# ---- di_term_sched ----
### Close-up of the layout, di_term_sched

Region (36, 38) to (66, 68) um. Cells in gray, sequential cells in the stronger gray; small squares are vias.
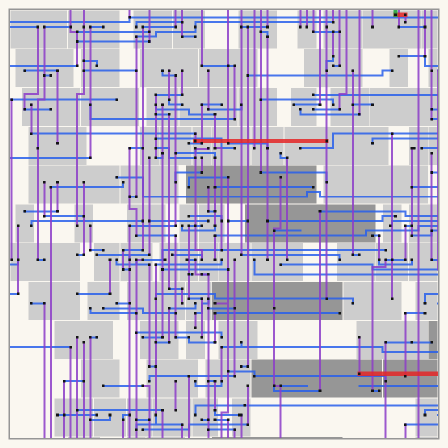
--- config.mk ---
export PLATFORM = sky130hd
export DESIGN_NAME = di_term_sched
export DESIGN_NICKNAME = d
export VERILOG_FILES = /design/src/rtl/di_term_sched.sv
export SDC_FILE = /design/constraint.sdc
export NUM_CORES = 1
export LEC_CHECK = 0
export ABC_AREA = 1
export CAP_MARGIN = 20
export CORE_AREA = 2 2 101 103
export DETAILED_ROUTE_END_ITERATION = 10
export DIE_AREA = 0 0 103 105
export PLACE_DENSITY = 0.93
export SLEW_MARGIN = 20
export SYNTH_ARGS = -nofsm -noshare
export SYNTH_HDL_FRONTEND = slang
export SYNTH_SLANG_ARGS = --single-unit
export TNS_END_PERCENT = 30
--- constraint.sdc ---
create_clock -name ifclk -period 2.6 [get_ports ifclk]
set_input_delay 0.39 -clock ifclk [delete_from_list [all_inputs] [get_ports ifclk]]
set_output_delay 0.39 -clock ifclk [all_outputs]
set_load 0.01 [all_outputs]
--- src/rtl/di_term_sched.sv ---
// Terminal-bus scheduler: decodes di_term_addr, latches the terminal per transaction, muxes ready/data/status back, with a ready watchdog.
// Latency: zero in IDLE (combinational decode), ACTIVE one cycle after a mode rises; ready is forced high in TIMEOUT and for unmapped addresses.
// Optional DI_TERM_SCHED_STATS_EN adds timeout_count / last_timeout_term outputs.
module di_term_sched #(
    parameter int          NUM_TERMS      = 4,
    parameter int          TIMEOUT_CYCLES = 1024,
    parameter logic [15:0] UNMAPPED_DATA  = 16'hDEAD
) (
    input  logic                   ifclk,
    input  logic                   resetb,
    input  logic [15:0]            di_term_addr,
    input  logic                   di_read_mode,
    input  logic                   di_write_mode,
    input  logic [16*NUM_TERMS-1:0] term_addr_tbl,
    input  logic [NUM_TERMS-1:0]   term_read_rdy,
    input  logic [NUM_TERMS-1:0]   term_write_rdy,
    input  logic [16*NUM_TERMS-1:0] term_reg_datao,
    input  logic [16*NUM_TERMS-1:0] term_transfer_status,
    output logic                   di_read_rdy,
    output logic                   di_write_rdy,
    output logic [15:0]            di_reg_datao,
    output logic [15:0]            di_transfer_status,
    output logic [NUM_TERMS-1:0]   term_sel,
    output logic                   busy,
    output logic                   timeout_err
`ifdef DI_TERM_SCHED_STATS_EN
    ,
    output logic [15:0]            timeout_count,
    output logic [3:0]             last_timeout_term
`endif
);

    localparam int WD_W = (TIMEOUT_CYCLES > 0) ? $clog2(TIMEOUT_CYCLES + 1) : 1;
    localparam logic [WD_W-1:0] WD_LAST = (TIMEOUT_CYCLES > 0) ? WD_W'(TIMEOUT_CYCLES - 1) : '0;
    localparam logic [WD_W-1:0] WD_MAX  = (TIMEOUT_CYCLES > 0) ? WD_W'(TIMEOUT_CYCLES) : '0;
    localparam bit WD_EN = (TIMEOUT_CYCLES > 0);

    typedef enum logic [1:0] {IDLE, ACTIVE, TIMEOUT} state_t;

    state_t          state_q, state_d;
    logic [3:0]      sel_idx_q;
    logic            unmapped_q;
    logic [WD_W-1:0] wd_cnt_q, wd_cnt_d;

    logic            any_mode;
    logic            dec_hit;
    logic [3:0]      dec_idx;
    logic [3:0]      cur_idx;
    logic            cur_unm;
    logic            mux_rrdy, mux_wrdy;
    logic [15:0]     mux_data, mux_status;
    logic            wd_rdy;
    logic            wd_fire;

    assign any_mode = di_read_mode | di_write_mode;

    // Descending scan so the lowest matching index is the one left standing.
    always_comb begin
        dec_hit = 1'b0;
        dec_idx = 4'd0;
        for (int i = NUM_TERMS - 1; i >= 0; i--) begin
            if (term_addr_tbl[16*i +: 16] == di_term_addr) begin
                dec_hit = 1'b1;
                dec_idx = 4'(i);
            end
        end
    end

    assign cur_idx = (state_q == IDLE) ? dec_idx  : sel_idx_q;
    assign cur_unm = (state_q == IDLE) ? !dec_hit : unmapped_q;

    always_comb begin
        mux_rrdy   = 1'b0;
        mux_wrdy   = 1'b0;
        mux_data   = 16'h0000;
        mux_status = 16'h0000;
        for (int i = 0; i < NUM_TERMS; i++) begin
            if (cur_idx == 4'(i)) begin
                mux_rrdy   = term_read_rdy[i];
                mux_wrdy   = term_write_rdy[i];
                mux_data   = term_reg_datao[16*i +: 16];
                mux_status = term_transfer_status[16*i +: 16];
            end
        end
    end

    // Read takes precedence when both modes are asserted.
    assign wd_rdy  = di_read_mode ? mux_rrdy : mux_wrdy;
    assign wd_fire = WD_EN && (state_q == ACTIVE) && !unmapped_q && !wd_rdy && (wd_cnt_q == WD_LAST);

    always_comb begin
        wd_cnt_d = '0;
        if (WD_EN && state_q == ACTIVE && any_mode && !unmapped_q && !wd_rdy)
            wd_cnt_d = (wd_cnt_q == WD_MAX) ? wd_cnt_q : wd_cnt_q + 1'b1;
    end

    always_ff @(posedge ifclk or negedge resetb) begin
        if (!resetb) state_q <= IDLE;
        else         state_q <= state_d;
    end

    always_comb begin
        state_d = state_q;
        case (state_q)
            IDLE:    if (any_mode) state_d = ACTIVE;
            ACTIVE:  if (!any_mode) state_d = IDLE;
                     else if (wd_fire) state_d = TIMEOUT;
            TIMEOUT: if (!any_mode) state_d = IDLE;
            default: state_d = IDLE;
        endcase
    end

    always_comb begin
        di_read_rdy        = 1'b0;
        di_write_rdy       = 1'b0;
        di_reg_datao       = 16'h0000;
        di_transfer_status = 16'h0000;
        term_sel           = '0;
        busy               = 1'b0;
        if (resetb) begin
            for (int i = 0; i < NUM_TERMS; i++)
                term_sel[i] = !cur_unm && (cur_idx == 4'(i));
            busy = (state_q != IDLE);
            if (state_q == TIMEOUT) begin
                di_read_rdy        = 1'b1;
                di_write_rdy       = 1'b1;
                di_reg_datao       = UNMAPPED_DATA;
                di_transfer_status = mux_status | 16'h8000;
            end else if (cur_unm) begin
                di_read_rdy        = 1'b1;
                di_write_rdy       = 1'b1;
                di_reg_datao       = UNMAPPED_DATA;
                di_transfer_status = 16'h4000;
            end else begin
                di_read_rdy        = mux_rrdy;
                di_write_rdy       = mux_wrdy;
                di_reg_datao       = mux_data;
                di_transfer_status = mux_status;
            end
        end
    end

    always_ff @(posedge ifclk or negedge resetb) begin
        if (!resetb) begin
            sel_idx_q   <= 4'd0;
            unmapped_q  <= 1'b0;
            wd_cnt_q    <= '0;
            timeout_err <= 1'b0;
        end else begin
            if (state_q == IDLE && any_mode) begin
                sel_idx_q  <= dec_idx;
                unmapped_q <= !dec_hit;
            end
            wd_cnt_q    <= wd_cnt_d;
            timeout_err <= (state_q == ACTIVE) && (state_d == TIMEOUT);
        end
    end

`ifdef DI_TERM_SCHED_STATS_EN
    always_ff @(posedge ifclk or negedge resetb) begin
        if (!resetb) begin
            timeout_count     <= 16'h0000;
            last_timeout_term <= 4'd0;
        end else if (timeout_err) begin
            if (timeout_count != 16'hFFFF) timeout_count <= timeout_count + 16'h0001;
            last_timeout_term <= sel_idx_q;
        end
    end
`endif

endmodule

==> run summary <==
Results of an implementation run.

After synthesis, the share of cell area in mux cells is 0%. The worst path setup slack after routing is -0.270 ns. The number of clock sinks seen by CTS is 17. The core region is 0.00964 mm^2. The global-route met2 utilization is 48.0%. The warning total across the stage logs is 29. The flow ran to the end, but the final reports show violations. The wire length recorded after detailed routing is 15700 um.

The cell count along the critical path is 18. The total standard cell area after synthesis is 0.00325 mm^2. Once layout is done, the placed cells without fillers occupy 0.00667 mm^2. In the synthesized netlist, the cells that appear most often are 187 x nand2_1, 90 x nor2_1, 61 x inv_1.

The report puts the cell count of the worst reg-to-reg path at 12. The most instantiated logic cell after routing is nand2_1. The checks that failed: setup timing. Sequential cells consume a total of 0.273 mW. Endpoints with negative setup slack in the final report add up to 35.
Notes on 'Close-up of the layout' of di_term_sched above:
Key: M2 = purple; M4 = green; M1 = blue; M3 = red
Netlist names of flops here include sel_idx_q (2), state_q (2). 76 logic cells have their middle in the window. Most frequent: buf_4 (16), buf_6 (7). Sequential cells in the window: 4.


# ---- mul_div_unit ----
### src/rtl/md_pkg.sv
// md_pkg: shared types and decode helpers for the iterative RV32M multiply/divide unit.
//   md_op_e     - operation codes, encoded exactly as the RV32M funct3 field
//   md_state_e  - sequencer states of mul_div_unit
//   is_div / is_rem / is_signed_a / is_signed_b - operation decode helpers
package md_pkg;

    typedef enum logic [2:0] {
        MUL    = 3'b000,
        MULH   = 3'b001,
        MULHSU = 3'b010,
        MULHU  = 3'b011,
        DIV    = 3'b100,
        DIVU   = 3'b101,
        REM    = 3'b110,
        REMU   = 3'b111
    } md_op_e;

    typedef enum logic [1:0] {
        IDLE = 2'd0,
        CALC = 2'd1,
        DONE = 2'd2
    } md_state_e;

    // Divide-class ops all have funct3[2] set.
    function automatic logic is_div(md_op_e op);
        logic [2:0] code;
        code = op;
        return code[2];
    endfunction

    function automatic logic is_rem(md_op_e op);
        return (op == REM) || (op == REMU);
    endfunction

    function automatic logic is_signed_a(md_op_e op);
        return (op == MULH) || (op == MULHSU) || (op == DIV) || (op == REM);
    endfunction

    function automatic logic is_signed_b(md_op_e op);
        return (op == MULH) || (op == DIV) || (op == REM);
    endfunction

endpackage

### src/rtl/md_sign_fix.sv
// md_sign_fix: combinational sign handling for mul_div_unit.
//   src_a, src_b     in   raw operands
//   signed_a/b       in   operand is interpreted as two's complement
//   sign_a, sign_b   out  operand is negative under its interpretation
//   mag_a, mag_b     out  operand magnitudes (|MIN_NEG| comes out as an unsigned value)
//   raw_res          in   double-width unsigned result from the iterative datapath
//   neg_res          in   negate the result
//   fixed_res        out  raw_res, negated modulo 2^(2*DATA_WIDTH) when neg_res
module md_sign_fix #(
    parameter int unsigned DATA_WIDTH = 32
) (
    input  logic [DATA_WIDTH-1:0]   src_a,
    input  logic [DATA_WIDTH-1:0]   src_b,
    input  logic                    signed_a,
    input  logic                    signed_b,
    output logic                    sign_a,
    output logic                    sign_b,
    output logic [DATA_WIDTH-1:0]   mag_a,
    output logic [DATA_WIDTH-1:0]   mag_b,
    input  logic [2*DATA_WIDTH-1:0] raw_res,
    input  logic                    neg_res,
    output logic [2*DATA_WIDTH-1:0] fixed_res
);

    always_comb begin
        sign_a    = signed_a & src_a[DATA_WIDTH-1];
        sign_b    = signed_b & src_b[DATA_WIDTH-1];
        mag_a     = sign_a ? (~src_a + 1'b1) : src_a;
        mag_b     = sign_b ? (~src_b + 1'b1) : src_b;
        // Negating the full double width keeps the high half of a product correct.
        fixed_res = neg_res ? (~raw_res + 1'b1) : raw_res;
    end

endmodule

### src/rtl/mul_div_unit.sv
// mul_div_unit: iterative RV32M multiply/divide, one result bit per cycle.
//   clk_i        in   clock
//   rst_i        in   synchronous active-high reset
//   Valid_i      in   operation request
//   Ready_o      out  idle; a request is accepted this cycle when Valid_i is high
//   MDControl_i  in   funct3 operation code (see md_pkg::md_op_e)
//   SrcA_i       in   rs1 operand
//   SrcB_i       in   rs2 operand
//   Flush_i      in   abort the in-flight operation (overrides Valid_i)
//   Valid_o      out  one-cycle pulse, Result_o valid
//   Result_o     out  registered result, held until the next completion
module mul_div_unit #(
    parameter int unsigned DATA_WIDTH = 32
) (
    input  logic                  clk_i,
    input  logic                  rst_i,
    input  logic                  Valid_i,
    output logic                  Ready_o,
    input  logic [2:0]            MDControl_i,
    input  logic [DATA_WIDTH-1:0] SrcA_i,
    input  logic [DATA_WIDTH-1:0] SrcB_i,
    input  logic                  Flush_i,
    output logic                  Valid_o,
    output logic [DATA_WIDTH-1:0] Result_o
);

    import md_pkg::*;

    localparam int unsigned CntW = $clog2(DATA_WIDTH);
    localparam logic [CntW-1:0] LastCnt = CntW'(DATA_WIDTH - 1);
    localparam logic [DATA_WIDTH-1:0] MinNeg = {1'b1, {(DATA_WIDTH-1){1'b0}}};

    md_state_e               state_q, state_d;
    logic [CntW-1:0]         cnt_q, cnt_d;
    md_op_e                  op_q, op_d;
    logic                    neg_q, neg_d;
    logic [DATA_WIDTH-1:0]   mag_b_q, mag_b_d;
    // Multiply accumulator: high half sums partial products, low half shifts out the multiplier.
    logic [2*DATA_WIDTH-1:0] acc_q, acc_d;
    logic [DATA_WIDTH:0]     rem_q, rem_d;
    // Quotient register starts as the dividend and shifts quotient bits in from the bottom.
    logic [DATA_WIDTH-1:0]   quo_q, quo_d;
    logic [DATA_WIDTH-1:0]   result_q, result_d;

    md_op_e                  op_in;
    logic                    sign_a, sign_b;
    logic [DATA_WIDTH-1:0]   mag_a, mag_b;
    logic                    div_zero, div_ovf;
    logic [DATA_WIDTH-1:0]   special_res;

    logic [DATA_WIDTH:0]     mul_sum;
    logic [2*DATA_WIDTH-1:0] acc_nxt;
    logic [DATA_WIDTH+1:0]   rem_shift, rem_trial;
    logic                    div_ok;
    logic [DATA_WIDTH:0]     rem_nxt;
    logic [DATA_WIDTH-1:0]   quo_nxt;
    logic [2*DATA_WIDTH-1:0] raw_res, fixed_res;
    logic [DATA_WIDTH-1:0]   calc_res;

    assign op_in = md_op_e'(MDControl_i);

    md_sign_fix #(
        .DATA_WIDTH (DATA_WIDTH)
    ) u_sign_fix (
        .src_a     (SrcA_i),
        .src_b     (SrcB_i),
        .signed_a  (is_signed_a(op_in)),
        .signed_b  (is_signed_b(op_in)),
        .sign_a    (sign_a),
        .sign_b    (sign_b),
        .mag_a     (mag_a),
        .mag_b     (mag_b),
        .raw_res   (raw_res),
        .neg_res   (neg_q),
        .fixed_res (fixed_res)
    );

    // Cases resolved at acceptance without iterating.
    always_comb begin
        div_zero    = is_div(op_in) && (SrcB_i == '0);
        div_ovf     = ((op_in == DIV) || (op_in == REM)) && (SrcA_i == MinNeg) && (SrcB_i == '1);
        special_res = '0;
        if (div_zero) begin
            special_res = is_rem(op_in) ? SrcA_i : '1;
        end else if (div_ovf) begin
            special_res = is_rem(op_in) ? '0 : MinNeg;
        end
    end

    // One iteration of the shift-add multiplier and the restoring divider.
    always_comb begin
        mul_sum   = {1'b0, acc_q[2*DATA_WIDTH-1:DATA_WIDTH]} + (acc_q[0] ? {1'b0, mag_b_q} : '0);
        acc_nxt   = {mul_sum, acc_q[DATA_WIDTH-1:1]};
        rem_shift = {rem_q, quo_q[DATA_WIDTH-1]};
        rem_trial = rem_shift - {2'b00, mag_b_q};
        div_ok    = ~rem_trial[DATA_WIDTH+1];
        rem_nxt   = div_ok ? rem_trial[DATA_WIDTH:0] : rem_shift[DATA_WIDTH:0];
        quo_nxt   = {quo_q[DATA_WIDTH-2:0], div_ok};
    end

    // Final-iteration result, sign corrected and selected by op.
    always_comb begin
        if (is_div(op_q)) begin
            raw_res = {{DATA_WIDTH{1'b0}}, (is_rem(op_q) ? rem_nxt[DATA_WIDTH-1:0] : quo_nxt)};
        end else begin
            raw_res = acc_nxt;
        end
        if ((op_q == MUL) || is_div(op_q)) begin
            calc_res = fixed_res[DATA_WIDTH-1:0];
        end else begin
            calc_res = fixed_res[2*DATA_WIDTH-1:DATA_WIDTH];
        end
    end

    always_comb begin
        state_d  = state_q;
        cnt_d    = cnt_q;
        op_d     = op_q;
        neg_d    = neg_q;
        mag_b_d  = mag_b_q;
        acc_d    = acc_q;
        rem_d    = rem_q;
        quo_d    = quo_q;
        result_d = result_q;

        case (state_q)
            IDLE: begin
                if (Valid_i && !Flush_i) begin
                    op_d    = op_in;
                    // Remainder follows the dividend; product and quotient follow sign_a ^ sign_b.
                    neg_d   = is_rem(op_in) ? sign_a : (sign_a ^ sign_b);
                    mag_b_d = mag_b;
                    acc_d   = {{DATA_WIDTH{1'b0}}, mag_a};
                    rem_d   = '0;
                    quo_d   = mag_a;
                    cnt_d   = '0;
                    if (div_zero || div_ovf) begin
                        result_d = special_res;
                        state_d  = DONE;
                    end else begin
                        state_d  = CALC;
                    end
                end
            end
            CALC: begin
                acc_d = acc_nxt;
                rem_d = rem_nxt;
                quo_d = quo_nxt;
                cnt_d = cnt_q + 1'b1;
                if (cnt_q == LastCnt) begin
                    result_d = calc_res;
                    cnt_d    = '0;
                    state_d  = DONE;
                end
            end
            DONE: begin
                state_d = IDLE;
            end
            default: begin
                state_d = IDLE;
            end
        endcase

        // Abort wins over everything: no completion, result untouched.
        if (Flush_i) begin
            state_d  = IDLE;
            cnt_d    = '0;
            result_d = result_q;
        end
    end

    always_ff @(posedge clk_i) begin
        if (rst_i) begin
            state_q  <= IDLE;
            cnt_q    <= '0;
            op_q     <= MUL;
            neg_q    <= 1'b0;
            mag_b_q  <= '0;
            acc_q    <= '0;
            rem_q    <= '0;
            quo_q    <= '0;
            result_q <= '0;
        end else begin
            state_q  <= state_d;
            cnt_q    <= cnt_d;
            op_q     <= op_d;
            neg_q    <= neg_d;
            mag_b_q  <= mag_b_d;
            acc_q    <= acc_d;
            rem_q    <= rem_d;
            quo_q    <= quo_d;
            result_q <= result_d;
        end
    end

    assign Ready_o  = (state_q == IDLE);
    assign Valid_o  = (state_q == DONE);
    assign Result_o = result_q;

endmodule
### config.mk
export PLATFORM = sky130hd
export DESIGN_NAME = mul_div_unit
export DESIGN_NICKNAME = d
export VERILOG_FILES = /design/src/rtl/md_pkg.sv /design/src/rtl/md_sign_fix.sv /design/src/rtl/mul_div_unit.sv
export SDC_FILE = /design/constraint.sdc
export NUM_CORES = 1
export LEC_CHECK = 0
export ABC_AREA = 1
export CORE_ASPECT_RATIO = 1.1
export CORE_MARGIN = 1
export CORE_UTILIZATION = 25
export DETAILED_ROUTE_END_ITERATION = 10
export GPL_TIMING_DRIVEN = 1
export SYNTH_ARGS = -nofsm -noshare
export SYNTH_HDL_FRONTEND = slang
export SYNTH_SLANG_ARGS = --single-unit
### constraint.sdc
create_clock -name clk_i -period 3.2 [get_ports clk_i]
set_input_delay 0.48 -clock clk_i [delete_from_list [all_inputs] [get_ports clk_i]]
set_output_delay 0.48 -clock clk_i [all_outputs]
set_load 0.05 [all_outputs]
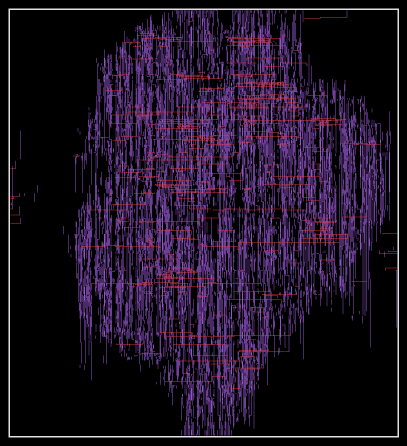
*Signal wires by layer, mul_div_unit*
(1.5 px per um) Only two layers are drawn.
Key: M2 = purple [wire length 41.5 mm]; M3 = red [wire length 4140 um]
GRT Util Overall: 22.7%
Total Routed Length: 86200 um

==> run summary <==
Results of an implementation run.

The first-pass iteration count of the detailed router is 5. The report lists the power per cell area as 326 mW/mm^2. The number of buffers inserted to repair setup after CTS is 39. The kind of critical path is reg -> reg. In this run the tool buffered the top-level ports with 104 buffer cells.

The number of instances in the synthesized netlist is 3054. The top register by number of flip-flops is acc_q. The final RePlAce weighted congestion is 0.981. According to the hold report, the worst path is of the in -> reg type. The number of gates resized after CTS is 327. The relative area of clock buffers and inverters in the final design is 2.92%.

Per the OpenROAD timing report, the critical path contains 27 cells. The combinational cell power is 3.50 mW. The nature of the critical path startpoint is a register. The capture point of the critical path is Result_o[10]. The total standard cell area after synthesis is 0.0181 mm^2. The end point of the worst hold path is state_q[1]. The combinational share of power is 37.9%. The final reports fail on setup timing. The most frequently used flop master after synthesis is dfxtp_1. The launching point of the worst reg2reg path is rem_q[17]. In this run the clock root is driven by a clkbuf_16. In the post-route analysis, the smallest setup slack over all paths is -0.442 ns. For this run, design rule violations remaining after detail routing come to 0.

The flow ran to the end, but the final reports show violations. The worst supply voltage drop on vdd is 0.335 mV. The end-of-flow timing check tallies setup violations at 32. The area fraction of the largest cell type after synthesis is 22.6%. The initialized floorplan defines 103 standard-cell rows.

# ---- mem_port_arbiter ----
### Cell placement, mem_port_arbiter

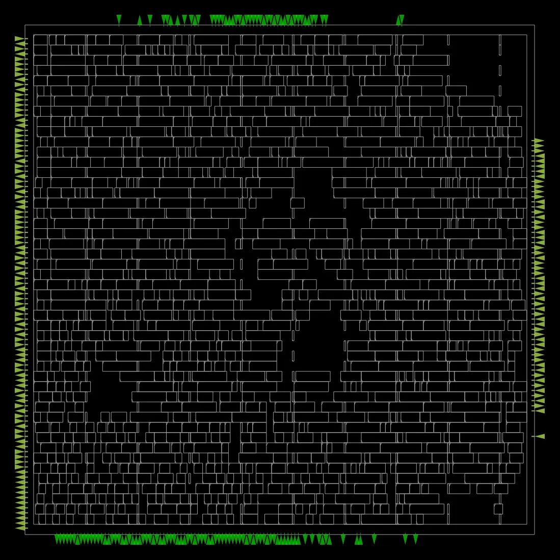
### Close-up of the layout, mem_port_arbiter

Region (53, 53) to (83, 83) um. Cells in gray, sequential cells in the stronger gray; small squares are vias.
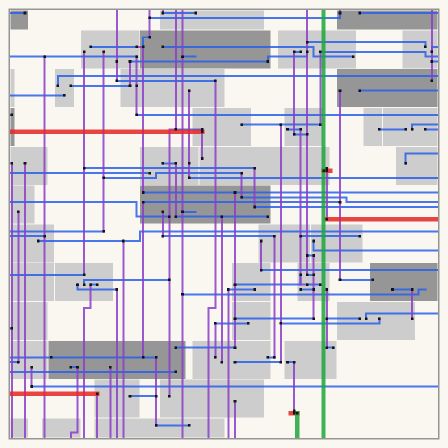
===== src/rtl/mem_port_arbiter_pkg.sv =====
// Shared types for the core-to-memory port arbiter: owner/state enums, the
// buffered request record and default widths.
package mem_port_arbiter_pkg;

  localparam int MEM_ADDR_W     = 32;
  localparam int MEM_DATA_W     = 32;
  localparam int MEM_MASK_W     = MEM_DATA_W / 8;
  localparam int MEM_STARVE_MAX = 4;

  typedef enum logic {ARB_IC, ARB_DC} arb_owner_t;
  typedef enum logic {ARB_IDLE, ARB_BUSY} arb_state_t;

  typedef struct packed {
    logic [MEM_ADDR_W-1:0] addr;
    logic [MEM_MASK_W-1:0] rmask;
    logic [MEM_MASK_W-1:0] wmask;
    logic [MEM_DATA_W-1:0] wdata;
  } mem_req_t;

  function automatic arb_owner_t other_port(input arb_owner_t o);
    return (o == ARB_IC) ? ARB_DC : ARB_IC;
  endfunction

endpackage


===== src/rtl/mem_req_slot.sv =====
// One-entry request buffer: holds a single pending core request until its
// response clears it; a capture in the clearing cycle wins.
module mem_req_slot
  import mem_port_arbiter_pkg::*;
#(
  parameter type req_t = mem_req_t
) (
  input  logic clk,
  input  logic rst,
  input  logic capture,
  input  logic clear,
  input  req_t req_in,
  output logic valid,
  output req_t req
);

  logic accept;
  assign accept = capture && (!valid || clear);

  // NOTE: non-blocking assignments so every register samples pre-edge values.
  always_ff @(posedge clk or negedge rst) begin
    if (!rst) begin
      valid <= 1'b0;
      req   <= '0;
    end else if (accept) begin
      valid <= 1'b1;
      req   <= req_in;
    end else if (clear) begin
      valid <= 1'b0;
    end
  end

  // A second request while the slot is still occupied is dropped.
  a_no_overrun : assert property (@(posedge clk) disable iff (!rst)
    !(capture && valid && !clear))
    else $warning("mem_req_slot: request into occupied slot dropped");

endmodule


===== src/rtl/mem_port_arbiter.sv =====
// Merges instruction (ic_*) and data (dc_*) ports onto one backing port (mem_*).
// Define ARB_ROUND_ROBIN_EN for round-robin; default is dc priority with ic anti-starvation.
module mem_port_arbiter
  import mem_port_arbiter_pkg::*;
#(
  parameter int ADDR_W     = MEM_ADDR_W,
  parameter int DATA_W     = MEM_DATA_W,
  parameter int STARVE_MAX = MEM_STARVE_MAX,
  localparam int MASK_W    = DATA_W / 8
) (
  input  logic              clk,
  input  logic              rst,
  input  logic [ADDR_W-1:0] ic_addr,
  input  logic [MASK_W-1:0] ic_rmask,
  output logic [DATA_W-1:0] ic_rdata,
  output logic              ic_resp,
  input  logic [ADDR_W-1:0] dc_addr,
  input  logic [MASK_W-1:0] dc_rmask,
  input  logic [MASK_W-1:0] dc_wmask,
  input  logic [DATA_W-1:0] dc_wdata,
  output logic [DATA_W-1:0] dc_rdata,
  output logic              dc_resp,
  output logic [ADDR_W-1:0] mem_addr,
  output logic [MASK_W-1:0] mem_rmask,
  output logic [MASK_W-1:0] mem_wmask,
  output logic [DATA_W-1:0] mem_wdata,
  input  logic [DATA_W-1:0] mem_rdata,
  input  logic              mem_resp
);

  typedef struct packed {
    logic [ADDR_W-1:0] addr;
    logic [MASK_W-1:0] rmask;
    logic [MASK_W-1:0] wmask;
    logic [DATA_W-1:0] wdata;
  } req_t;

  arb_state_t state;
  arb_owner_t owner, winner, sel;
  req_t       ic_req_in, dc_req_in, ic_slot, dc_slot, mem_req;
  logic       ic_req, dc_req, ic_valid, dc_valid;
  logic       done, ic_clear, dc_clear, grant, stray_resp;

  assign ic_req = |ic_rmask;
  assign dc_req = |(dc_rmask | dc_wmask);

  // NOTE: every always_comb output gets a default first so no latch is inferred.
  always_comb begin
    ic_req_in       = '0;
    ic_req_in.addr  = ic_addr;
    ic_req_in.rmask = ic_rmask;
    dc_req_in       = '{addr: dc_addr, rmask: dc_rmask, wmask: dc_wmask, wdata: dc_wdata};
  end

  assign done       = (state == ARB_BUSY) && mem_resp;
  assign ic_clear   = done && (owner == ARB_IC);
  assign dc_clear   = done && (owner == ARB_DC);
  assign grant      = (state == ARB_IDLE) && (ic_valid || dc_valid);
  assign stray_resp = (state == ARB_IDLE) && mem_resp;

  mem_req_slot #(.req_t(req_t)) u_ic_slot (
    .clk(clk), .rst(rst), .capture(ic_req), .clear(ic_clear),
    .req_in(ic_req_in), .valid(ic_valid), .req(ic_slot)
  );

  mem_req_slot #(.req_t(req_t)) u_dc_slot (
    .clk(clk), .rst(rst), .capture(dc_req), .clear(dc_clear),
    .req_in(dc_req_in), .valid(dc_valid), .req(dc_slot)
  );

`ifdef ARB_ROUND_ROBIN_EN
  arb_owner_t last_grant;

  always_comb begin
    winner = ARB_DC;
    if (ic_valid && dc_valid) winner = other_port(last_grant);
    else if (ic_valid)        winner = ARB_IC;
  end

  always_ff @(posedge clk or negedge rst) begin
    if (!rst)       last_grant <= ARB_IC;
    else if (grant) last_grant <= winner;
  end
`else
  localparam int CNT_W = $clog2(STARVE_MAX + 1);
  logic [CNT_W-1:0] starve_cnt;

  // dc wins ties until ic has watched STARVE_MAX dc grants go by.
  always_comb begin
    winner = ARB_DC;
    if (ic_valid && (!dc_valid || starve_cnt >= CNT_W'(STARVE_MAX))) winner = ARB_IC;
  end

  always_ff @(posedge clk or negedge rst) begin
    if (!rst)          starve_cnt <= '0;
    else if (!ic_valid) starve_cnt <= '0;
    else if (grant)    starve_cnt <= (winner == ARB_IC) ? '0 : starve_cnt + 1'b1;
  end
`endif

  always_ff @(posedge clk or negedge rst) begin
    if (!rst) begin
      state <= ARB_IDLE;
      owner <= ARB_IC;
    end else begin
      case (state)
        ARB_IDLE: if (grant) begin
          owner <= winner;
          state <= ARB_BUSY;
        end
        ARB_BUSY: if (mem_resp) state <= ARB_IDLE;
      endcase
    end
  end

  // The winner's request is presented in the grant cycle and held from its slot until mem_resp.
  always_comb begin
    mem_req = '0;
    sel     = (state == ARB_BUSY) ? owner : winner;
    if (state == ARB_BUSY || grant) mem_req = (sel == ARB_IC) ? ic_slot : dc_slot;
  end

  assign mem_addr  = mem_req.addr;
  assign mem_rmask = mem_req.rmask;
  assign mem_wmask = mem_req.wmask;
  assign mem_wdata = mem_req.wdata;

  assign ic_resp  = ic_clear;
  assign ic_rdata = ic_clear ? mem_rdata : '0;
  assign dc_resp  = dc_clear;
  assign dc_rdata = dc_clear ? mem_rdata : '0;

  a_no_stray_resp : assert property (@(posedge clk) disable iff (!rst) !stray_resp)
    else $warning("mem_port_arbiter: mem_resp while idle ignored");

endmodule


===== config.mk =====
export PLATFORM = sky130hd
export DESIGN_NAME = mem_port_arbiter
export DESIGN_NICKNAME = d
export VERILOG_FILES = /design/src/rtl/mem_port_arbiter_pkg.sv /design/src/rtl/mem_req_slot.sv /design/src/rtl/mem_port_arbiter.sv
export SDC_FILE = /design/constraint.sdc
export NUM_CORES = 1
export LEC_CHECK = 0
export CAP_MARGIN = 10
export CORE_MARGIN = 2
export CORE_UTILIZATION = 47
export DETAILED_ROUTE_END_ITERATION = 8
export GPL_ROUTABILITY_DRIVEN = 0
export PLACE_DENSITY = 0.85
export SYNTH_ARGS = -nofsm -noshare
export SYNTH_HDL_FRONTEND = slang
export SYNTH_HIERARCHICAL = 1
export SYNTH_SLANG_ARGS = --single-unit

===== constraint.sdc =====
create_clock -name clk -period 2.2 [get_ports clk]
set_input_delay 0.44 -clock clk [delete_from_list [all_inputs] [get_ports clk]]
set_output_delay 0.44 -clock clk [all_outputs]
set_load 0.01 [all_outputs]

==> run summary <==
Results of an implementation run.

The run finished, with violations left. The checks that failed: setup timing. The largest registers in the layout are u_dc_slot/req x72, u_ic_slot/req x72, starve_cnt x3. In this run, synthesis inferred 0 flip-flops with an integrated enable. The final number of setup-violating endpoints is 210. After clock tree synthesis, the setup repair step added 18 buffers. The launch point of the worst min-delay path is recorded as u_dc_slot/req[67].

The critical path in the final layout is reported with a setup slack of -0.251 ns. In this run the number of H-tree levels came out at 4. The met1 demand-to-capacity share in global routing is 31.0%. After layout, the buffer instance count without clock buffers stands at 381. The endpoint identified for the worst register-to-register timing path is u_dc_slot/req[13]. The flop-to-flop setup slack is -0.19 ns. The post-synthesis average cell area is 12.7 um^2. Per the layout report, the design carries 19 clock buffers.

The warning total across the stage logs is 28. The share of async-settable or async-resettable flops after synthesis is 100%. The number of cell instances after yosys synthesis is 645. The synthesis run shows the most used standard cells to be 151 x dfrtp_1, 140 x mux2_4, 77 x nand2_1. Per the layout area report, the sequential fraction of cell area is 29.5%.

The power report puts the net switching power at 4.34 mW. On the critical path the largest part of the delay comes from buffers and inverters. The final layout contains 1189 nets. The most instantiated logic cell after routing is dfrtp_1. Looking at the power breakdown, sequential logic takes 33.6% of the total.

In the detailed route, the total length drawn on met2 is 12500 um.
Notes on 'Cell placement' of mem_port_arbiter above:
Non-Filler Instances: 1282
num tapcells: 225

Notes on 'Close-up of the layout' of mem_port_arbiter above:
Key: M4 = green; M3 = red; M2 = purple; M1 = blue
Sequential cells in the window: 6. Most frequent: buf_4 (5), dfrtp_1 (5), mux2_4 (4). 32 logic cells have their middle in the window. Netlist names of flops here include u_dc_slot/req (4).


# ---- timer_irq_servicer_flat ----
### Routed metal per tile, timer_irq_servicer_flat

(2 px per um) The die is cut into 21 by 25 equal tiles; dark purple is low, yellow is high, scaled to the fullest tile. Values are wire area over tile area, all layers added.
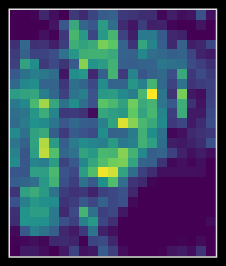
### Signal wires by layer, timer_irq_servicer_flat

(3 px per um) Only two layers are drawn.
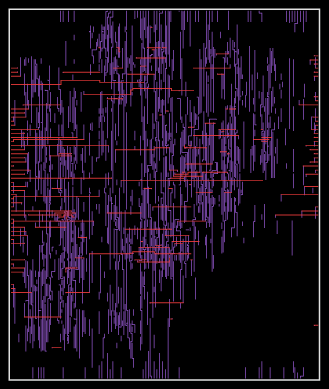
<file path="src/rtl/timer_irq_servicer_if.sv">
// Requester-side valid/ready memory bus shared with the timer MMIO block.
// master = initiator (servicer), slave = responder (timer via arbiter).
interface timer_irq_servicer_if;
  logic        mem_valid;
  logic        mem_instr;
  logic        mem_ready;
  logic [31:0] mem_addr;
  logic [31:0] mem_wdata;
  logic [3:0]  mem_wstrb;
  logic [31:0] mem_rdata;

  modport master (
    output mem_valid, mem_instr, mem_addr, mem_wdata, mem_wstrb,
    input  mem_ready, mem_rdata
  );

  modport slave (
    input  mem_valid, mem_instr, mem_addr, mem_wdata, mem_wstrb,
    output mem_ready, mem_rdata
  );
endinterface

</file>
<file path="src/rtl/timer_irq_servicer.sv">
// Services timer irqs: read STATUS, W1C pending causes, pulse eoi, tally per cause.
// Requests hold until mem_ready; each transfer aborts after TIMEOUT_CYCLES (eoi still sent).
module timer_irq_servicer #(
  parameter logic [31:0] TIMER_BASE     = 32'h8100_7000,
  parameter int unsigned CNT_W          = 16,
  parameter logic [31:0] TIMEOUT_CYCLES = 32'd64,
  parameter int unsigned HOLDOFF_CYCLES = 2
) (
  input  logic                 clk_i,
  input  logic                 rst_i,
  input  logic                 enable_i,
  input  logic                 timer_irq_i,
  output logic                 eoi_o,
  timer_irq_servicer_if.master bus,
  output logic [CNT_W-1:0]     compare_count_o,
  output logic [CNT_W-1:0]     overflow_count_o,
  output logic [CNT_W-1:0]     prescaler_count_o,
  output logic [CNT_W-1:0]     spurious_count_o,
  output logic [3:0]           last_status_o,
  output logic                 busy_o,
  output logic                 timeout_err_o
);
  localparam logic [31:0] STATUS_ADDR = TIMER_BASE + 32'h10;
  localparam int unsigned HOLD_W      = $clog2(HOLDOFF_CYCLES + 1);

  typedef enum logic [2:0] {IDLE, RD_REQ, WR_REQ, EOI, HOLD} state_e;

  state_e             state_q;
  logic [31:0]        tmo_q;
  logic [HOLD_W-1:0]  hold_q;
  logic               mem_valid_q;
  logic [31:0]        mem_addr_q;
  logic [31:0]        mem_wdata_q;
  logic [3:0]         mem_wstrb_q;
  logic               eoi_q;
  logic [CNT_W-1:0]   cmp_q, ovf_q, pre_q, spur_q;
  logic [3:0]         last_q;
  logic               busy_q;
  logic               terr_q;
  logic               tmo_hit;
  logic               unused_rdata;

  assign tmo_hit      = (tmo_q == TIMEOUT_CYCLES - 32'd1);
  // Only STATUS[3:0] carries meaning.
  assign unused_rdata = ^bus.mem_rdata[31:4];

  function automatic logic [CNT_W-1:0] sat_inc(input logic [CNT_W-1:0] v, input logic en);
    return (en && (v != {CNT_W{1'b1}})) ? v + CNT_W'(1) : v;
  endfunction

  always_ff @(posedge clk_i or posedge rst_i) begin
    if (rst_i) begin
      state_q     <= IDLE;
      tmo_q       <= '0;
      hold_q      <= '0;
      mem_valid_q <= 1'b0;
      mem_addr_q  <= '0;
      mem_wdata_q <= '0;
      mem_wstrb_q <= '0;
      eoi_q       <= 1'b0;
      cmp_q       <= '0;
      ovf_q       <= '0;
      pre_q       <= '0;
      spur_q      <= '0;
      last_q      <= '0;
      busy_q      <= 1'b0;
      terr_q      <= 1'b0;
    end else begin
      eoi_q <= 1'b0;
      case (state_q)
        IDLE: begin
          if (enable_i && timer_irq_i) begin
            state_q     <= RD_REQ;
            busy_q      <= 1'b1;
            mem_valid_q <= 1'b1;
            mem_addr_q  <= STATUS_ADDR;
            mem_wdata_q <= '0;
            mem_wstrb_q <= '0;
            tmo_q       <= '0;
          end
        end
        RD_REQ, WR_REQ: begin
          if (bus.mem_ready) begin
            tmo_q <= '0;
            if (state_q == RD_REQ) begin
              last_q <= bus.mem_rdata[3:0];
              cmp_q  <= sat_inc(cmp_q, bus.mem_rdata[0]);
              ovf_q  <= sat_inc(ovf_q, bus.mem_rdata[1]);
              pre_q  <= sat_inc(pre_q, bus.mem_rdata[2]);
            end
            if (state_q == RD_REQ && bus.mem_rdata[2:0] != 3'b000) begin
              // W1C only the event bits; bit3 (run) is left untouched.
              state_q     <= WR_REQ;
              mem_wdata_q <= {29'd0, bus.mem_rdata[2:0]};
              mem_wstrb_q <= 4'b0001;
            end else begin
              if (state_q == RD_REQ) spur_q <= sat_inc(spur_q, 1'b1);
              state_q     <= EOI;
              eoi_q       <= 1'b1;
              mem_valid_q <= 1'b0;
              mem_wstrb_q <= '0;
            end
          end else if (tmo_hit) begin
            state_q     <= EOI;
            eoi_q       <= 1'b1;
            mem_valid_q <= 1'b0;
            mem_wstrb_q <= '0;
            terr_q      <= 1'b1;
            tmo_q       <= '0;
          end else begin
            tmo_q <= tmo_q + 32'd1;
          end
        end
        EOI: begin
          state_q <= HOLD;
          hold_q  <= HOLD_W'(HOLDOFF_CYCLES);
        end
        HOLD: begin
          if (hold_q <= HOLD_W'(1)) begin
            state_q <= IDLE;
            busy_q  <= 1'b0;
            hold_q  <= '0;
          end else begin
            hold_q <= hold_q - HOLD_W'(1);
          end
        end
        default: begin
          state_q <= IDLE;
          busy_q  <= 1'b0;
        end
      endcase
    end
  end

  assign bus.mem_valid     = mem_valid_q;
  assign bus.mem_instr     = 1'b0;
  assign bus.mem_addr      = mem_addr_q;
  assign bus.mem_wdata     = mem_wdata_q;
  assign bus.mem_wstrb     = mem_wstrb_q;
  assign eoi_o             = eoi_q;
  assign compare_count_o   = cmp_q;
  assign overflow_count_o  = ovf_q;
  assign prescaler_count_o = pre_q;
  assign spurious_count_o  = spur_q;
  assign last_status_o     = last_q;
  assign busy_o            = busy_q;
  assign timeout_err_o     = terr_q;
endmodule

</file>
<file path="src/flat_wrapper.sv">
// flat-port wrapper written by rule: the top's interface ports become plain ports
module timer_irq_servicer_flat 
#(
  parameter logic [31:0] TIMER_BASE     = 32'h8100_7000,
  parameter int unsigned CNT_W          = 16,
  parameter logic [31:0] TIMEOUT_CYCLES = 32'd64,
  parameter int unsigned HOLDOFF_CYCLES = 2
)
  (clk_i, rst_i, enable_i, timer_irq_i, eoi_o, compare_count_o, overflow_count_o, prescaler_count_o, spurious_count_o, last_status_o, busy_o, timeout_err_o, bus_mem_valid, bus_mem_instr, bus_mem_addr, bus_mem_wdata, bus_mem_wstrb, bus_mem_ready, bus_mem_rdata);
  timer_irq_servicer_if bus_i ();
  input  logic clk_i;
  input  logic rst_i;
  input  logic enable_i;
  input  logic timer_irq_i;
  output logic eoi_o;
  output logic [CNT_W-1:0] compare_count_o;
  output logic [CNT_W-1:0] overflow_count_o;
  output logic [CNT_W-1:0] prescaler_count_o;
  output logic [CNT_W-1:0] spurious_count_o;
  output logic [3:0] last_status_o;
  output logic busy_o;
  output logic timeout_err_o;
  output wire logic [$bits(bus_i.mem_valid)-1:0] bus_mem_valid;
  output wire logic [$bits(bus_i.mem_instr)-1:0] bus_mem_instr;
  output wire logic [$bits(bus_i.mem_addr)-1:0] bus_mem_addr;
  output wire logic [$bits(bus_i.mem_wdata)-1:0] bus_mem_wdata;
  output wire logic [$bits(bus_i.mem_wstrb)-1:0] bus_mem_wstrb;
  input wire logic [$bits(bus_i.mem_ready)-1:0] bus_mem_ready;
  input wire logic [$bits(bus_i.mem_rdata)-1:0] bus_mem_rdata;
  assign bus_mem_valid = bus_i.mem_valid;
  assign bus_mem_instr = bus_i.mem_instr;
  assign bus_mem_addr = bus_i.mem_addr;
  assign bus_mem_wdata = bus_i.mem_wdata;
  assign bus_mem_wstrb = bus_i.mem_wstrb;
  assign bus_i.mem_ready = bus_mem_ready;
  assign bus_i.mem_rdata = bus_mem_rdata;
  timer_irq_servicer #(.TIMER_BASE(TIMER_BASE), .CNT_W(CNT_W), .TIMEOUT_CYCLES(TIMEOUT_CYCLES), .HOLDOFF_CYCLES(HOLDOFF_CYCLES)) u_core (.clk_i(clk_i), .rst_i(rst_i), .enable_i(enable_i), .timer_irq_i(timer_irq_i), .eoi_o(eoi_o), .bus(bus_i), .compare_count_o(compare_count_o), .overflow_count_o(overflow_count_o), .prescaler_count_o(prescaler_count_o), .spurious_count_o(spurious_count_o), .last_status_o(last_status_o), .busy_o(busy_o), .timeout_err_o(timeout_err_o));
endmodule
</file>
<file path="config.mk">
export PLATFORM = sky130hd
export DESIGN_NAME = timer_irq_servicer_flat
export DESIGN_NICKNAME = d
export VERILOG_FILES = /design/src/rtl/timer_irq_servicer_if.sv /design/src/rtl/timer_irq_servicer.sv /design/src/flat_wrapper.sv
export SDC_FILE = /design/constraint.sdc
export NUM_CORES = 1
export LEC_CHECK = 0
export CORE_ASPECT_RATIO = 1.2
export CORE_UTILIZATION = 48
export DETAILED_ROUTE_END_ITERATION = 16
export HOLD_SLACK_MARGIN = 0.08
export PLACE_DENSITY = 0.84
export SYNTH_ARGS = -nofsm -noshare
export SYNTH_HDL_FRONTEND = slang
export SYNTH_SLANG_ARGS = --single-unit
</file>
<file path="constraint.sdc">
create_clock -name clk_i -period 5.3 [get_ports clk_i]
set_input_delay 1.06 -clock clk_i [delete_from_list [all_inputs] [get_ports clk_i]]
set_output_delay 1.06 -clock clk_i [all_outputs]
set_load 0.05 [all_outputs]
</file>
==> run summary <==
Results of an implementation run.

The flow ran to the end, and the final reports show no timing, DRC or antenna violations. Buffers added to address setup during post-CTS repair amount to 0. In the global route stage, met2 resource usage came out at 35.5%. The number of flops mapped to enable cells by yosys is 0. The count of nets left with antenna violations once routing finished came out at 0.

According to the tapcell log, the count of inserted taps is 157. The share of the core filled with cells in the final layout is 61.6%. Counting instances, the worst hold path has a depth of 2. The worst hold path begins at u_core.last_status_o[1]. STA classifies the critical path endpoint as a register. OpenSTA lists the critical path endpoint as u_core.overflow_count_o[6]. The worst setup path is of the in -> reg kind.

In this run, power in flip-flops and latches comes to 1.13 mW. Clock cells make up 8.16% of the layout cell area. The number of instances in the synthesized netlist is 581.

The met1 demand-to-capacity share in global routing is 26.4%. The area growth from synthesis to layout is 23.2%. The number of gates resized after CTS is 0. Subtracting the final worst setup slack from the clock period gives 3.02 ns. The pre-CTS setup slack is 1.87 ns. dfrtp_1 takes more of the synthesized area than any other cell.

Looking at the max-slew report, the worst-margin pin has a slew of 1.20 ns. Counting cells, the worst reg-to-reg path comes to 5. The routed length on met1 is 5080 um.

Across all stage logs, warnings added up to 54. The synthesized-area fraction occupied by and/or/nand/nor cells is 21.3%. Sequential cells placed in the final layout were counted as 114.
About 'Routed metal per tile' of timer_irq_servicer_flat:
18% of the tiles are nearly empty. The emptiest ninth of the die: lower right. The mean over all tiles is 0.17. The fullest tile reaches 0.61. 20% of the tiles are over half the peak.
post-DR wirelength/cell: 15.5 um
total vias in the final route: 4537
GRT Util Overall: 22.0%

About 'Signal wires by layer' of timer_irq_servicer_flat:
Key: M2 = purple [wire length 6640 um]; M3 = red [wire length 966 um]
Total Routed Length: 13000 um


# ---- dir_input_encoder ----
### Signal wires by layer, dir_input_encoder

(3 px per um) Only two layers are drawn.
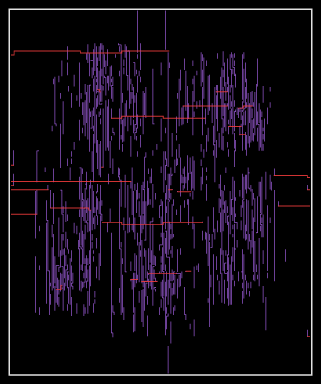
==> config.mk <==
export PLATFORM = sky130hd
export DESIGN_NAME = dir_input_encoder
export DESIGN_NICKNAME = d
export VERILOG_FILES = /design/src/rtl/dir_input_encoder.sv
export SDC_FILE = /design/constraint.sdc
export NUM_CORES = 1
export LEC_CHECK = 0
export CAP_MARGIN = 25
export CORE_ASPECT_RATIO = 1.25
export CORE_MARGIN = 8
export CORE_UTILIZATION = 55
export CTS_BUF_LIST = sky130_fd_sc_hd__clkbuf_8
export CTS_CLUSTER_SIZE = 24
export DETAILED_ROUTE_END_ITERATION = 8
export PLACE_DENSITY = 0.82
export SLEW_MARGIN = 20
export SYNTH_ARGS = -nofsm -noshare
export SYNTH_HDL_FRONTEND = slang
export SYNTH_SLANG_ARGS = --single-unit
==> constraint.sdc <==
create_clock -name clk -period 2.04 [get_ports clk]
set_input_delay 0.204 -clock clk [delete_from_list [all_inputs] [get_ports clk]]
set_output_delay 0.204 -clock clk [all_outputs]
set_load 0.01 [all_outputs]
==> src/rtl/dir_input_encoder.sv <==
`default_nettype none
// dir_input_encoder: synchronise/debounce/edge-detect five buttons; holds snake direction and start level.
// Build option REVERSE_BLOCK_EN masks direction events opposite the current movement.
module dir_input_encoder #(
  parameter int DEBOUNCE_CYCLES = 50000,
  parameter int CNT_W           = 16
) (
  input  logic       clk,
  input  logic       reset_n,
  input  logic       btn_up,
  input  logic       btn_down,
  input  logic       btn_left,
  input  logic       btn_right,
  input  logic       btn_start,
  output logic [3:0] movement,
  output logic       dir_valid,
  output logic       start
);

  localparam int               NB       = 5;
  localparam logic [CNT_W-1:0] CNT_LAST = CNT_W'(DEBOUNCE_CYCLES - 1);

  typedef enum logic [0:0] {
    IDLE = 1'b0,
    RUN  = 1'b1
  } state_t;

  logic [NB-1:0]    raw;
  logic [NB-1:0]    sync1_q;
  logic [NB-1:0]    sync2_q;
  logic [NB-1:0]    stable_q;
  logic [NB-1:0]    stable_d;
  logic [NB-1:0]    prev_q;
  logic [CNT_W-1:0] cnt_q [NB];
  logic [CNT_W-1:0] cnt_d [NB];
  logic [NB-1:0]    press;
  logic [3:0]       dir_masked;
  logic [3:0]       winner;
  state_t           state_q;
  state_t           state_d;
  logic [3:0]       movement_q;
  logic [3:0]       movement_d;
  logic             dir_valid_q;
  logic             dir_valid_d;

  // Bit order {start, right, left, down, up}; low four bits line up with movement.
  assign raw = {btn_start, btn_right, btn_left, btn_down, btn_up};

  always_comb begin
    stable_d = stable_q;
    for (int i = 0; i < NB; i++) begin
      cnt_d[i] = '0;
      if (sync2_q[i] != stable_q[i]) begin
        if (cnt_q[i] == CNT_LAST) begin
          stable_d[i] = ~stable_q[i];
        end else begin
          cnt_d[i] = cnt_q[i] + CNT_W'(1);
        end
      end
    end
  end

  assign press = stable_q & ~prev_q;

`ifdef REVERSE_BLOCK_EN
  // Opposite pairs are up<->down and left<->right.
  assign dir_masked = press[3:0] &
                      ~{movement_q[2], movement_q[3], movement_q[0], movement_q[1]};
`else
  assign dir_masked = press[3:0];
`endif

  always_comb begin
    winner = 4'b0000;
    if (dir_masked[0]) begin
      winner = 4'b0001;
    end else if (dir_masked[1]) begin
      winner = 4'b0010;
    end else if (dir_masked[2]) begin
      winner = 4'b0100;
    end else if (dir_masked[3]) begin
      winner = 4'b1000;
    end
  end

  always_comb begin
    state_d     = state_q;
    movement_d  = movement_q;
    dir_valid_d = 1'b0;
    case (state_q)
      IDLE: begin
        if (press[4]) begin
          state_d = RUN;
        end
      end
      RUN: begin
        if ((winner != 4'b0000) && (winner != movement_q)) begin
          movement_d  = winner;
          dir_valid_d = 1'b1;
        end
      end
      default: state_d = IDLE;
    endcase
  end

  always_ff @(posedge clk or negedge reset_n) begin
    if (!reset_n) begin
      sync1_q     <= '0;
      sync2_q     <= '0;
      stable_q    <= '0;
      prev_q      <= '0;
      for (int i = 0; i < NB; i++) begin
        cnt_q[i] <= '0;
      end
      state_q     <= IDLE;
      movement_q  <= 4'b0001;
      dir_valid_q <= 1'b0;
    end else begin
      sync1_q     <= raw;
      sync2_q     <= sync1_q;
      stable_q    <= stable_d;
      prev_q      <= stable_q;
      for (int i = 0; i < NB; i++) begin
        cnt_q[i] <= cnt_d[i];
      end
      state_q     <= state_d;
      movement_q  <= movement_d;
      dir_valid_q <= dir_valid_d;
    end
  end

  assign movement  = movement_q;
  assign dir_valid = dir_valid_q;
  assign start     = (state_q == RUN);

endmodule
`default_nettype wire

==> run summary <==
Results of an implementation run.

The cell group occupying the most layout area is registers. The flop-to-flop setup slack is 0.27 ns. The number of warnings printed during yosys synthesis is 0.

Subtracting the final worst setup slack from the clock period gives 1.77 ns. Power comes to 3.83 mW. Among the non-sequential cells, simple AND/OR/NAND/NOR gates take the most area. The flow ran to the end, and the final reports show no timing, DRC or antenna violations. The flop share of the area is 49.2%. Each instance of the synthesized netlist takes up on average 10.8 um^2.

The warning total across the stage logs is 26. The launch point of the worst path is cnt_q[37]. The post-route setup TNS is 0 ns. The worst path buffer plus inverter count is 0. The highest routed metal layer is met4. Measured along the x axis, the die boundary spans 100 um. For this run, the top clock speed supported by timing is 566 MHz. The post-route utilization of the core is recorded as 62.4%.

The most instantiated logic cell after routing is dfrtp_1. The class of the tightest hold or removal check is in -> reg. In this run, distinct cell masters in the synthesized netlist total 39. The count of routing violations after the opening detailed-route iteration is 182. The register with the most flip-flops in the layout has 80 of them. The total cell area reported by yosys after synthesis is 0.00489 mm^2.

Power spread over the standard cell area amounts to 709 mW/mm^2. Cell internal power was estimated by the tool at 3.00 mW.
## Picture notes: 'Signal wires by layer' of dir_input_encoder
Key: M2 = purple [wire length 4380 um]; M3 = red [wire length 281 um]
GRT Util Overall: 15.0%
post-DR wirelength/cell: 14.4 um


# ---- vga_plot_arbiter ----
`config.mk`:
```
export PLATFORM = sky130hd
export DESIGN_NAME = vga_plot_arbiter
export DESIGN_NICKNAME = d
export VERILOG_FILES = /design/src/rtl/vga_plot_arbiter.sv
export SDC_FILE = /design/constraint.sdc
export NUM_CORES = 1
export LEC_CHECK = 0
export ABC_AREA = 1
export CAP_MARGIN = 20
export CORE_MARGIN = 10
export CORE_UTILIZATION = 23
export CTS_BUF_LIST = sky130_fd_sc_hd__clkbuf_4
export DETAILED_ROUTE_END_ITERATION = 8
export GPL_TIMING_DRIVEN = 0
export HOLD_SLACK_MARGIN = 0.06
export SYNTH_ARGS = -nofsm -noshare
export SYNTH_HDL_FRONTEND = slang
export SYNTH_SLANG_ARGS = --single-unit
export TNS_END_PERCENT = 5
```
`constraint.sdc`:
```
create_clock -name clk -period 3.9 [get_ports clk]
set_clock_uncertainty 0.15 [all_clocks]
set_input_delay 0.78 -clock clk [delete_from_list [all_inputs] [get_ports clk]]
set_output_delay 0.78 -clock clk [all_outputs]
set_load 0.005 [all_outputs]
```
`src/rtl/vga_plot_arbiter.sv`:
```
//------------------------------------------------------------------------------
// Module   : vga_plot_arbiter
// Purpose  : Grants the shared VGA plot port to one of three box-drawing requesters
//            and paints that requester's box, one pixel per cycle.
// Options  : ARB_ROUND_ROBIN_EN - alternate p1/p2 instead of p1 fixed priority
// Revision : 1.0 - initial release
//------------------------------------------------------------------------------
`default_nettype none

module vga_plot_arbiter #(
    parameter int BOX_W = 5,
    parameter int BOX_H = 3
) (
    input  logic       clk,
    input  logic       resetn,
    input  logic       clr_req,
    input  logic [7:0] clr_x,
    input  logic [6:0] clr_y,
    input  logic [2:0] clr_colour,
    output logic       clr_ack,
    input  logic       p1_req,
    input  logic [7:0] p1_x,
    input  logic [6:0] p1_y,
    input  logic [2:0] p1_colour,
    output logic       p1_ack,
    input  logic       p2_req,
    input  logic [7:0] p2_x,
    input  logic [6:0] p2_y,
    input  logic [2:0] p2_colour,
    output logic       p2_ack,
    output logic [7:0] vga_x,
    output logic [6:0] vga_y,
    output logic [2:0] vga_colour,
    output logic       plot,
    output logic       busy
);

    typedef enum logic [1:0] {
        S_IDLE = 2'd0,
        S_DRAW = 2'd1,
        S_DONE = 2'd2
    } state_t;

    localparam logic [1:0] C_GNT_CLR = 2'd0;
    localparam logic [1:0] C_GNT_P1  = 2'd1;
    localparam logic [1:0] C_GNT_P2  = 2'd2;
    localparam logic [2:0] C_LAST_X  = 3'(BOX_W - 1);
    localparam logic [2:0] C_LAST_Y  = 3'(BOX_H - 1);

    state_t     state_q;
    logic [7:0] base_x_q;
    logic [6:0] base_y_q;
    logic [2:0] cx_q, cy_q;
    logic [2:0] cx_d, cy_d;
    logic [1:0] grant_q, grant_d;
    logic [7:0] vga_x_q, sel_x_d;
    logic [6:0] vga_y_q, sel_y_d;
    logic [2:0] vga_colour_q, sel_colour_d;
    logic       plot_q, busy_q;
    logic       clr_ack_q, p1_ack_q, p2_ack_q;
    logic       w_any_req;
    logic       w_p1_first;
    logic       w_last_x;
    logic       w_box_done;

`ifdef ARB_ROUND_ROBIN_EN
    logic rr_q;  // 1 means p2 is favoured on the next p1/p2 tie
    assign w_p1_first = ~rr_q;
`else
    assign w_p1_first = 1'b1;
`endif

    assign w_any_req = clr_req | p1_req | p2_req;

    always_comb begin
        grant_d      = C_GNT_CLR;
        sel_x_d      = clr_x;
        sel_y_d      = clr_y;
        sel_colour_d = clr_colour;
        if (!clr_req) begin
            if (p1_req && (!p2_req || w_p1_first)) begin
                grant_d      = C_GNT_P1;
                sel_x_d      = p1_x;
                sel_y_d      = p1_y;
                sel_colour_d = p1_colour;
            end else begin
                grant_d      = C_GNT_P2;
                sel_x_d      = p2_x;
                sel_y_d      = p2_y;
                sel_colour_d = p2_colour;
            end
        end
    end

    // x-fastest scan; cy only advances when cx wraps
    assign w_last_x   = (cx_q == C_LAST_X);
    assign w_box_done = w_last_x && (cy_q == C_LAST_Y);
    assign cx_d       = w_last_x ? 3'd0 : cx_q + 3'd1;
    assign cy_d       = w_last_x ? cy_q + 3'd1 : cy_q;

    always_ff @(posedge clk) begin
        if (!resetn) begin
            state_q      <= S_IDLE;
            base_x_q     <= 8'd0;
            base_y_q     <= 7'd0;
            cx_q         <= 3'd0;
            cy_q         <= 3'd0;
            grant_q      <= C_GNT_CLR;
            vga_x_q      <= 8'd0;
            vga_y_q      <= 7'd0;
            vga_colour_q <= 3'd0;
            plot_q       <= 1'b0;
            busy_q       <= 1'b0;
            clr_ack_q    <= 1'b0;
            p1_ack_q     <= 1'b0;
            p2_ack_q     <= 1'b0;
`ifdef ARB_ROUND_ROBIN_EN
            rr_q         <= 1'b0;
`endif
        end else begin
            clr_ack_q <= 1'b0;
            p1_ack_q  <= 1'b0;
            p2_ack_q  <= 1'b0;
            case (state_q)
                S_IDLE: begin
                    if (w_any_req) begin
                        base_x_q     <= sel_x_d;
                        base_y_q     <= sel_y_d;
                        vga_x_q      <= sel_x_d;
                        vga_y_q      <= sel_y_d;
                        vga_colour_q <= sel_colour_d;
                        cx_q         <= 3'd0;
                        cy_q         <= 3'd0;
                        grant_q      <= grant_d;
                        plot_q       <= 1'b1;
                        busy_q       <= 1'b1;
                        state_q      <= S_DRAW;
`ifdef ARB_ROUND_ROBIN_EN
                        if (grant_d == C_GNT_P1) begin
                            rr_q <= 1'b1;
                        end else if (grant_d == C_GNT_P2) begin
                            rr_q <= 1'b0;
                        end
`endif
                    end
                end
                S_DRAW: begin
                    if (w_box_done) begin
                        plot_q  <= 1'b0;
                        state_q <= S_DONE;
                        case (grant_q)
                            C_GNT_CLR: clr_ack_q <= 1'b1;
                            C_GNT_P1:  p1_ack_q  <= 1'b1;
                            default:   p2_ack_q  <= 1'b1;
                        endcase
                    end else begin
                        cx_q    <= cx_d;
                        cy_q    <= cy_d;
                        vga_x_q <= base_x_q + {5'd0, cx_d};
                        vga_y_q <= base_y_q + {4'd0, cy_d};
                    end
                end
                S_DONE: begin
                    busy_q  <= 1'b0;
                    state_q <= S_IDLE;
                end
                default: begin
                    plot_q  <= 1'b0;
                    busy_q  <= 1'b0;
                    state_q <= S_IDLE;
                end
            endcase
        end
    end

    assign vga_x      = vga_x_q;
    assign vga_y      = vga_y_q;
    assign vga_colour = vga_colour_q;
    assign plot       = plot_q;
    assign busy       = busy_q;
    assign clr_ack    = clr_ack_q;
    assign p1_ack     = p1_ack_q;
    assign p2_ack     = p2_ack_q;

endmodule

`default_nettype wire
```
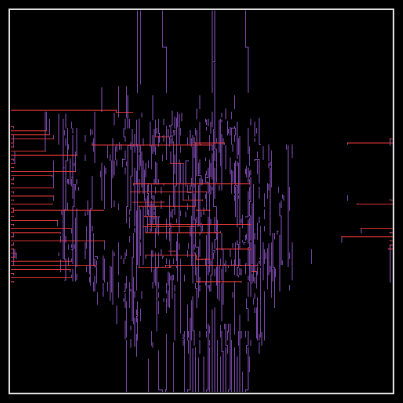
*Signal wires by layer, vga_plot_arbiter*
(3 px per um) Only two layers are drawn.
Key: M3 = red [wire length 802 um]; M2 = purple [wire length 4090 um]
total vias in the final route: 2805
GRT Util Overall: 10.7%

==> run summary <==
Results of an implementation run.

The share of post-route cells with drive strength above 1 is 6.29%. Setup repair after global routing left no endpoint under its margin. The fraction of synthesized cell area taken by the top area cell type is 36.1%. The flow ran to the end, and the final reports show no timing, DRC or antenna violations. The max-slew headroom at the worst pin is 60.3%. Counting along the longest clock path gives a buffer depth of 2. The routed length per placed instance is 14.3 um. After floorplanning, the core was divided into 39 placement rows. The number of different library cells used by synthesis comes to 32. According to the cell report, the number of logic gates is 284. Of the total power, the share spent switching nets is 30.6%. The tightest hold path in the finished design has a slack of 0.275 ns. The final timing report lists a hold violation count of 0. Note, the detailed placer reported a final HPWL of 6990 um.

The most frequently used flop master after synthesis is dfxtp_1. In this run, CTS created clock tree buffers numbering 5. In the routed layout, each cell is associated on average with a via count of 4.52. The power per standard cell area is 329 mW/mm^2.

The number of buffers and inverters on the critical path is 4. The total congestion overflow is 0. The first-pass iteration count of the detailed router is 4. After synthesis, the design contains 388 cells according to Yosys. The number of warnings printed during yosys synthesis is 0. After Yosys synthesis, and, or, nand and nor cells account for 32.0% of the synthesized area.

Per the detail_route log, the uppermost layer with routed signals is met4. The synthesized netlist devotes 6.20% of its cell area to adder and majority cells. The final number of setup-violating endpoints is 0. The prevailing logic family in the synthesized netlist is simple AND/OR/NAND/NOR gates.

From synthesis to final layout, the design area changed by 40.2%.
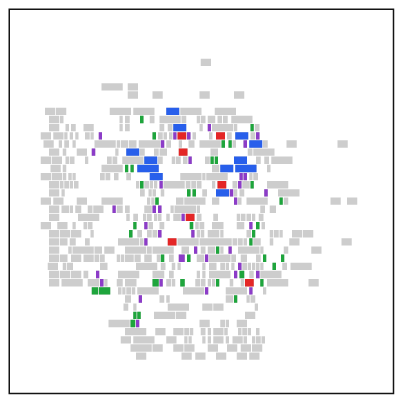
*Gate families picked out, vga_plot_arbiter*
(3 px per um)
Key: nor cells = green [cells 38, most used nor2_1]; inv cells = purple [cells 39, most used inv_1, where center]; fa/ha/maj cells = blue [cells 12, most used ha_1, where center]; xor and xnor cells = red [cells 7, most used xor2_1, where center]
logic share of the area: 39.0%
Non-Filler Instances: 620
most common logic cell in the routed design: nand2_1


# ---- dmem_arbiter ----
### Routed metal per tile, dmem_arbiter

(2 px per um) The die is cut into 24 by 24 equal tiles; dark purple is low, yellow is high, scaled to the fullest tile. Values are wire area over tile area, all layers added.
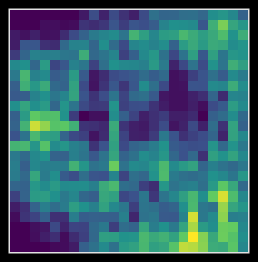
## src/rtl/dmem_arbiter.sv

```systemverilog
// dmem_arbiter: two-requester round-robin arbiter in front of a single-port
// data memory. Port 0 is the CPU load/store path, port 1 the loader/debug port.
// One access per cycle. ACK is same-cycle. An owner may keep the memory with
// LOCK, bounded by MAX_HOLD grants while the other port waits. Read data is
// registered and returned with a one-cycle RVALID. Misaligned word accesses
// never write memory and raise a one-cycle ERR.
module dmem_arbiter #(
    parameter int unsigned MAX_HOLD = 4,
    parameter int unsigned AW       = 32,
    parameter int unsigned DW       = 32
) (
    input  logic          CLK,
    input  logic          RESET,
    input  logic          REQ0,
    input  logic          WE0,
    input  logic [AW-1:0] A0,
    input  logic [DW-1:0] WD0,
    input  logic          LOCK0,
    output logic          ACK0,
    output logic [DW-1:0] RD0,
    output logic          RVALID0,
    output logic          ERR0,
    input  logic          REQ1,
    input  logic          WE1,
    input  logic [AW-1:0] A1,
    input  logic [DW-1:0] WD1,
    input  logic          LOCK1,
    output logic          ACK1,
    output logic [DW-1:0] RD1,
    output logic          RVALID1,
    output logic          ERR1,
    output logic [AW-1:0] MEM_A,
    output logic [DW-1:0] MEM_WD,
    output logic          MEM_WE,
    input  logic [DW-1:0] MEM_RD
);

    typedef enum logic [1:0] {
        IDLE = 2'd0,
        OWN0 = 2'd1,
        OWN1 = 2'd2
    } owner_e;

    localparam logic [3:0] MAX_HOLD_C = 4'(MAX_HOLD);

    owner_e        owner_q, owner_d;
    logic          last_q, last_d;      // port granted most recently
    logic          lock_q, lock_d;      // LOCK of the port granted last cycle
    logic [3:0]    hold_q, hold_d;      // consecutive held grants while contended
    logic [DW-1:0] rd0_q, rd0_d, rd1_q, rd1_d;
    logic          rvalid0_q, rvalid0_d, rvalid1_q, rvalid1_d;
    logic          err0_q, err0_d, err1_q, err1_d;

    logic          gnt0_s, gnt1_s;
    logic          stay0_s, stay1_s;
    logic          mis0_s, mis1_s;

    assign mis0_s = (A0[1:0] != 2'b00);
    assign mis1_s = (A1[1:0] != 2'b00);

    // Grant selection: honour a still-valid lock first, otherwise round-robin.
    always_comb begin
        gnt0_s  = 1'b0;
        gnt1_s  = 1'b0;
        stay0_s = (owner_q == OWN0) && REQ0 && lock_q && (!REQ1 || (hold_q < MAX_HOLD_C));
        stay1_s = (owner_q == OWN1) && REQ1 && lock_q && (!REQ0 || (hold_q < MAX_HOLD_C));
        if (RESET) begin
            gnt0_s = 1'b0;
            gnt1_s = 1'b0;
        end else if (stay0_s) begin
            gnt0_s = 1'b1;
        end else if (stay1_s) begin
            gnt1_s = 1'b1;
        end else if (REQ0 && REQ1) begin
            // Tie goes to the port that did not win last time.
            if (last_q) begin
                gnt0_s = 1'b1;
            end else begin
                gnt1_s = 1'b1;
            end
        end else if (REQ0) begin
            gnt0_s = 1'b1;
        end else if (REQ1) begin
            gnt1_s = 1'b1;
        end else begin
            gnt0_s = 1'b0;
            gnt1_s = 1'b0;
        end
    end

    // Memory-side mux; a misaligned access never reaches the write enable.
    always_comb begin
        ACK0   = gnt0_s;
        ACK1   = gnt1_s;
        MEM_A  = A0;
        MEM_WD = WD0;
        MEM_WE = 1'b0;
        if (gnt1_s) begin
            MEM_A  = A1;
            MEM_WD = WD1;
            MEM_WE = WE1 && !mis1_s;
        end else if (gnt0_s) begin
            MEM_WE = WE0 && !mis0_s;
        end else begin
            MEM_WE = 1'b0;
        end
    end

    // Next-state for ownership, round-robin pointer, lock and hold counter.
    always_comb begin
        owner_d = IDLE;
        last_d  = last_q;
        lock_d  = 1'b0;
        hold_d  = 4'd0;
        if (gnt0_s) begin
            owner_d = OWN0;
            last_d  = 1'b0;
            lock_d  = LOCK0;
            if ((owner_q == OWN0) && REQ1) begin
                hold_d = (hold_q < MAX_HOLD_C) ? (hold_q + 4'd1) : hold_q;
            end else begin
                hold_d = 4'd0;
            end
        end else if (gnt1_s) begin
            owner_d = OWN1;
            last_d  = 1'b1;
            lock_d  = LOCK1;
            if ((owner_q == OWN1) && REQ0) begin
                hold_d = (hold_q < MAX_HOLD_C) ? (hold_q + 4'd1) : hold_q;
            end else begin
                hold_d = 4'd0;
            end
        end else begin
            owner_d = IDLE;
            hold_d  = 4'd0;
        end
    end

    // Next-state for the per-port read data, RVALID and ERR pulses.
    always_comb begin
        rd0_d     = rd0_q;
        rd1_d     = rd1_q;
        rvalid0_d = 1'b0;
        rvalid1_d = 1'b0;
        err0_d    = 1'b0;
        err1_d    = 1'b0;
        if (gnt0_s) begin
            if (mis0_s) begin
                err0_d = 1'b1;
                if (!WE0) begin
                    rvalid0_d = 1'b1;
                    rd0_d     = '0;
                end else begin
                    rvalid0_d = 1'b0;
                end
            end else if (!WE0) begin
                rvalid0_d = 1'b1;
                rd0_d     = MEM_RD;
            end else begin
                rvalid0_d = 1'b0;
            end
        end else if (gnt1_s) begin
            if (mis1_s) begin
                err1_d = 1'b1;
                if (!WE1) begin
                    rvalid1_d = 1'b1;
                    rd1_d     = '0;
                end else begin
                    rvalid1_d = 1'b0;
                end
            end else if (!WE1) begin
                rvalid1_d = 1'b1;
                rd1_d     = MEM_RD;
            end else begin
                rvalid1_d = 1'b0;
            end
        end else begin
            rvalid0_d = 1'b0;
            rvalid1_d = 1'b0;
        end
    end

    // State register; reset clears ownership, favours port 0 and kills pulses.
    always_ff @(posedge CLK) begin
        if (RESET) begin
            owner_q   <= IDLE;
            last_q    <= 1'b1;
            lock_q    <= 1'b0;
            hold_q    <= 4'd0;
            rd0_q     <= '0;
            rd1_q     <= '0;
            rvalid0_q <= 1'b0;
            rvalid1_q <= 1'b0;
            err0_q    <= 1'b0;
            err1_q    <= 1'b0;
        end else begin
            owner_q   <= owner_d;
            last_q    <= last_d;
            lock_q    <= lock_d;
            hold_q    <= hold_d;
            rd0_q     <= rd0_d;
            rd1_q     <= rd1_d;
            rvalid0_q <= rvalid0_d;
            rvalid1_q <= rvalid1_d;
            err0_q    <= err0_d;
            err1_q    <= err1_d;
        end
    end

    assign RD0     = rd0_q;
    assign RD1     = rd1_q;
    assign RVALID0 = rvalid0_q;
    assign RVALID1 = rvalid1_q;
    assign ERR0    = err0_q;
    assign ERR1    = err1_q;

endmodule

```

## config.mk

```make
export PLATFORM = sky130hd
export DESIGN_NAME = dmem_arbiter
export DESIGN_NICKNAME = d
export VERILOG_FILES = /design/src/rtl/dmem_arbiter.sv
export SDC_FILE = /design/constraint.sdc
export NUM_CORES = 1
export LEC_CHECK = 0
export ABC_AREA = 1
export CAP_MARGIN = 0
export CORE_AREA = 2 2 117 119
export CTS_CLUSTER_SIZE = 30
export DETAILED_ROUTE_END_ITERATION = 7
export DIE_AREA = 0 0 119 121
export HOLD_SLACK_MARGIN = 0.02
export PLACE_DENSITY = 0.76
export SLEW_MARGIN = 20
export SYNTH_ARGS = -nofsm -noshare
export SYNTH_HDL_FRONTEND = slang
export SYNTH_SLANG_ARGS = --single-unit
```

## constraint.sdc

```tcl
create_clock -name CLK -period 1.8 [get_ports CLK]
set_input_delay 0.36 -clock CLK [delete_from_list [all_inputs] [get_ports CLK]]
set_output_delay 0.36 -clock CLK [all_outputs]
set_load 0.03 [all_outputs]
```

==> run summary <==
Results of an implementation run.

The detailed router used layers up to and including met4. The net count after synthesis is 884. The pre-CTS setup slack is -0.561 ns. The share of post-route cells with drive strength above 1 is 26.4%. The number of port buffers is 302. Post-CTS repair ended up resizing 102 cells. The synthesis report gives the async set-or-reset register share as 0%. Of the synthesized area, sequential elements account for 35.9%.

For reference, compound AND-OR and OR-AND cells occupy 8.45% of the area reported after synthesis. The clock tree from TritonCTS is yes. The synthesis stat section lists a flop and latch total of 76.

The fraction of synthesized cell area taken by the top area cell type is 35.9%. For this block, the initial DRC count from the detailed router was 302. Once routing completed, OpenROAD measured the worst setup slack at -0.442 ns. Setup violations remaining at the end of the flow were counted as 99.

For this design the top-level I/O count stands at 303. The total standard cell area after synthesis is 0.00423 mm^2. The number of antenna violations at the first check in global routing is 2.

Setup repair after global routing could not meet its margin everywhere. The switching power is 1.78 mW. The delay of the slowest critical-path stage is 0.32 ns. The flow ran to the end, but the final reports show violations. The worst slack on hold paths is 0.458 ns. The checks that failed: setup timing.
About 'Routed metal per tile' of dmem_arbiter:
3.5% of the tiles are nearly empty. The fullest tile reaches 0.61. The densest ninth of the die: lower right. 26% of the tiles are over half the peak.
Total Routed Length: 20000 um
GRT Util Overall: 25.0%
total vias in the final route: 5749
post-DR wirelength/cell: 16.1 um


# ---- dmux_bit_sequencer ----
--- src/rtl/dmux_seq_pkg.sv ---
// dmux_seq_pkg: shared types and sizes for the demux bit sequencer.
package dmux_seq_pkg;
   localparam int NUM_CH = 8;
   localparam int SEL_W  = 3;
   localparam int GAP_W  = 4;
   typedef enum logic [1:0] {IDLE, SHIFT, GAP} state_t;
endpackage

--- src/rtl/dmux_bit_sequencer.sv ---
// dmux_bit_sequencer: serialises a byte onto a 1-to-8 demux in/sel pair, one bit per clock.
// Define DMUX_SEQ_MSB_FIRST_EN for MSB-first slot order (default LSB-first).
module dmux_bit_sequencer
   import dmux_seq_pkg::*;
#(
   parameter int GAP_CYCLES = 1
) (
   input  logic             clk,
   input  logic             rst,
   input  logic [7:0]       s_data,
   input  logic             s_valid,
   output logic             s_ready,
   output logic             dmux_in,
   output logic [SEL_W-1:0] dmux_sel,
   output logic             dmux_en,
   output logic             busy,
   output logic             frame_done
);
`ifdef DMUX_SEQ_MSB_FIRST_EN
   localparam logic [SEL_W-1:0] FIRST = SEL_W'(NUM_CH - 1);
   localparam logic [SEL_W-1:0] LAST  = '0;
   localparam logic [SEL_W-1:0] STEP  = '1;
`else
   localparam logic [SEL_W-1:0] FIRST = '0;
   localparam logic [SEL_W-1:0] LAST  = SEL_W'(NUM_CH - 1);
   localparam logic [SEL_W-1:0] STEP  = SEL_W'(1);
`endif
   state_t             state;
   logic [NUM_CH-1:0]  shreg;
   logic [SEL_W-1:0]   idx;
   logic [GAP_W-1:0]   cnt;
   logic [SEL_W-1:0]   nxt;
   assign nxt = idx + STEP;
   always_ff @(posedge clk or posedge rst)
      if (rst) begin
         state      <= IDLE;
         shreg      <= '0;
         idx        <= '0;
         cnt        <= '0;
         s_ready    <= 1'b0;
         dmux_in    <= 1'b0;
         dmux_sel   <= '0;
         dmux_en    <= 1'b0;
         busy       <= 1'b0;
         frame_done <= 1'b0;
      end else begin
         case (state)
            IDLE:
               if (s_valid && s_ready) begin
                  state      <= SHIFT;
                  shreg      <= s_data;
                  idx        <= FIRST;
                  s_ready    <= 1'b0;
                  busy       <= 1'b1;
                  dmux_en    <= 1'b1;
                  dmux_sel   <= FIRST;
                  dmux_in    <= s_data[FIRST];
                  frame_done <= 1'b0;
               end else
                  s_ready <= 1'b1;
            SHIFT:
               if (idx == LAST) begin
                  dmux_en    <= 1'b0;
                  dmux_sel   <= '0;
                  dmux_in    <= 1'b0;
                  frame_done <= 1'b0;
                  if (GAP_CYCLES > 0) begin
                     state <= GAP;
                     cnt   <= GAP_W'(GAP_CYCLES - 1);
                  end else begin
                     state   <= IDLE;
                     s_ready <= 1'b1;
                     busy    <= 1'b0;
                  end
               end else begin
                  idx        <= nxt;
                  dmux_sel   <= nxt;
                  dmux_in    <= shreg[nxt];
                  frame_done <= (nxt == LAST);
               end
            GAP:
               if (cnt == '0) begin
                  state   <= IDLE;
                  s_ready <= 1'b1;
                  busy    <= 1'b0;
               end else
                  cnt <= cnt - 1'b1;
            default: state <= IDLE;
         endcase
      end
endmodule

--- config.mk ---
export PLATFORM = sky130hd
export DESIGN_NAME = dmux_bit_sequencer
export DESIGN_NICKNAME = d
export VERILOG_FILES = /design/src/rtl/dmux_seq_pkg.sv /design/src/rtl/dmux_bit_sequencer.sv
export SDC_FILE = /design/constraint.sdc
export NUM_CORES = 1
export LEC_CHECK = 0
export CAP_MARGIN = 20
export CORE_MARGIN = 1.5
export CORE_UTILIZATION = 52
export DETAILED_ROUTE_END_ITERATION = 10
export PLACE_DENSITY = 0.83
export SETUP_SLACK_MARGIN = 0.5
export SYNTH_ARGS = -nofsm -noshare
export SYNTH_HDL_FRONTEND = slang
export SYNTH_SLANG_ARGS = --single-unit
--- constraint.sdc ---
create_clock -name clk -period 2.02 [get_ports clk]
set_input_delay 0.303 -clock clk [delete_from_list [all_inputs] [get_ports clk]]
set_output_delay 0.303 -clock clk [all_outputs]
set_load 0.02 [all_outputs]
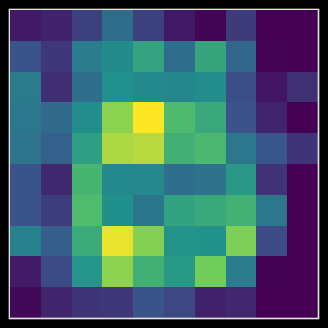
*Routed metal per tile, dmux_bit_sequencer*
(6 px per um) The die is cut into 10 by 10 equal tiles; dark purple is low, yellow is high, scaled to the fullest tile. Values are wire area over tile area, all layers added.
The mean over all tiles is 0.12. The emptiest ninth of the die: upper right. 28% of the tiles are over half the peak. The fullest tile reaches 0.35. 13% of the tiles are nearly empty. The densest ninth of the die: center.
total vias in the final route: 843
post-DR wirelength/cell: 13.3 um

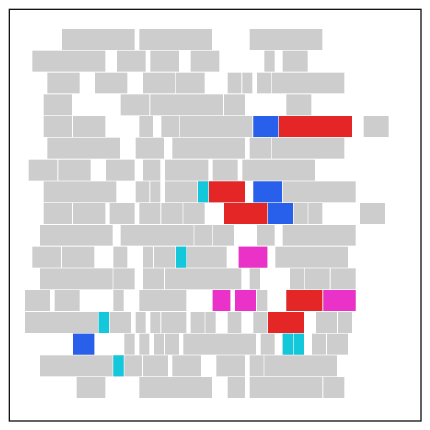
*Gate families picked out, dmux_bit_sequencer*
(8 px per um)
Key: and/or cells = magenta [cells 4]; fa/ha/maj cells = red [cells 5, most used ha_1]; inv cells = cyan [cells 6, most used inv_1]; non-inverting ao/oa cells = blue [cells 4, most used a22o_1]
logic share of the area: 36.7%
most common logic cell in the routed design: dfrtp_1
Non-Filler Instances: 158

==> run summary <==
Results of an implementation run.

The combinational cell power is 1.03 mW. Cell internal power was estimated by the tool at 1.31 mW. The synthesis-stage register bit count is 25. The final hold violation count is 0. The endpoint kind of the worst setup timing path is a register. The die outline area is 0.00263 mm^2.

Sequential power for this build is 0.840 mW. The most frequently used flop master after synthesis is dfrtp_1. The detailed-route DRC error count is 0.

The number of buffers added to fix hold violations after cts is 0. Total power normalized to cell area comes to 1400 mW/mm^2. The maximum clock rate is 635 MHz. The flow ran to the end, and the final reports show no timing, DRC or antenna violations. The non-clock inverters instantiated in the layout total 6.

The number of warnings printed during yosys synthesis is 0. The first routing iteration left 9 violations. The first-pass iteration count of the detailed router is 4. Of the total synthesized cell area, the portion taken by full adders, half adders and majority gates is 5.16%. The row count is 17.

All stages included, the depth of the critical timing path comes to 6. TritonCTS built the clock tree. In the post-synthesis netlist, the biggest area contributors are dfrtp_1 52%, mux2_2 7.4%, ha_1 5.2%. CTS saw 25 sinks. The worst path setup slack after routing is 0.444 ns.

For this design, the slowest cell found on the critical path is dfrtp_1. The area growth from synthesis to layout is 22.6%. The highest routed metal layer is met4. The share of the Yosys chip area taken by registers is 51.6%. The layout report lists the multi-input gate area as 546 um^2.
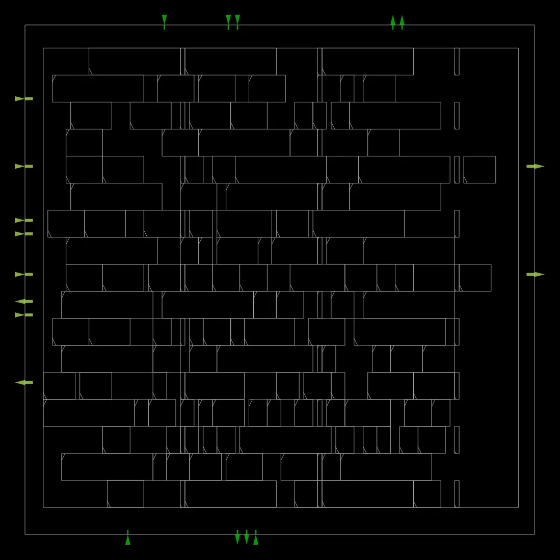
*Cell placement, dmux_bit_sequencer*
fraction of area in registers: 42.2%
Flop Count: 25
final core area utilization: 67.2%
Core Box Area: 0.00221 mm^2
fill cell total of the finished layout: 179


# ---- out_nu_array_flat ----
### Close-up of the layout, out_nu_array_flat

Region (167, 301) to (197, 331) um. Cells in gray, sequential cells in the stronger gray; small squares are vias.
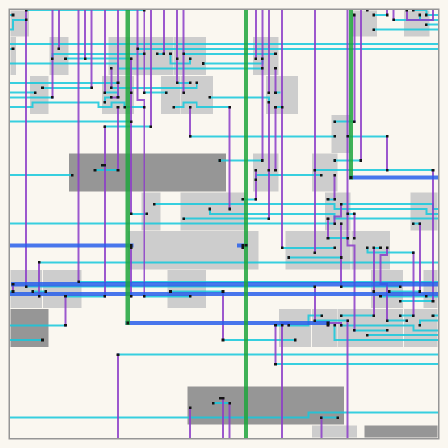
$ cat src/rtl/snn_pkg.sv
// Shared constants, FSM encoding and arithmetic helpers for the
// output neuron array: default LIF constants, state enum, saturating add.
package snn_pkg;

    localparam int TH_DEF   = 15018;
    localparam int D_DEF    = 614;
    localparam int PRES_DEF = 0;
    localparam int PMIN_DEF = -2048000;
    localparam int REF_DEF  = 30;

    typedef enum logic [2:0] {
        S_IDLE,
        S_ACC,
        S_EVAL,
        S_LEARN,
        S_DONE
    } state_e;

    // Wide add, then clamp to [lo, hi] so narrow potentials never wrap.
    function automatic longint sat_add(
        input longint a,
        input longint b,
        input longint lo,
        input longint hi
    );
        longint s;
        s = a + b;
        if (s < lo)
            sat_add = lo;
        else if (s > hi)
            sat_add = hi;
        else
            sat_add = s;
    endfunction

endpackage

$ cat src/rtl/out_nu_array_if.sv
// Weight RAM read bus and learning handshake of the output neuron array.
// master: neuron array (drives w_addr/w_rd/learn_req/learn_idx); slave: RAM + learner.
interface out_nu_array_if #(
    parameter int N_OUT = 8,
    parameter int W     = 24,
    parameter int AW    = 10
);
    localparam int IW = (N_OUT > 1) ? $clog2(N_OUT) : 1;

    logic [AW-1:0]      w_addr;
    logic               w_rd;
    logic [N_OUT*W-1:0] w_data;
    logic               learn_req;
    logic [IW-1:0]      learn_idx;
    logic               learn_ack;

    modport master (
        output w_addr, w_rd, learn_req, learn_idx,
        input  w_data, learn_ack
    );

    modport slave (
        input  w_addr, w_rd, learn_req, learn_idx,
        output w_data, learn_ack
    );

endinterface

$ cat src/rtl/out_nu_array_wta_select.sv
// Combinational argmax over N signed potentials restricted to a candidate mask.
// Ports: pot_i (packed potentials), mask_i, idx_o (winner), valid_o (any candidate).
module wta_select #(
    parameter int N  = 8,
    parameter int W  = 24,
    parameter int IW = (N > 1) ? $clog2(N) : 1
) (
    input  logic [N*W-1:0] pot_i,
    input  logic [N-1:0]   mask_i,
    output logic [IW-1:0]  idx_o,
    output logic           valid_o
);
    logic signed [W-1:0] best;
    logic                found;

    // Strict '>' keeps the earlier (lower) index on ties.
    always_comb begin
        best  = '0;
        found = 1'b0;
        idx_o = '0;
        for (int j = 0; j < N; j++) begin
            if (mask_i[j] && (!found || $signed(pot_i[j*W +: W]) > best)) begin
                best  = $signed(pot_i[j*W +: W]);
                idx_o = IW'(j);
                found = 1'b1;
            end
        end
        valid_o = found;
    end

endmodule

$ cat src/rtl/out_nu_array.sv
// Array of N_OUT leaky integrate-and-fire neurons stepped once per timestep.
// Ports: clk/rst, start_core_img, step_start, spike_in, li_en, learn_en,
// bus (weight RAM + learn handshake), spike_out, potential, step_valid, busy.
module out_nu_array
    import snn_pkg::*;
#(
    parameter int     N_IN  = 784,
    parameter int     N_OUT = 8,
    parameter int     W     = 24,
    parameter int     AW    = 10,
    parameter int     TH    = TH_DEF,
    parameter int     D     = D_DEF,
    parameter int     PRES  = PRES_DEF,
    parameter int     PMIN  = PMIN_DEF,
    parameter longint PMAX  = (longint'(1) << (W - 1)) - 1,
    parameter int     REF   = REF_DEF,
    parameter int     RW    = 8
) (
    input  logic               clk,
    input  logic               rst,
    input  logic               start_core_img,
    input  logic               step_start,
    input  logic [N_IN-1:0]    spike_in,
    input  logic               li_en,
    input  logic               learn_en,
    out_nu_array_if.master     bus,
    output logic [N_OUT-1:0]   spike_out,
    output logic [N_OUT*W-1:0] potential,
    output logic               step_valid,
    output logic               busy
);
    localparam int IW = (N_OUT > 1) ? $clog2(N_OUT) : 1;
    localparam int CW = $clog2(N_IN + 1);

    state_e              state_q;
    logic [CW-1:0]       cnt_q;
    logic [N_IN-1:0]     spk_sh_q;
    logic                li_q;
    logic                le_q;
    logic signed [W-1:0] pot_q [N_OUT];
    logic [RW-1:0]       ref_q [N_OUT];
    logic [N_OUT-1:0]    fire_q;
    logic                w_rd_q;
    logic [AW-1:0]       w_addr_q;
    logic                req_q;
    logic [IW-1:0]       idx_q;

    logic [N_OUT*W-1:0]  leak_flat;
    logic [N_OUT-1:0]    cand_c;
    logic [N_OUT-1:0]    fire_c;
    logic [IW-1:0]       win_idx;
    logic                win_vld;
    logic [IW-1:0]       low_idx;
    longint              p;
    longint              lk;

    // Leak toward PRES without crossing it; candidates use leaked value.
    always_comb begin
        leak_flat = '0;
        cand_c    = '0;
        p         = 0;
        lk        = 0;
        for (int j = 0; j < N_OUT; j++) begin
            p = longint'(pot_q[j]);
            if (p > longint'(PRES))
                lk = (p - D < longint'(PRES)) ? longint'(PRES) : p - D;
            else
                lk = (p + D > longint'(PRES)) ? longint'(PRES) : p + D;
            leak_flat[j*W +: W] = W'(lk);
            cand_c[j] = (ref_q[j] == '0) && (lk >= longint'(TH));
        end
    end

    wta_select #(
        .N (N_OUT),
        .W (W),
        .IW(IW)
    ) u_wta (
        .pot_i  (leak_flat),
        .mask_i (cand_c),
        .idx_o  (win_idx),
        .valid_o(win_vld)
    );

    always_comb begin
        if (li_q)
            fire_c = win_vld ? (N_OUT'(1) << win_idx) : '0;
        else
            fire_c = cand_c;
        low_idx = '0;
        for (int j = N_OUT - 1; j >= 0; j--)
            if (fire_c[j])
                low_idx = IW'(j);
    end

    always_ff @(posedge clk) begin
        if (rst || start_core_img) begin
            state_q  <= S_IDLE;
            cnt_q    <= '0;
            w_rd_q   <= 1'b0;
            w_addr_q <= '0;
            req_q    <= 1'b0;
            fire_q   <= '0;
            for (int j = 0; j < N_OUT; j++) begin
                pot_q[j] <= W'(PRES);
                ref_q[j] <= '0;
            end
            if (rst) begin
                spk_sh_q <= '0;
                li_q     <= 1'b0;
                le_q     <= 1'b0;
                idx_q    <= '0;
            end
        end else begin
            unique case (state_q)
                S_IDLE: begin
                    if (step_start) begin
                        spk_sh_q <= spike_in;
                        li_q     <= li_en;
                        le_q     <= learn_en;
                        cnt_q    <= '0;
                        w_rd_q   <= 1'b1;
                        w_addr_q <= '0;
                        state_q  <= S_ACC;
                    end
                end
                S_ACC: begin
                    cnt_q <= cnt_q + 1'b1;
                    if (int'(cnt_q) + 1 < N_IN) begin
                        w_addr_q <= w_addr_q + 1'b1;
                    end else begin
                        w_rd_q   <= 1'b0;
                        w_addr_q <= '0;
                    end
                    // Row k arrives one cycle after its read; the
                    // shift register lines spike k up with it.
                    if (cnt_q != '0) begin
                        spk_sh_q <= spk_sh_q >> 1;
                        if (spk_sh_q[0]) begin
                            for (int j = 0; j < N_OUT; j++)
                                if (ref_q[j] == '0)
                                    pot_q[j] <= W'(sat_add(
                                        longint'(pot_q[j]),
                                        longint'($signed(bus.w_data[j*W +: W])),
                                        longint'(PMIN), PMAX));
                        end
                    end
                    if (cnt_q == CW'(N_IN))
                        state_q <= S_EVAL;
                end
                S_EVAL: begin
                    for (int j = 0; j < N_OUT; j++) begin
                        if (ref_q[j] != '0) begin
                            ref_q[j] <= ref_q[j] - 1'b1;
                            pot_q[j] <= W'(PRES);
                        end else if (fire_c[j]) begin
                            pot_q[j] <= W'(PRES);
                            ref_q[j] <= RW'(REF);
                        end else if (li_q && win_vld) begin
                            pot_q[j] <= W'(PRES);
                        end else begin
                            pot_q[j] <= $signed(leak_flat[j*W +: W]);
                        end
                    end
                    fire_q <= fire_c;
                    if (le_q && |fire_c) begin
                        req_q   <= 1'b1;
                        idx_q   <= low_idx;
                        state_q <= S_LEARN;
                    end else begin
                        state_q <= S_DONE;
                    end
                end
                S_LEARN: begin
                    if (bus.learn_ack) begin
                        req_q   <= 1'b0;
                        state_q <= S_DONE;
                    end
                end
                S_DONE: begin
                    state_q <= S_IDLE;
                end
                default: begin
                    state_q <= S_IDLE;
                end
            endcase
        end
    end

    always_comb begin
        potential = '0;
        for (int j = 0; j < N_OUT; j++)
            potential[j*W +: W] = pot_q[j];
    end

    assign step_valid    = (state_q == S_DONE);
    assign spike_out     = step_valid ? fire_q : '0;
    assign busy          = (state_q != S_IDLE);
    assign bus.w_rd      = w_rd_q;
    assign bus.w_addr    = w_addr_q;
    assign bus.learn_req = req_q;
    assign bus.learn_idx = idx_q;

endmodule

$ cat src/flat_wrapper.sv
// flat-port wrapper written by rule: the top's interface ports become plain ports
module out_nu_array_flat import snn_pkg::*;
#(
    parameter int     N_IN  = 784,
    parameter int     N_OUT = 8,
    parameter int     W     = 24,
    parameter int     AW    = 10,
    parameter int     TH    = TH_DEF,
    parameter int     D     = D_DEF,
    parameter int     PRES  = PRES_DEF,
    parameter int     PMIN  = PMIN_DEF,
    parameter longint PMAX  = (longint'(1) << (W - 1)) - 1,
    parameter int     REF   = REF_DEF,
    parameter int     RW    = 8
)
  (clk, rst, start_core_img, step_start, spike_in, li_en, learn_en, spike_out, potential, step_valid, busy, bus_w_addr, bus_w_rd, bus_learn_req, bus_learn_idx, bus_w_data, bus_learn_ack);
  out_nu_array_if #(.N_OUT(N_OUT), .W(W), .AW(AW)) bus_i ();
  input  logic clk;
  input  logic rst;
  input  logic start_core_img;
  input  logic step_start;
  input  logic [N_IN-1:0] spike_in;
  input  logic li_en;
  input  logic learn_en;
  output logic [N_OUT-1:0] spike_out;
  output logic [N_OUT*W-1:0] potential;
  output logic step_valid;
  output logic busy;
  output wire logic [$bits(bus_i.w_addr)-1:0] bus_w_addr;
  output wire logic [$bits(bus_i.w_rd)-1:0] bus_w_rd;
  output wire logic [$bits(bus_i.learn_req)-1:0] bus_learn_req;
  output wire logic [$bits(bus_i.learn_idx)-1:0] bus_learn_idx;
  input wire logic [$bits(bus_i.w_data)-1:0] bus_w_data;
  input wire logic [$bits(bus_i.learn_ack)-1:0] bus_learn_ack;
  assign bus_w_addr = bus_i.w_addr;
  assign bus_w_rd = bus_i.w_rd;
  assign bus_learn_req = bus_i.learn_req;
  assign bus_learn_idx = bus_i.learn_idx;
  assign bus_i.w_data = bus_w_data;
  assign bus_i.learn_ack = bus_learn_ack;
  out_nu_array #(.N_IN(N_IN), .N_OUT(N_OUT), .W(W), .AW(AW), .TH(TH), .D(D), .PRES(PRES), .PMIN(PMIN), .PMAX(PMAX), .REF(REF), .RW(RW)) u_core (.clk(clk), .rst(rst), .start_core_img(start_core_img), .step_start(step_start), .spike_in(spike_in), .li_en(li_en), .learn_en(learn_en), .bus(bus_i), .spike_out(spike_out), .potential(potential), .step_valid(step_valid), .busy(busy));
endmodule
$ cat config.mk
export PLATFORM = sky130hd
export DESIGN_NAME = out_nu_array_flat
export DESIGN_NICKNAME = d
export VERILOG_FILES = /design/src/rtl/snn_pkg.sv /design/src/rtl/out_nu_array_if.sv /design/src/rtl/out_nu_array_wta_select.sv /design/src/rtl/out_nu_array.sv /design/src/flat_wrapper.sv
export SDC_FILE = /design/constraint.sdc
export NUM_CORES = 2
export LEC_CHECK = 0
export CAP_MARGIN = 10
export CELL_PAD_IN_SITES_DETAIL_PLACEMENT = 0
export CELL_PAD_IN_SITES_GLOBAL_PLACEMENT = 1
export CORE_AREA = 4 4 360 628
export DETAILED_ROUTE_END_ITERATION = 10
export DIE_AREA = 0 0 364 632
export PLACE_DENSITY = 0.79
export SLEW_MARGIN = 20
export SYNTH_ARGS = -nofsm -noshare
export SYNTH_HDL_FRONTEND = slang
export SYNTH_SLANG_ARGS = --single-unit
$ cat constraint.sdc
create_clock -name clk -period 24.4 [get_ports clk]
set_input_delay 4.88 -clock clk [delete_from_list [all_inputs] [get_ports clk]]
set_output_delay 4.88 -clock clk [all_outputs]
set_load 0.05 [all_outputs]
==> run summary <==
Results of an implementation run.

For the worst reg-to-reg path, the endpoint reported by OpenROAD is u_core.ref_q[0][3]. The synthesized netlist devotes 21.0% of its cell area to simple gates. For this floorplan the total number of well-tap instances is 2875. The leakage power is 36.8 nW. STA classifies the critical path startpoint as a register. The first global-routing pass estimated 493000 um of wire. Sequential cells account for 39.8% of the total power.

The met1 demand-to-capacity share in global routing is 29.0%. The deepest clock path buffer count is 3. Per the STA report, the cell with the highest stage delay on the worst path is o211ai_2. The flow measured a signed area growth from synthesis to layout of 25.2%. The run finished with clean final reports. The end point of the worst hold path is u_core.fire_q[7]. The worst slack on hold paths is 0.469 ns. Per report_power, the top consumer among the power groups is sequential cells. Counting instances in the post-synthesis netlist gives the leading cell types as 2010 x nand2_1, 1151 x a21oi_1, 1045 x edfxtp_1. The most frequently used flop master after synthesis is edfxtp_1.

The layout report gives the register share of total cell area as 33.3%. After synthesis, the share of cell area in mux cells is 1.34%. The number of antenna-violating nets in the routed design is 0. The final max-slew violation count recorded for this run is 0.
## Picture notes: 'Close-up of the layout' of out_nu_array_flat
Key: M3 = blue; M1 = cyan; M2 = purple; M4 = green
Netlist names of flops here include u_core.pot_q (1), u_core.ref_q (1). 31 logic cells have their middle in the window. Most frequent: ha_1 (4). Sequential cells in the window: 2.


# ---- lsu_rmw ----
$ cat src/rtl/lsu_rmw.sv
// ---------------------------------------------------------------------------
// lsu_rmw -- load/store unit sitting between the ALU/control path and a
// word-wide Data_Memory.
//
// Purpose:
//   * Presents word-aligned accesses to memory (mem_addr = address & ~3).
//   * Loads are combinational: byte/halfword lane select with sign or zero
//     extension (LB, LH, LW, LBU, LHU).
//   * SW writes the full word in one cycle.
//   * SB/SH use a two-cycle read-modify-write: cycle 1 reads the word and
//     stalls the core, cycle 2 writes the merged word back.
//   * Misaligned, out-of-range, illegal-funct3 and read+write requests are
//     suppressed (no strobes, load_data = 0) and flagged on `fault`.
//
// Ports:
//   clk, rst            clock; asynchronous active-low reset
//   MemRead, MemWrite   load / store request from the control unit
//   funct3              RV32I load/store size and signedness
//   address             byte address from the ALU
//   write_data          store data (rs2)
//   mem_rdata           combinational read data for mem_addr
//   mem_read, mem_write memory strobes
//   mem_addr, mem_wdata word address and full write word
//   load_data           extended load result
//   stall               core must hold PC and inputs this cycle
//   fault               request suppressed this cycle
//   rmw_count           completed RMW stores (saturating)
//   fault_count         faulted requests (saturating)
//
// Configuration:
//   LSU_STATS_EN        define to build the two statistics counters; when
//                       undefined the counter ports are tied to zero.
// ---------------------------------------------------------------------------
module lsu_rmw #(
    parameter int unsigned MEM_BYTES = 256,
    parameter int unsigned CNT_W     = 16
) (
    input  logic             clk,
    input  logic             rst,
    input  logic             MemRead,
    input  logic             MemWrite,
    input  logic [2:0]       funct3,
    input  logic [31:0]      address,
    input  logic [31:0]      write_data,
    input  logic [31:0]      mem_rdata,
    output logic             mem_read,
    output logic             mem_write,
    output logic [31:0]      mem_addr,
    output logic [31:0]      mem_wdata,
    output logic [31:0]      load_data,
    output logic             stall,
    output logic             fault,
    output logic [CNT_W-1:0] rmw_count,
    output logic [CNT_W-1:0] fault_count
);

    typedef enum logic [0:0] {
        ST_IDLE   = 1'b0,
        ST_RMW_WR = 1'b1
    } state_e;

    state_e      state_q;
    logic [31:0] cap_word_q;   // word read during the RMW read cycle
    logic [1:0]  cap_lane_q;   // address[1:0] of the sub-word store
    logic        cap_half_q;   // 1 = SH, 0 = SB
    logic [15:0] cap_data_q;   // write_data[15:0]
    logic [31:0] cap_addr_q;   // word address to write back

    // ------------------------------------------------------------------
    // Request decode (only meaningful in IDLE; RMW_WR ignores inputs)
    // ------------------------------------------------------------------
    logic is_idle;
    logic is_half;
    logic is_word;
    logic load_ok;
    logic store_ok;
    logic misalign;
    logic out_of_range;
    logic req_bad;
    logic req_ok;
    logic go_load;
    logic go_sw;
    logic go_rmw;

    always_comb begin
        is_idle      = (state_q == ST_IDLE);
        is_half      = (funct3[1:0] == 2'b01);
        is_word      = (funct3[1:0] == 2'b10);
        load_ok      = (funct3 inside {3'b000, 3'b001, 3'b010, 3'b100, 3'b101});
        store_ok     = (funct3 inside {3'b000, 3'b001, 3'b010});
        misalign     = (is_half && address[0]) || (is_word && (address[1:0] != 2'b00));
        out_of_range = (address >= 32'(MEM_BYTES));
        req_bad      = (MemRead && MemWrite)
                    || (MemRead && !load_ok)
                    || (MemWrite && !store_ok)
                    || misalign
                    || out_of_range;
        req_ok       = is_idle && (MemRead || MemWrite) && !req_bad;
        go_load      = req_ok && MemRead;
        go_sw        = req_ok && MemWrite && is_word;
        go_rmw       = req_ok && MemWrite && !is_word;
    end

    // ------------------------------------------------------------------
    // Load lane selection and extension
    // ------------------------------------------------------------------
    logic [7:0]  lane_byte;
    logic [15:0] lane_half;
    logic [31:0] load_ext;

    // NOTE: every combinational output gets a default before the case so
    // that no path leaves it unassigned and a latch is never inferred.
    always_comb begin
        lane_half = address[1] ? mem_rdata[31:16] : mem_rdata[15:0];
        unique case (address[1:0])
            2'b00:   lane_byte = mem_rdata[7:0];
            2'b01:   lane_byte = mem_rdata[15:8];
            2'b10:   lane_byte = mem_rdata[23:16];
            default: lane_byte = mem_rdata[31:24];
        endcase
        load_ext = '0;
        case (funct3)
            3'b000:  load_ext = {{24{lane_byte[7]}}, lane_byte};
            3'b001:  load_ext = {{16{lane_half[15]}}, lane_half};
            3'b010:  load_ext = mem_rdata;
            3'b100:  load_ext = {24'd0, lane_byte};
            3'b101:  load_ext = {16'd0, lane_half};
            default: load_ext = '0;
        endcase
    end

    // ------------------------------------------------------------------
    // RMW merge: replace the captured byte/halfword in the captured word
    // ------------------------------------------------------------------
    logic [31:0] merged_word;

    always_comb begin
        merged_word = cap_word_q;
        if (cap_half_q) begin
            if (cap_lane_q[1]) merged_word[31:16] = cap_data_q;
            else               merged_word[15:0]  = cap_data_q;
        end else begin
            unique case (cap_lane_q)
                2'b00:   merged_word[7:0]   = cap_data_q[7:0];
                2'b01:   merged_word[15:8]  = cap_data_q[7:0];
                2'b10:   merged_word[23:16] = cap_data_q[7:0];
                default: merged_word[31:24] = cap_data_q[7:0];
            endcase
        end
    end

    // ------------------------------------------------------------------
    // Outputs. mem_write in RMW_WR comes straight from state_q, so an
    // asynchronous reset drops it immediately and no partial write occurs.
    // ------------------------------------------------------------------
    always_comb begin
        fault     = is_idle && (MemRead || MemWrite) && req_bad;
        mem_read  = go_load || go_rmw;
        stall     = go_rmw;
        load_data = go_load ? load_ext : 32'd0;
        if (is_idle) begin
            mem_write = go_sw;
            mem_addr  = (MemRead || MemWrite) ? {address[31:2], 2'b00} : 32'd0;
            mem_wdata = go_sw ? write_data : 32'd0;
        end else begin
            mem_write = 1'b1;
            mem_addr  = cap_addr_q;
            mem_wdata = merged_word;
        end
    end

    // ------------------------------------------------------------------
    // FSM and capture registers
    // ------------------------------------------------------------------
    // NOTE: sequential state uses non-blocking assignments so every flop
    // samples pre-edge values regardless of statement order.
    always_ff @(posedge clk or negedge rst) begin
        if (!rst) begin
            // NOTE: the capture registers are plain data but are reset
            // anyway so the merged word is deterministic from power-up.
            state_q    <= ST_IDLE;
            cap_word_q <= '0;
            cap_lane_q <= '0;
            cap_half_q <= 1'b0;
            cap_data_q <= '0;
            cap_addr_q <= '0;
        end else begin
            unique case (state_q)
                ST_IDLE: begin
                    if (go_rmw) begin
                        state_q    <= ST_RMW_WR;
                        cap_word_q <= mem_rdata;
                        cap_lane_q <= address[1:0];
                        cap_half_q <= is_half;
                        cap_data_q <= write_data[15:0];
                        cap_addr_q <= {address[31:2], 2'b00};
                    end
                end
                default: begin
                    state_q <= ST_IDLE;
                end
            endcase
        end
    end

    // ------------------------------------------------------------------
    // Saturating statistics counters
    // ------------------------------------------------------------------
`ifdef LSU_STATS_EN
    logic [CNT_W-1:0] rmw_cnt_q;
    logic [CNT_W-1:0] fault_cnt_q;

    always_ff @(posedge clk or negedge rst) begin
        if (!rst) begin
            rmw_cnt_q   <= '0;
            fault_cnt_q <= '0;
        end else begin
            if ((state_q == ST_RMW_WR) && !(&rmw_cnt_q))
                rmw_cnt_q <= rmw_cnt_q + 1'b1;
            if (fault && !(&fault_cnt_q))
                fault_cnt_q <= fault_cnt_q + 1'b1;
        end
    end

    assign rmw_count   = rmw_cnt_q;
    assign fault_count = fault_cnt_q;
`else
    assign rmw_count   = '0;
    assign fault_count = '0;
`endif

endmodule

$ cat config.mk
export PLATFORM = sky130hd
export DESIGN_NAME = lsu_rmw
export DESIGN_NICKNAME = d
export VERILOG_FILES = /design/src/rtl/lsu_rmw.sv
export SDC_FILE = /design/constraint.sdc
export NUM_CORES = 1
export LEC_CHECK = 0
export CORE_ASPECT_RATIO = 1.4
export CORE_MARGIN = 1.5
export CORE_UTILIZATION = 39
export DETAILED_ROUTE_END_ITERATION = 10
export PLACE_DENSITY = 0.78
export SYNTH_ARGS = -nofsm -noshare
export SYNTH_HDL_FRONTEND = slang
export SYNTH_SLANG_ARGS = --single-unit
$ cat constraint.sdc
create_clock -name clk -period 2.6 [get_ports clk]
set_input_delay 0.52 -clock clk [delete_from_list [all_inputs] [get_ports clk]]
set_output_delay 0.52 -clock clk [all_outputs]
set_load 0.005 [all_outputs]
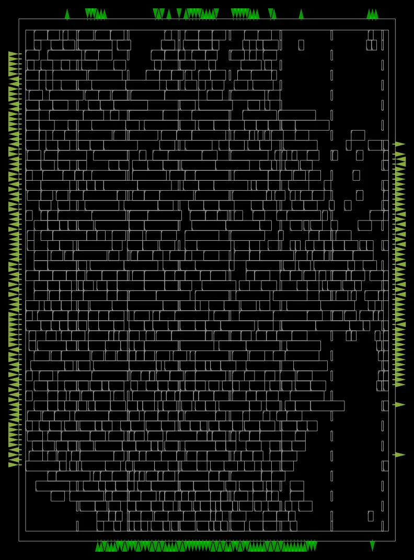
*Cell placement, lsu_rmw*
Non-Filler Instances: 1037
Core Box Area: 0.0134 mm^2
Flop Count: 82
fraction of area in registers: 22.5%
num tapcells: 182

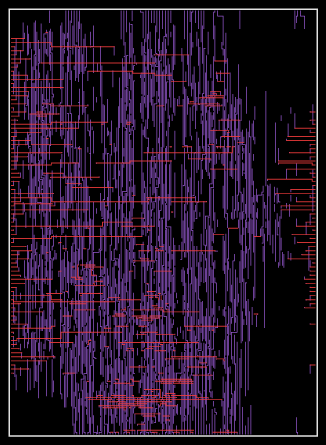
*Signal wires by layer, lsu_rmw*
(3 px per um) Only two layers are drawn.
Key: M2 = purple [wire length 12000 um]; M3 = red [wire length 1890 um]
GRT Util Overall: 31.0%
post-DR wirelength/cell: 22.8 um
total vias in the final route: 5982

==> run summary <==
Results of an implementation run.

The worst path setup slack after routing is -0.335 ns. The delay of the slowest critical-path stage is 0.54 ns. The number of nets in the layout is 953. The met2 wire length is 12000 um. Non-clock inverters in the final layout number 19. The final RePlAce weighted congestion is 0.927. The number of buffers inserted during clock tree synthesis is 9. The run finished, with violations left. Setup violations remaining at the end of the flow were counted as 111. The total of clock buffers placed in the layout is 10. The data required time at the worst endpoint is 2.08 ns. The final reports fail on setup timing. The share of the final layout cell area in multi-input gates is 37.1%. The leakage power is 4.37 nW.

The cell type contributing the most total cell area after synthesis is dfrtp_1. In the power breakdown, the biggest contributor is sequential cells. The cell area after placement is 0.00817 mm^2.

# ---- stack_sequencer ----
`config.mk`:
```
export PLATFORM = sky130hd
export DESIGN_NAME = stack_sequencer
export DESIGN_NICKNAME = d
export VERILOG_FILES = /design/src/rtl/stack_seq_pkg.sv /design/src/rtl/stack_sequencer.sv
export SDC_FILE = /design/constraint.sdc
export NUM_CORES = 1
export LEC_CHECK = 0
export CAP_MARGIN = 25
export CORE_ASPECT_RATIO = 0.7
export CORE_MARGIN = 3
export CORE_UTILIZATION = 46
export CTS_CLUSTER_SIZE = 10
export DETAILED_ROUTE_END_ITERATION = 8
export PLACE_DENSITY_LB_ADDON = 0.2
export RECOVER_POWER = 100
export SLEW_MARGIN = 40
export SYNTH_ARGS = -nofsm -noshare
export SYNTH_HDL_FRONTEND = slang
export SYNTH_SLANG_ARGS = --single-unit
```
`constraint.sdc`:
```
create_clock -name Clock -period 2.6 [get_ports Clock]
set_input_delay 0.78 -clock Clock [delete_from_list [all_inputs] [get_ports Clock]]
set_output_delay 0.78 -clock Clock [all_outputs]
set_load 0.02 [all_outputs]
```
`src/rtl/stack_seq_pkg.sv`:
```
// Shared types for the stack sequencer:
// FSM state encoding and stack operation codes.
package stack_seq_pkg;

  typedef enum logic [2:0] {
    S_IDLE,
    S_W1,
    S_W2,
    S_R1,
    S_R2,
    S_RCAP,
    S_DONE,
    S_ERR
  } state_t;

  typedef enum logic [1:0] {
    OP_PUSH = 2'b00,
    OP_POP  = 2'b01,
    OP_CALL = 2'b10,
    OP_RET  = 2'b11
  } op_t;

endpackage

```
`src/rtl/stack_sequencer.sv`:
```
// Stack sequencer: runs PUSH/POP/CALL/RET as short byte-wide memory
// sequences and reports SP update, PC load, popped byte and status.
// Ports: Clock/ResetN; Start, Op, DataIn, SPIn, RetAddr, Target,
// MemRdData in; Mem*, StackIn*, PC*, PopData, Busy/Done/Error out.
module stack_sequencer
  import stack_seq_pkg::*;
#(
  parameter logic [15:0] STACK_LIMIT = 16'h0100,
  parameter logic [15:0] STACK_TOP   = 16'h08FF
) (
  input  logic        Clock,
  input  logic        ResetN,
  input  logic        Start,
  input  logic [1:0]  Op,
  input  logic [7:0]  DataIn,
  input  logic [15:0] SPIn,
  input  logic [15:0] RetAddr,
  input  logic [15:0] Target,
  input  logic [7:0]  MemRdData,
  output logic [15:0] MemAddr,
  output logic [7:0]  MemWrData,
  output logic        MemWe,
  output logic        MemRe,
  output logic        StackInEnable,
  output logic [15:0] StackIn,
  output logic        PCLoad,
  output logic [15:0] PCNext,
  output logic [7:0]  PopData,
  output logic        Busy,
  output logic        Done,
  output logic        Error
);

  localparam logic [15:0] CallLimit = STACK_LIMIT + 16'd1;
  localparam logic [15:0] RetTop    = STACK_TOP - 16'd1;

  state_t      r_state;
  state_t      w_next;
  op_t         r_op;
  logic [15:0] r_sp;
  logic [7:0]  r_data;
  logic [15:0] r_ret;
  logic [15:0] r_tgt;
  logic [7:0]  r_hi;
  logic [7:0]  r_lo;
  logic [7:0]  r_pop;
  logic        w_err;

  // Bounds check on the live inputs, used when a request is accepted
  always_comb begin
    w_err = 1'b0;
    unique case (op_t'(Op))
      OP_PUSH: w_err = SPIn < STACK_LIMIT;
      OP_CALL: w_err = SPIn < CallLimit;
      OP_POP:  w_err = SPIn >= STACK_TOP;
      OP_RET:  w_err = SPIn >= RetTop;
    endcase
  end

  always_ff @(posedge Clock or negedge ResetN) begin
    if (!ResetN) r_state <= S_IDLE;
    else         r_state <= w_next;
  end

  always_comb begin
    w_next = r_state;
    unique case (r_state)
      S_IDLE: begin
        if (Start) begin
          if (w_err)
            w_next = S_ERR;
          else if (op_t'(Op) == OP_PUSH || op_t'(Op) == OP_CALL)
            w_next = S_W1;
          else
            w_next = S_R1;
        end
      end
      S_W1:   w_next = (r_op == OP_CALL) ? S_W2 : S_DONE;
      S_W2:   w_next = S_DONE;
      S_R1:   w_next = (r_op == OP_RET) ? S_R2 : S_RCAP;
      S_R2:   w_next = S_RCAP;
      S_RCAP: w_next = S_DONE;
      S_DONE: w_next = S_IDLE;
      S_ERR:  w_next = S_IDLE;
    endcase
  end

  // Request latch and read-data capture
  always_ff @(posedge Clock or negedge ResetN) begin
    if (!ResetN) begin
      r_op   <= OP_PUSH;
      r_sp   <= '0;
      r_data <= '0;
      r_ret  <= '0;
      r_tgt  <= '0;
      r_hi   <= '0;
      r_lo   <= '0;
      r_pop  <= '0;
    end else begin
      if (r_state == S_IDLE && Start) begin
        r_op   <= op_t'(Op);
        r_sp   <= SPIn;
        r_data <= DataIn;
        r_ret  <= RetAddr;
        r_tgt  <= Target;
      end
      if (r_state == S_R2)
        r_hi <= MemRdData;
      // RET keeps its low byte private so PopData only moves on POP
      if (r_state == S_RCAP) begin
        if (r_op == OP_POP) r_pop <= MemRdData;
        else                r_lo  <= MemRdData;
      end
    end
  end

  always_comb begin
    MemAddr       = '0;
    MemWrData     = '0;
    MemWe         = 1'b0;
    MemRe         = 1'b0;
    StackInEnable = 1'b0;
    StackIn       = '0;
    PCLoad        = 1'b0;
    PCNext        = '0;
    Done          = 1'b0;
    Error         = 1'b0;
    Busy          = (r_state != S_IDLE);
    unique case (r_state)
      S_IDLE: ;
      S_W1: begin
        MemWe     = 1'b1;
        MemAddr   = r_sp;
        MemWrData = (r_op == OP_CALL) ? r_ret[7:0] : r_data;
      end
      S_W2: begin
        MemWe     = 1'b1;
        MemAddr   = r_sp - 16'd1;
        MemWrData = r_ret[15:8];
      end
      S_R1: begin
        MemRe   = 1'b1;
        MemAddr = r_sp + 16'd1;
      end
      S_R2: begin
        MemRe   = 1'b1;
        MemAddr = r_sp + 16'd2;
      end
      S_RCAP: ;
      S_DONE: begin
        Done          = 1'b1;
        StackInEnable = 1'b1;
        unique case (r_op)
          OP_PUSH: StackIn = r_sp - 16'd1;
          OP_POP:  StackIn = r_sp + 16'd1;
          OP_CALL: begin
            StackIn = r_sp - 16'd2;
            PCLoad  = 1'b1;
            PCNext  = r_tgt;
          end
          OP_RET: begin
            StackIn = r_sp + 16'd2;
            PCLoad  = 1'b1;
            PCNext  = {r_hi, r_lo};
          end
        endcase
      end
      S_ERR: begin
        Done  = 1'b1;
        Error = 1'b1;
      end
    endcase
  end

  assign PopData = r_pop;

endmodule

```
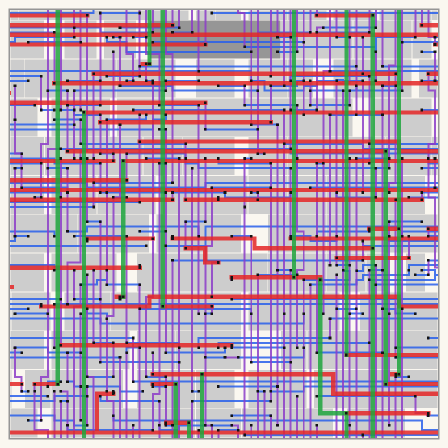
*Close-up of the layout, stack_sequencer*
Region (56, 36) to (86, 66) um. Cells in gray, sequential cells in the stronger gray; small squares are vias.
Key: M2 = purple; M1 = blue; M4 = green; M3 = red
Most frequent: buf_4 (15), buf_6 (13). 72 logic cells have their middle in the window. Sequential cells in the window: 1. Netlist names of flops here include r_tgt (1).

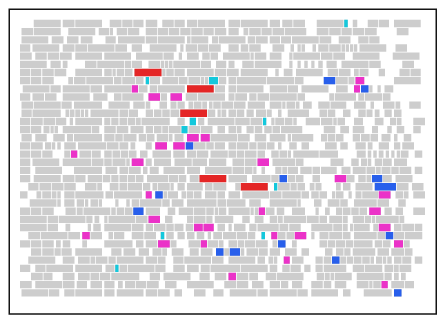
*Gate families picked out, stack_sequencer*
(3 px per um)
Key: fa/ha/maj cells = red [cells 5, most used ha_4]; inv cells = cyan [cells 10, most used inv_1]; and/or cells = magenta [cells 30, most used and3_4]; non-inverting ao/oa cells = blue [cells 14, most used o21a_1]
logic share of the area: 42.4%
most common logic cell in the routed design: buf_4
Non-Filler Instances: 1116

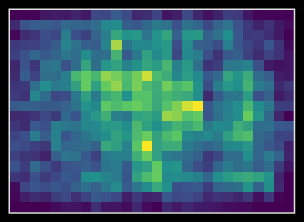
*Routed metal per tile, stack_sequencer*
(2 px per um) The die is cut into 28 by 20 equal tiles; dark purple is low, yellow is high, scaled to the fullest tile. Values are wire area over tile area, all layers added.
The densest ninth of the die: center. The fullest tile reaches 0.87. The mean over all tiles is 0.30. 23% of the tiles are over half the peak. 3.9% of the tiles are nearly empty.
post-DR wirelength/cell: 23.2 um
total vias in the final route: 6711

==> run summary <==
Results of an implementation run.

The layout report lists the combined flip-flop and latch area as 0.00214 mm^2. In this run, CTS created clock tree buffers numbering 9. The cell group occupying the most layout area is logic gates. The registers reported with the highest flop counts are r_ret x16, r_sp x16, r_tgt x16. The number of buffers and inverters on the critical path is 3. The checks that failed: setup timing.

The flow ran to the end, but the final reports show violations. The data required time at the worst endpoint is 1.82 ns. The launching point of the worst reg2reg path is r_state[1]. The clock network power consumption is 1.37 mW. The number of flops mapped to enable cells by yosys is 0. The cell depth of the worst min-delay path is 2.

After technology mapping, the gate count stands at 634. The effective utilization at floorplan is 47.5%. The final number of setup-violating endpoints is 83.

For the worst flop-to-flop path, the logic depth is 8. The worst path setup slack after routing is -0.580 ns.

# ---- irq_ctrl ----
### Routed metal per tile, irq_ctrl

(3 px per um) The die is cut into 20 by 20 equal tiles; dark purple is low, yellow is high, scaled to the fullest tile. Values are wire area over tile area, all layers added.
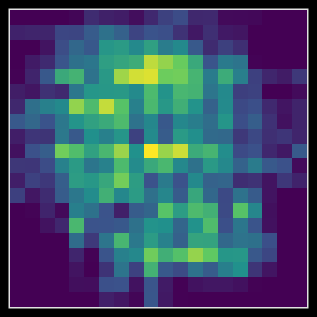
### Signal wires by layer, irq_ctrl

(4 px per um) Only two layers are drawn.
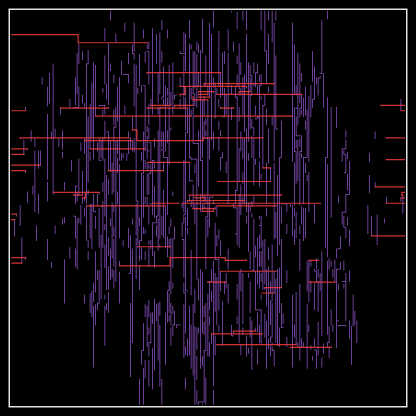
==> config.mk <==
export PLATFORM = sky130hd
export DESIGN_NAME = irq_ctrl
export DESIGN_NICKNAME = d
export VERILOG_FILES = /design/src/rtl/irq_ctrl.sv
export SDC_FILE = /design/constraint.sdc
export NUM_CORES = 1
export LEC_CHECK = 0
export ABC_CLOCK_PERIOD_IN_PS = 1880
export CELL_PAD_IN_SITES_DETAIL_PLACEMENT = 0
export CELL_PAD_IN_SITES_GLOBAL_PLACEMENT = 2
export CORE_UTILIZATION = 33
export CTS_BUF_LIST = sky130_fd_sc_hd__clkbuf_16
export DETAILED_ROUTE_END_ITERATION = 10
export PLACE_DENSITY = 0.87
export SETUP_SLACK_MARGIN = 0.15
export SLEW_MARGIN = 20
export SYNTH_ARGS = -nofsm -noshare
export SYNTH_HDL_FRONTEND = slang
export SYNTH_SLANG_ARGS = --single-unit
==> constraint.sdc <==
create_clock -name clk -period 1.88 [get_ports clk]
set_input_delay 0.376 -clock clk [delete_from_list [all_inputs] [get_ports clk]]
set_output_delay 0.376 -clock clk [all_outputs]
set_load 0.05 [all_outputs]
==> src/rtl/irq_ctrl.sv <==
// irq_ctrl: aggregates N_SRC edge/level interrupt sources onto one irq line with id,
// one source presented at a time, closed by a matching ack and a programmable hold-off.
module irq_ctrl #(
  parameter int N_SRC = 8,
  parameter int ID_W  = $clog2(N_SRC)
) (
  input  logic             clk,
  input  logic             rstn,
  input  logic [N_SRC-1:0] src_i,
  input  logic             cfg_we,
  input  logic             cfg_re,
  input  logic [1:0]       cfg_addr,
  input  logic [N_SRC-1:0] cfg_wdata,
  output logic [N_SRC-1:0] cfg_rdata,
  output logic             irq,
  output logic [ID_W-1:0]  irq_id,
  input  logic             ack,
  input  logic [ID_W-1:0]  ack_id
);
  typedef enum logic [1:0] {IDLE, ASSERT, WAIT_ACK, HOLDOFF} state_e;
  state_e state_q, state_d;
  logic [N_SRC-1:0] src_q, en_q, en_d, edge_q, edge_d, pend_q, pend_d;
  logic [N_SRC-1:0] pending, elig, w1c, clr, rd_mux;
  logic [7:0] hold_q, hold_d, cnt_q, cnt_d;
  logic [ID_W-1:0] id_q, id_d, low;
  logic ack_hit;
  assign en_d    = (cfg_we && cfg_addr == 2'd0) ? cfg_wdata : en_q;
  assign edge_d  = (cfg_we && cfg_addr == 2'd1) ? cfg_wdata : edge_q;
  assign hold_d  = (cfg_we && cfg_addr == 2'd3) ? 8'(cfg_wdata) : hold_q;
  assign w1c     = (cfg_we && cfg_addr == 2'd2) ? cfg_wdata : '0;
  assign clr     = ack_hit ? (N_SRC'(1) << id_q) : '0;
  // a fresh rising edge is OR'd in after both clears so it can never be lost
  assign pend_d  = ((pend_q & ~w1c & ~clr) | (src_i & ~src_q)) & edge_q;
  assign pending = (pend_q & edge_q) | (src_q & ~edge_q);
  assign elig    = pending & en_q;
  assign rd_mux  = cfg_addr == 2'd0 ? en_q :
                   cfg_addr == 2'd1 ? edge_q :
                   cfg_addr == 2'd2 ? pending : N_SRC'(hold_q);
  assign irq     = (state_q == ASSERT) || (state_q == WAIT_ACK);
  assign irq_id  = id_q;
  always_comb begin
    low = '0;
    for (int i = N_SRC - 1; i >= 0; i--) if (elig[i]) low = ID_W'(i);
  end
  always_comb begin
    state_d = state_q;
    cnt_d   = cnt_q;
    id_d    = id_q;
    ack_hit = 1'b0;
    case (state_q)
      IDLE: if (|elig) begin
        state_d = ASSERT;
        id_d    = low;
      end
      ASSERT: state_d = WAIT_ACK;
      WAIT_ACK: if (ack && ack_id == id_q) begin
        ack_hit = 1'b1;
        cnt_d   = hold_q;
        state_d = hold_q == 8'd0 ? IDLE : HOLDOFF;
      end
      default: begin
        cnt_d   = cnt_q - 8'd1;
        state_d = cnt_q == 8'd1 ? IDLE : HOLDOFF;
      end
    endcase
  end
  always_ff @(posedge clk) begin
    if (!rstn) begin
      state_q   <= IDLE;
      src_q     <= '0;
      en_q      <= '0;
      edge_q    <= '0;
      pend_q    <= '0;
      hold_q    <= '0;
      cnt_q     <= '0;
      id_q      <= '0;
      cfg_rdata <= '0;
    end else begin
      state_q   <= state_d;
      src_q     <= src_i;
      en_q      <= en_d;
      edge_q    <= edge_d;
      pend_q    <= pend_d;
      hold_q    <= hold_d;
      cnt_q     <= cnt_d;
      id_q      <= id_d;
      cfg_rdata <= cfg_re ? rd_mux : cfg_rdata;
    end
  end
endmodule

==> run summary <==
Results of an implementation run.

The warning total across the stage logs is 31. For met2 alone, demand over resource in global routing was 31.0%. The final layout report lists a non-clock buffer count of 81. The total cell area reported by yosys after synthesis is 0.00310 mm^2. Once detail routing completed, the nets flagged for antenna violations numbered 0. Following the worst setup path forward leads to its endpoint at cnt_q[7].

The filler-free cell count of the finished design is 558. In the routed layout, each cell is associated on average with a via count of 5.51. Leaving out fill and tap cells, the most frequent cell in the layout is dfxtp_1. The proportion of power drawn by the clock network is 35.9%. The share of async-settable or async-resettable flops after synthesis is 0%. The post-CTS hold buffer count recorded in the log is 0. The setup check on the worst reg-to-reg path leaves a slack of 0.17 ns. The row count is 35. The flow ran to the end, and the final reports show no timing, DRC or antenna violations.

Net switching is 31.1% of the power. The count of final max-slew check failures is 0. At the placement stage, the worst setup path has a slack of -0.255 ns.

The die outline area is 0.00980 mm^2. The total standard cell area after synthesis is 0.00310 mm^2. The final hold violation count is 0. The via count of the first global-routing pass is 2824.
Notes on 'Routed metal per tile' of irq_ctrl above:
22% of the tiles are over half the peak. 20% of the tiles are nearly empty. The mean over all tiles is 0.16.
Total Routed Length: 9730 um
total vias in the final route: 3075
GRT Util Overall: 19.9%
post-DR wirelength/cell: 17.4 um

Notes on 'Signal wires by layer' of irq_ctrl above:
Key: M2 = purple [wire length 4520 um]; M3 = red [wire length 671 um]



## Gallery

Signal wires by layer.
panel A
(8 px per um) Only two layers are drawn.
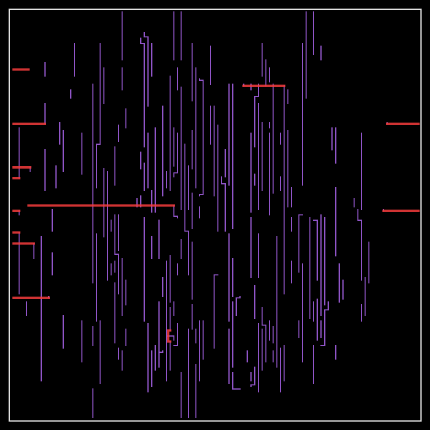
panel B
(3 px per um) Only two layers are drawn.
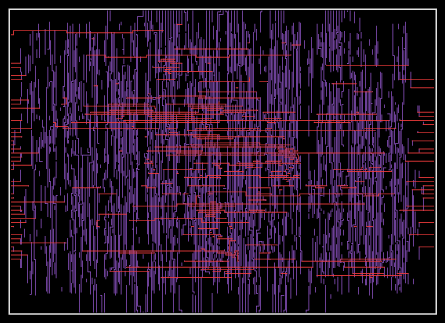
panel C
(4 px per um) Only two layers are drawn.
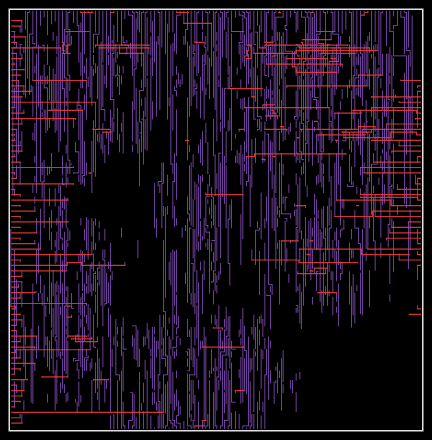
panel D
(3 px per um) Only two layers are drawn.
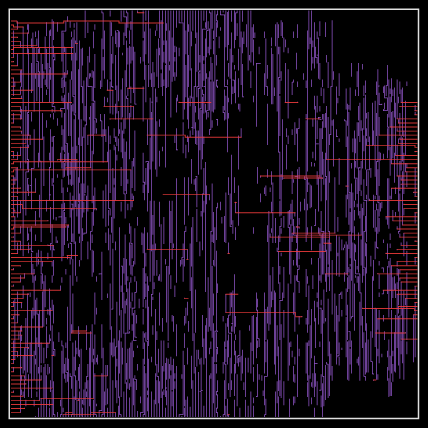
panel E
(3 px per um) Only two layers are drawn.
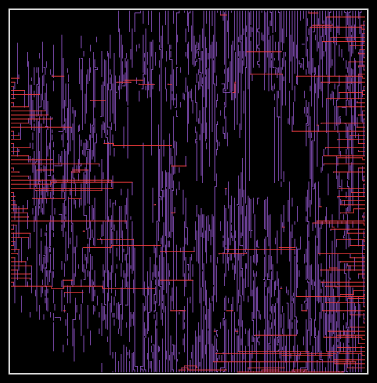
panel F
(1 px per um) Only two layers are drawn.
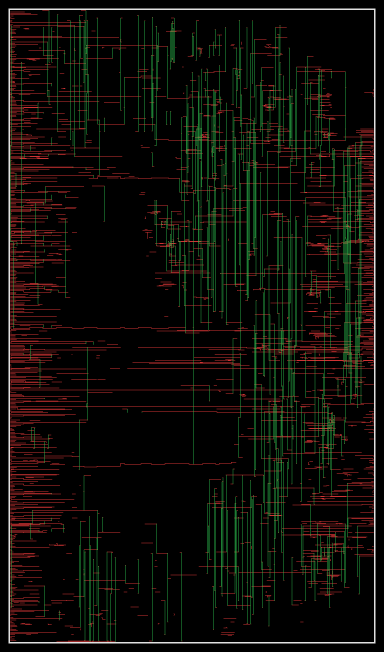
Panel E comes from dmem_arbiter.
Panel A comes from dmux_bit_sequencer.
Panel F comes from out_nu_array_flat.
Panel B comes from stack_sequencer.
Panel D comes from mem_port_arbiter.
Panel C comes from di_term_sched.
The one with the least wire is panel A.


==> notes/layouts.md <==
Pictures saved along the way, in no particular order.

Routed metal per tile.
picture 1
(2 px per um) The die is cut into 20 by 24 equal tiles; dark purple is low, yellow is high, scaled to the fullest tile. Values are wire area over tile area, all layers added.
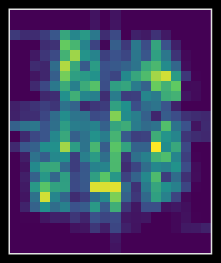
picture 2
(3 px per um) The die is cut into 21 by 21 equal tiles; dark purple is low, yellow is high, scaled to the fullest tile. Values are wire area over tile area, all layers added.
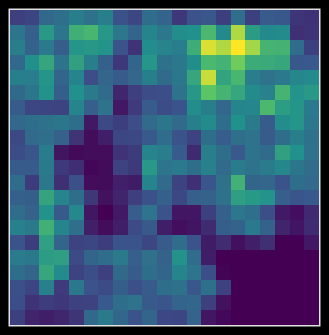
picture 3
(2 px per um) The die is cut into 20 by 28 equal tiles; dark purple is low, yellow is high, scaled to the fullest tile. Values are wire area over tile area, all layers added.
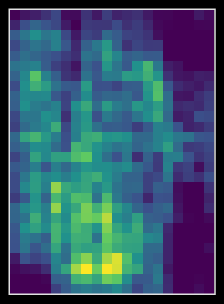
picture 4
(2 px per um) The die is cut into 26 by 26 equal tiles; dark purple is low, yellow is high, scaled to the fullest tile. Values are wire area over tile area, all layers added.
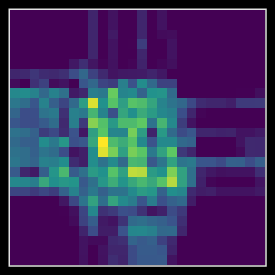
picture 5
(2 px per um) The die is cut into 27 by 27 equal tiles; dark purple is low, yellow is high, scaled to the fullest tile. Values are wire area over tile area, all layers added.
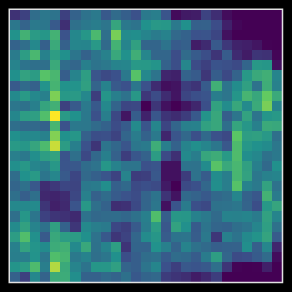
picture 6
(0.5 px per um) The die is cut into 18 by 32 equal tiles; dark purple is low, yellow is high, scaled to the fullest tile. Values are wire area over tile area, all layers added.
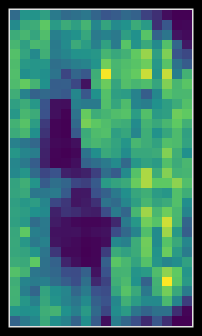
lsu_rmw -> picture 3
mem_port_arbiter -> picture 5
out_nu_array_flat -> picture 6
vga_plot_arbiter -> picture 4
dir_input_encoder -> picture 1
di_term_sched -> picture 2
Of these, largest die: picture 6

Key to picture 2:
13% of the tiles are over half the peak. 8.2% of the tiles are nearly empty. The mean over all tiles is 0.24. The emptiest ninth of the die: lower right.

Power and IR drop assume default switching activity.
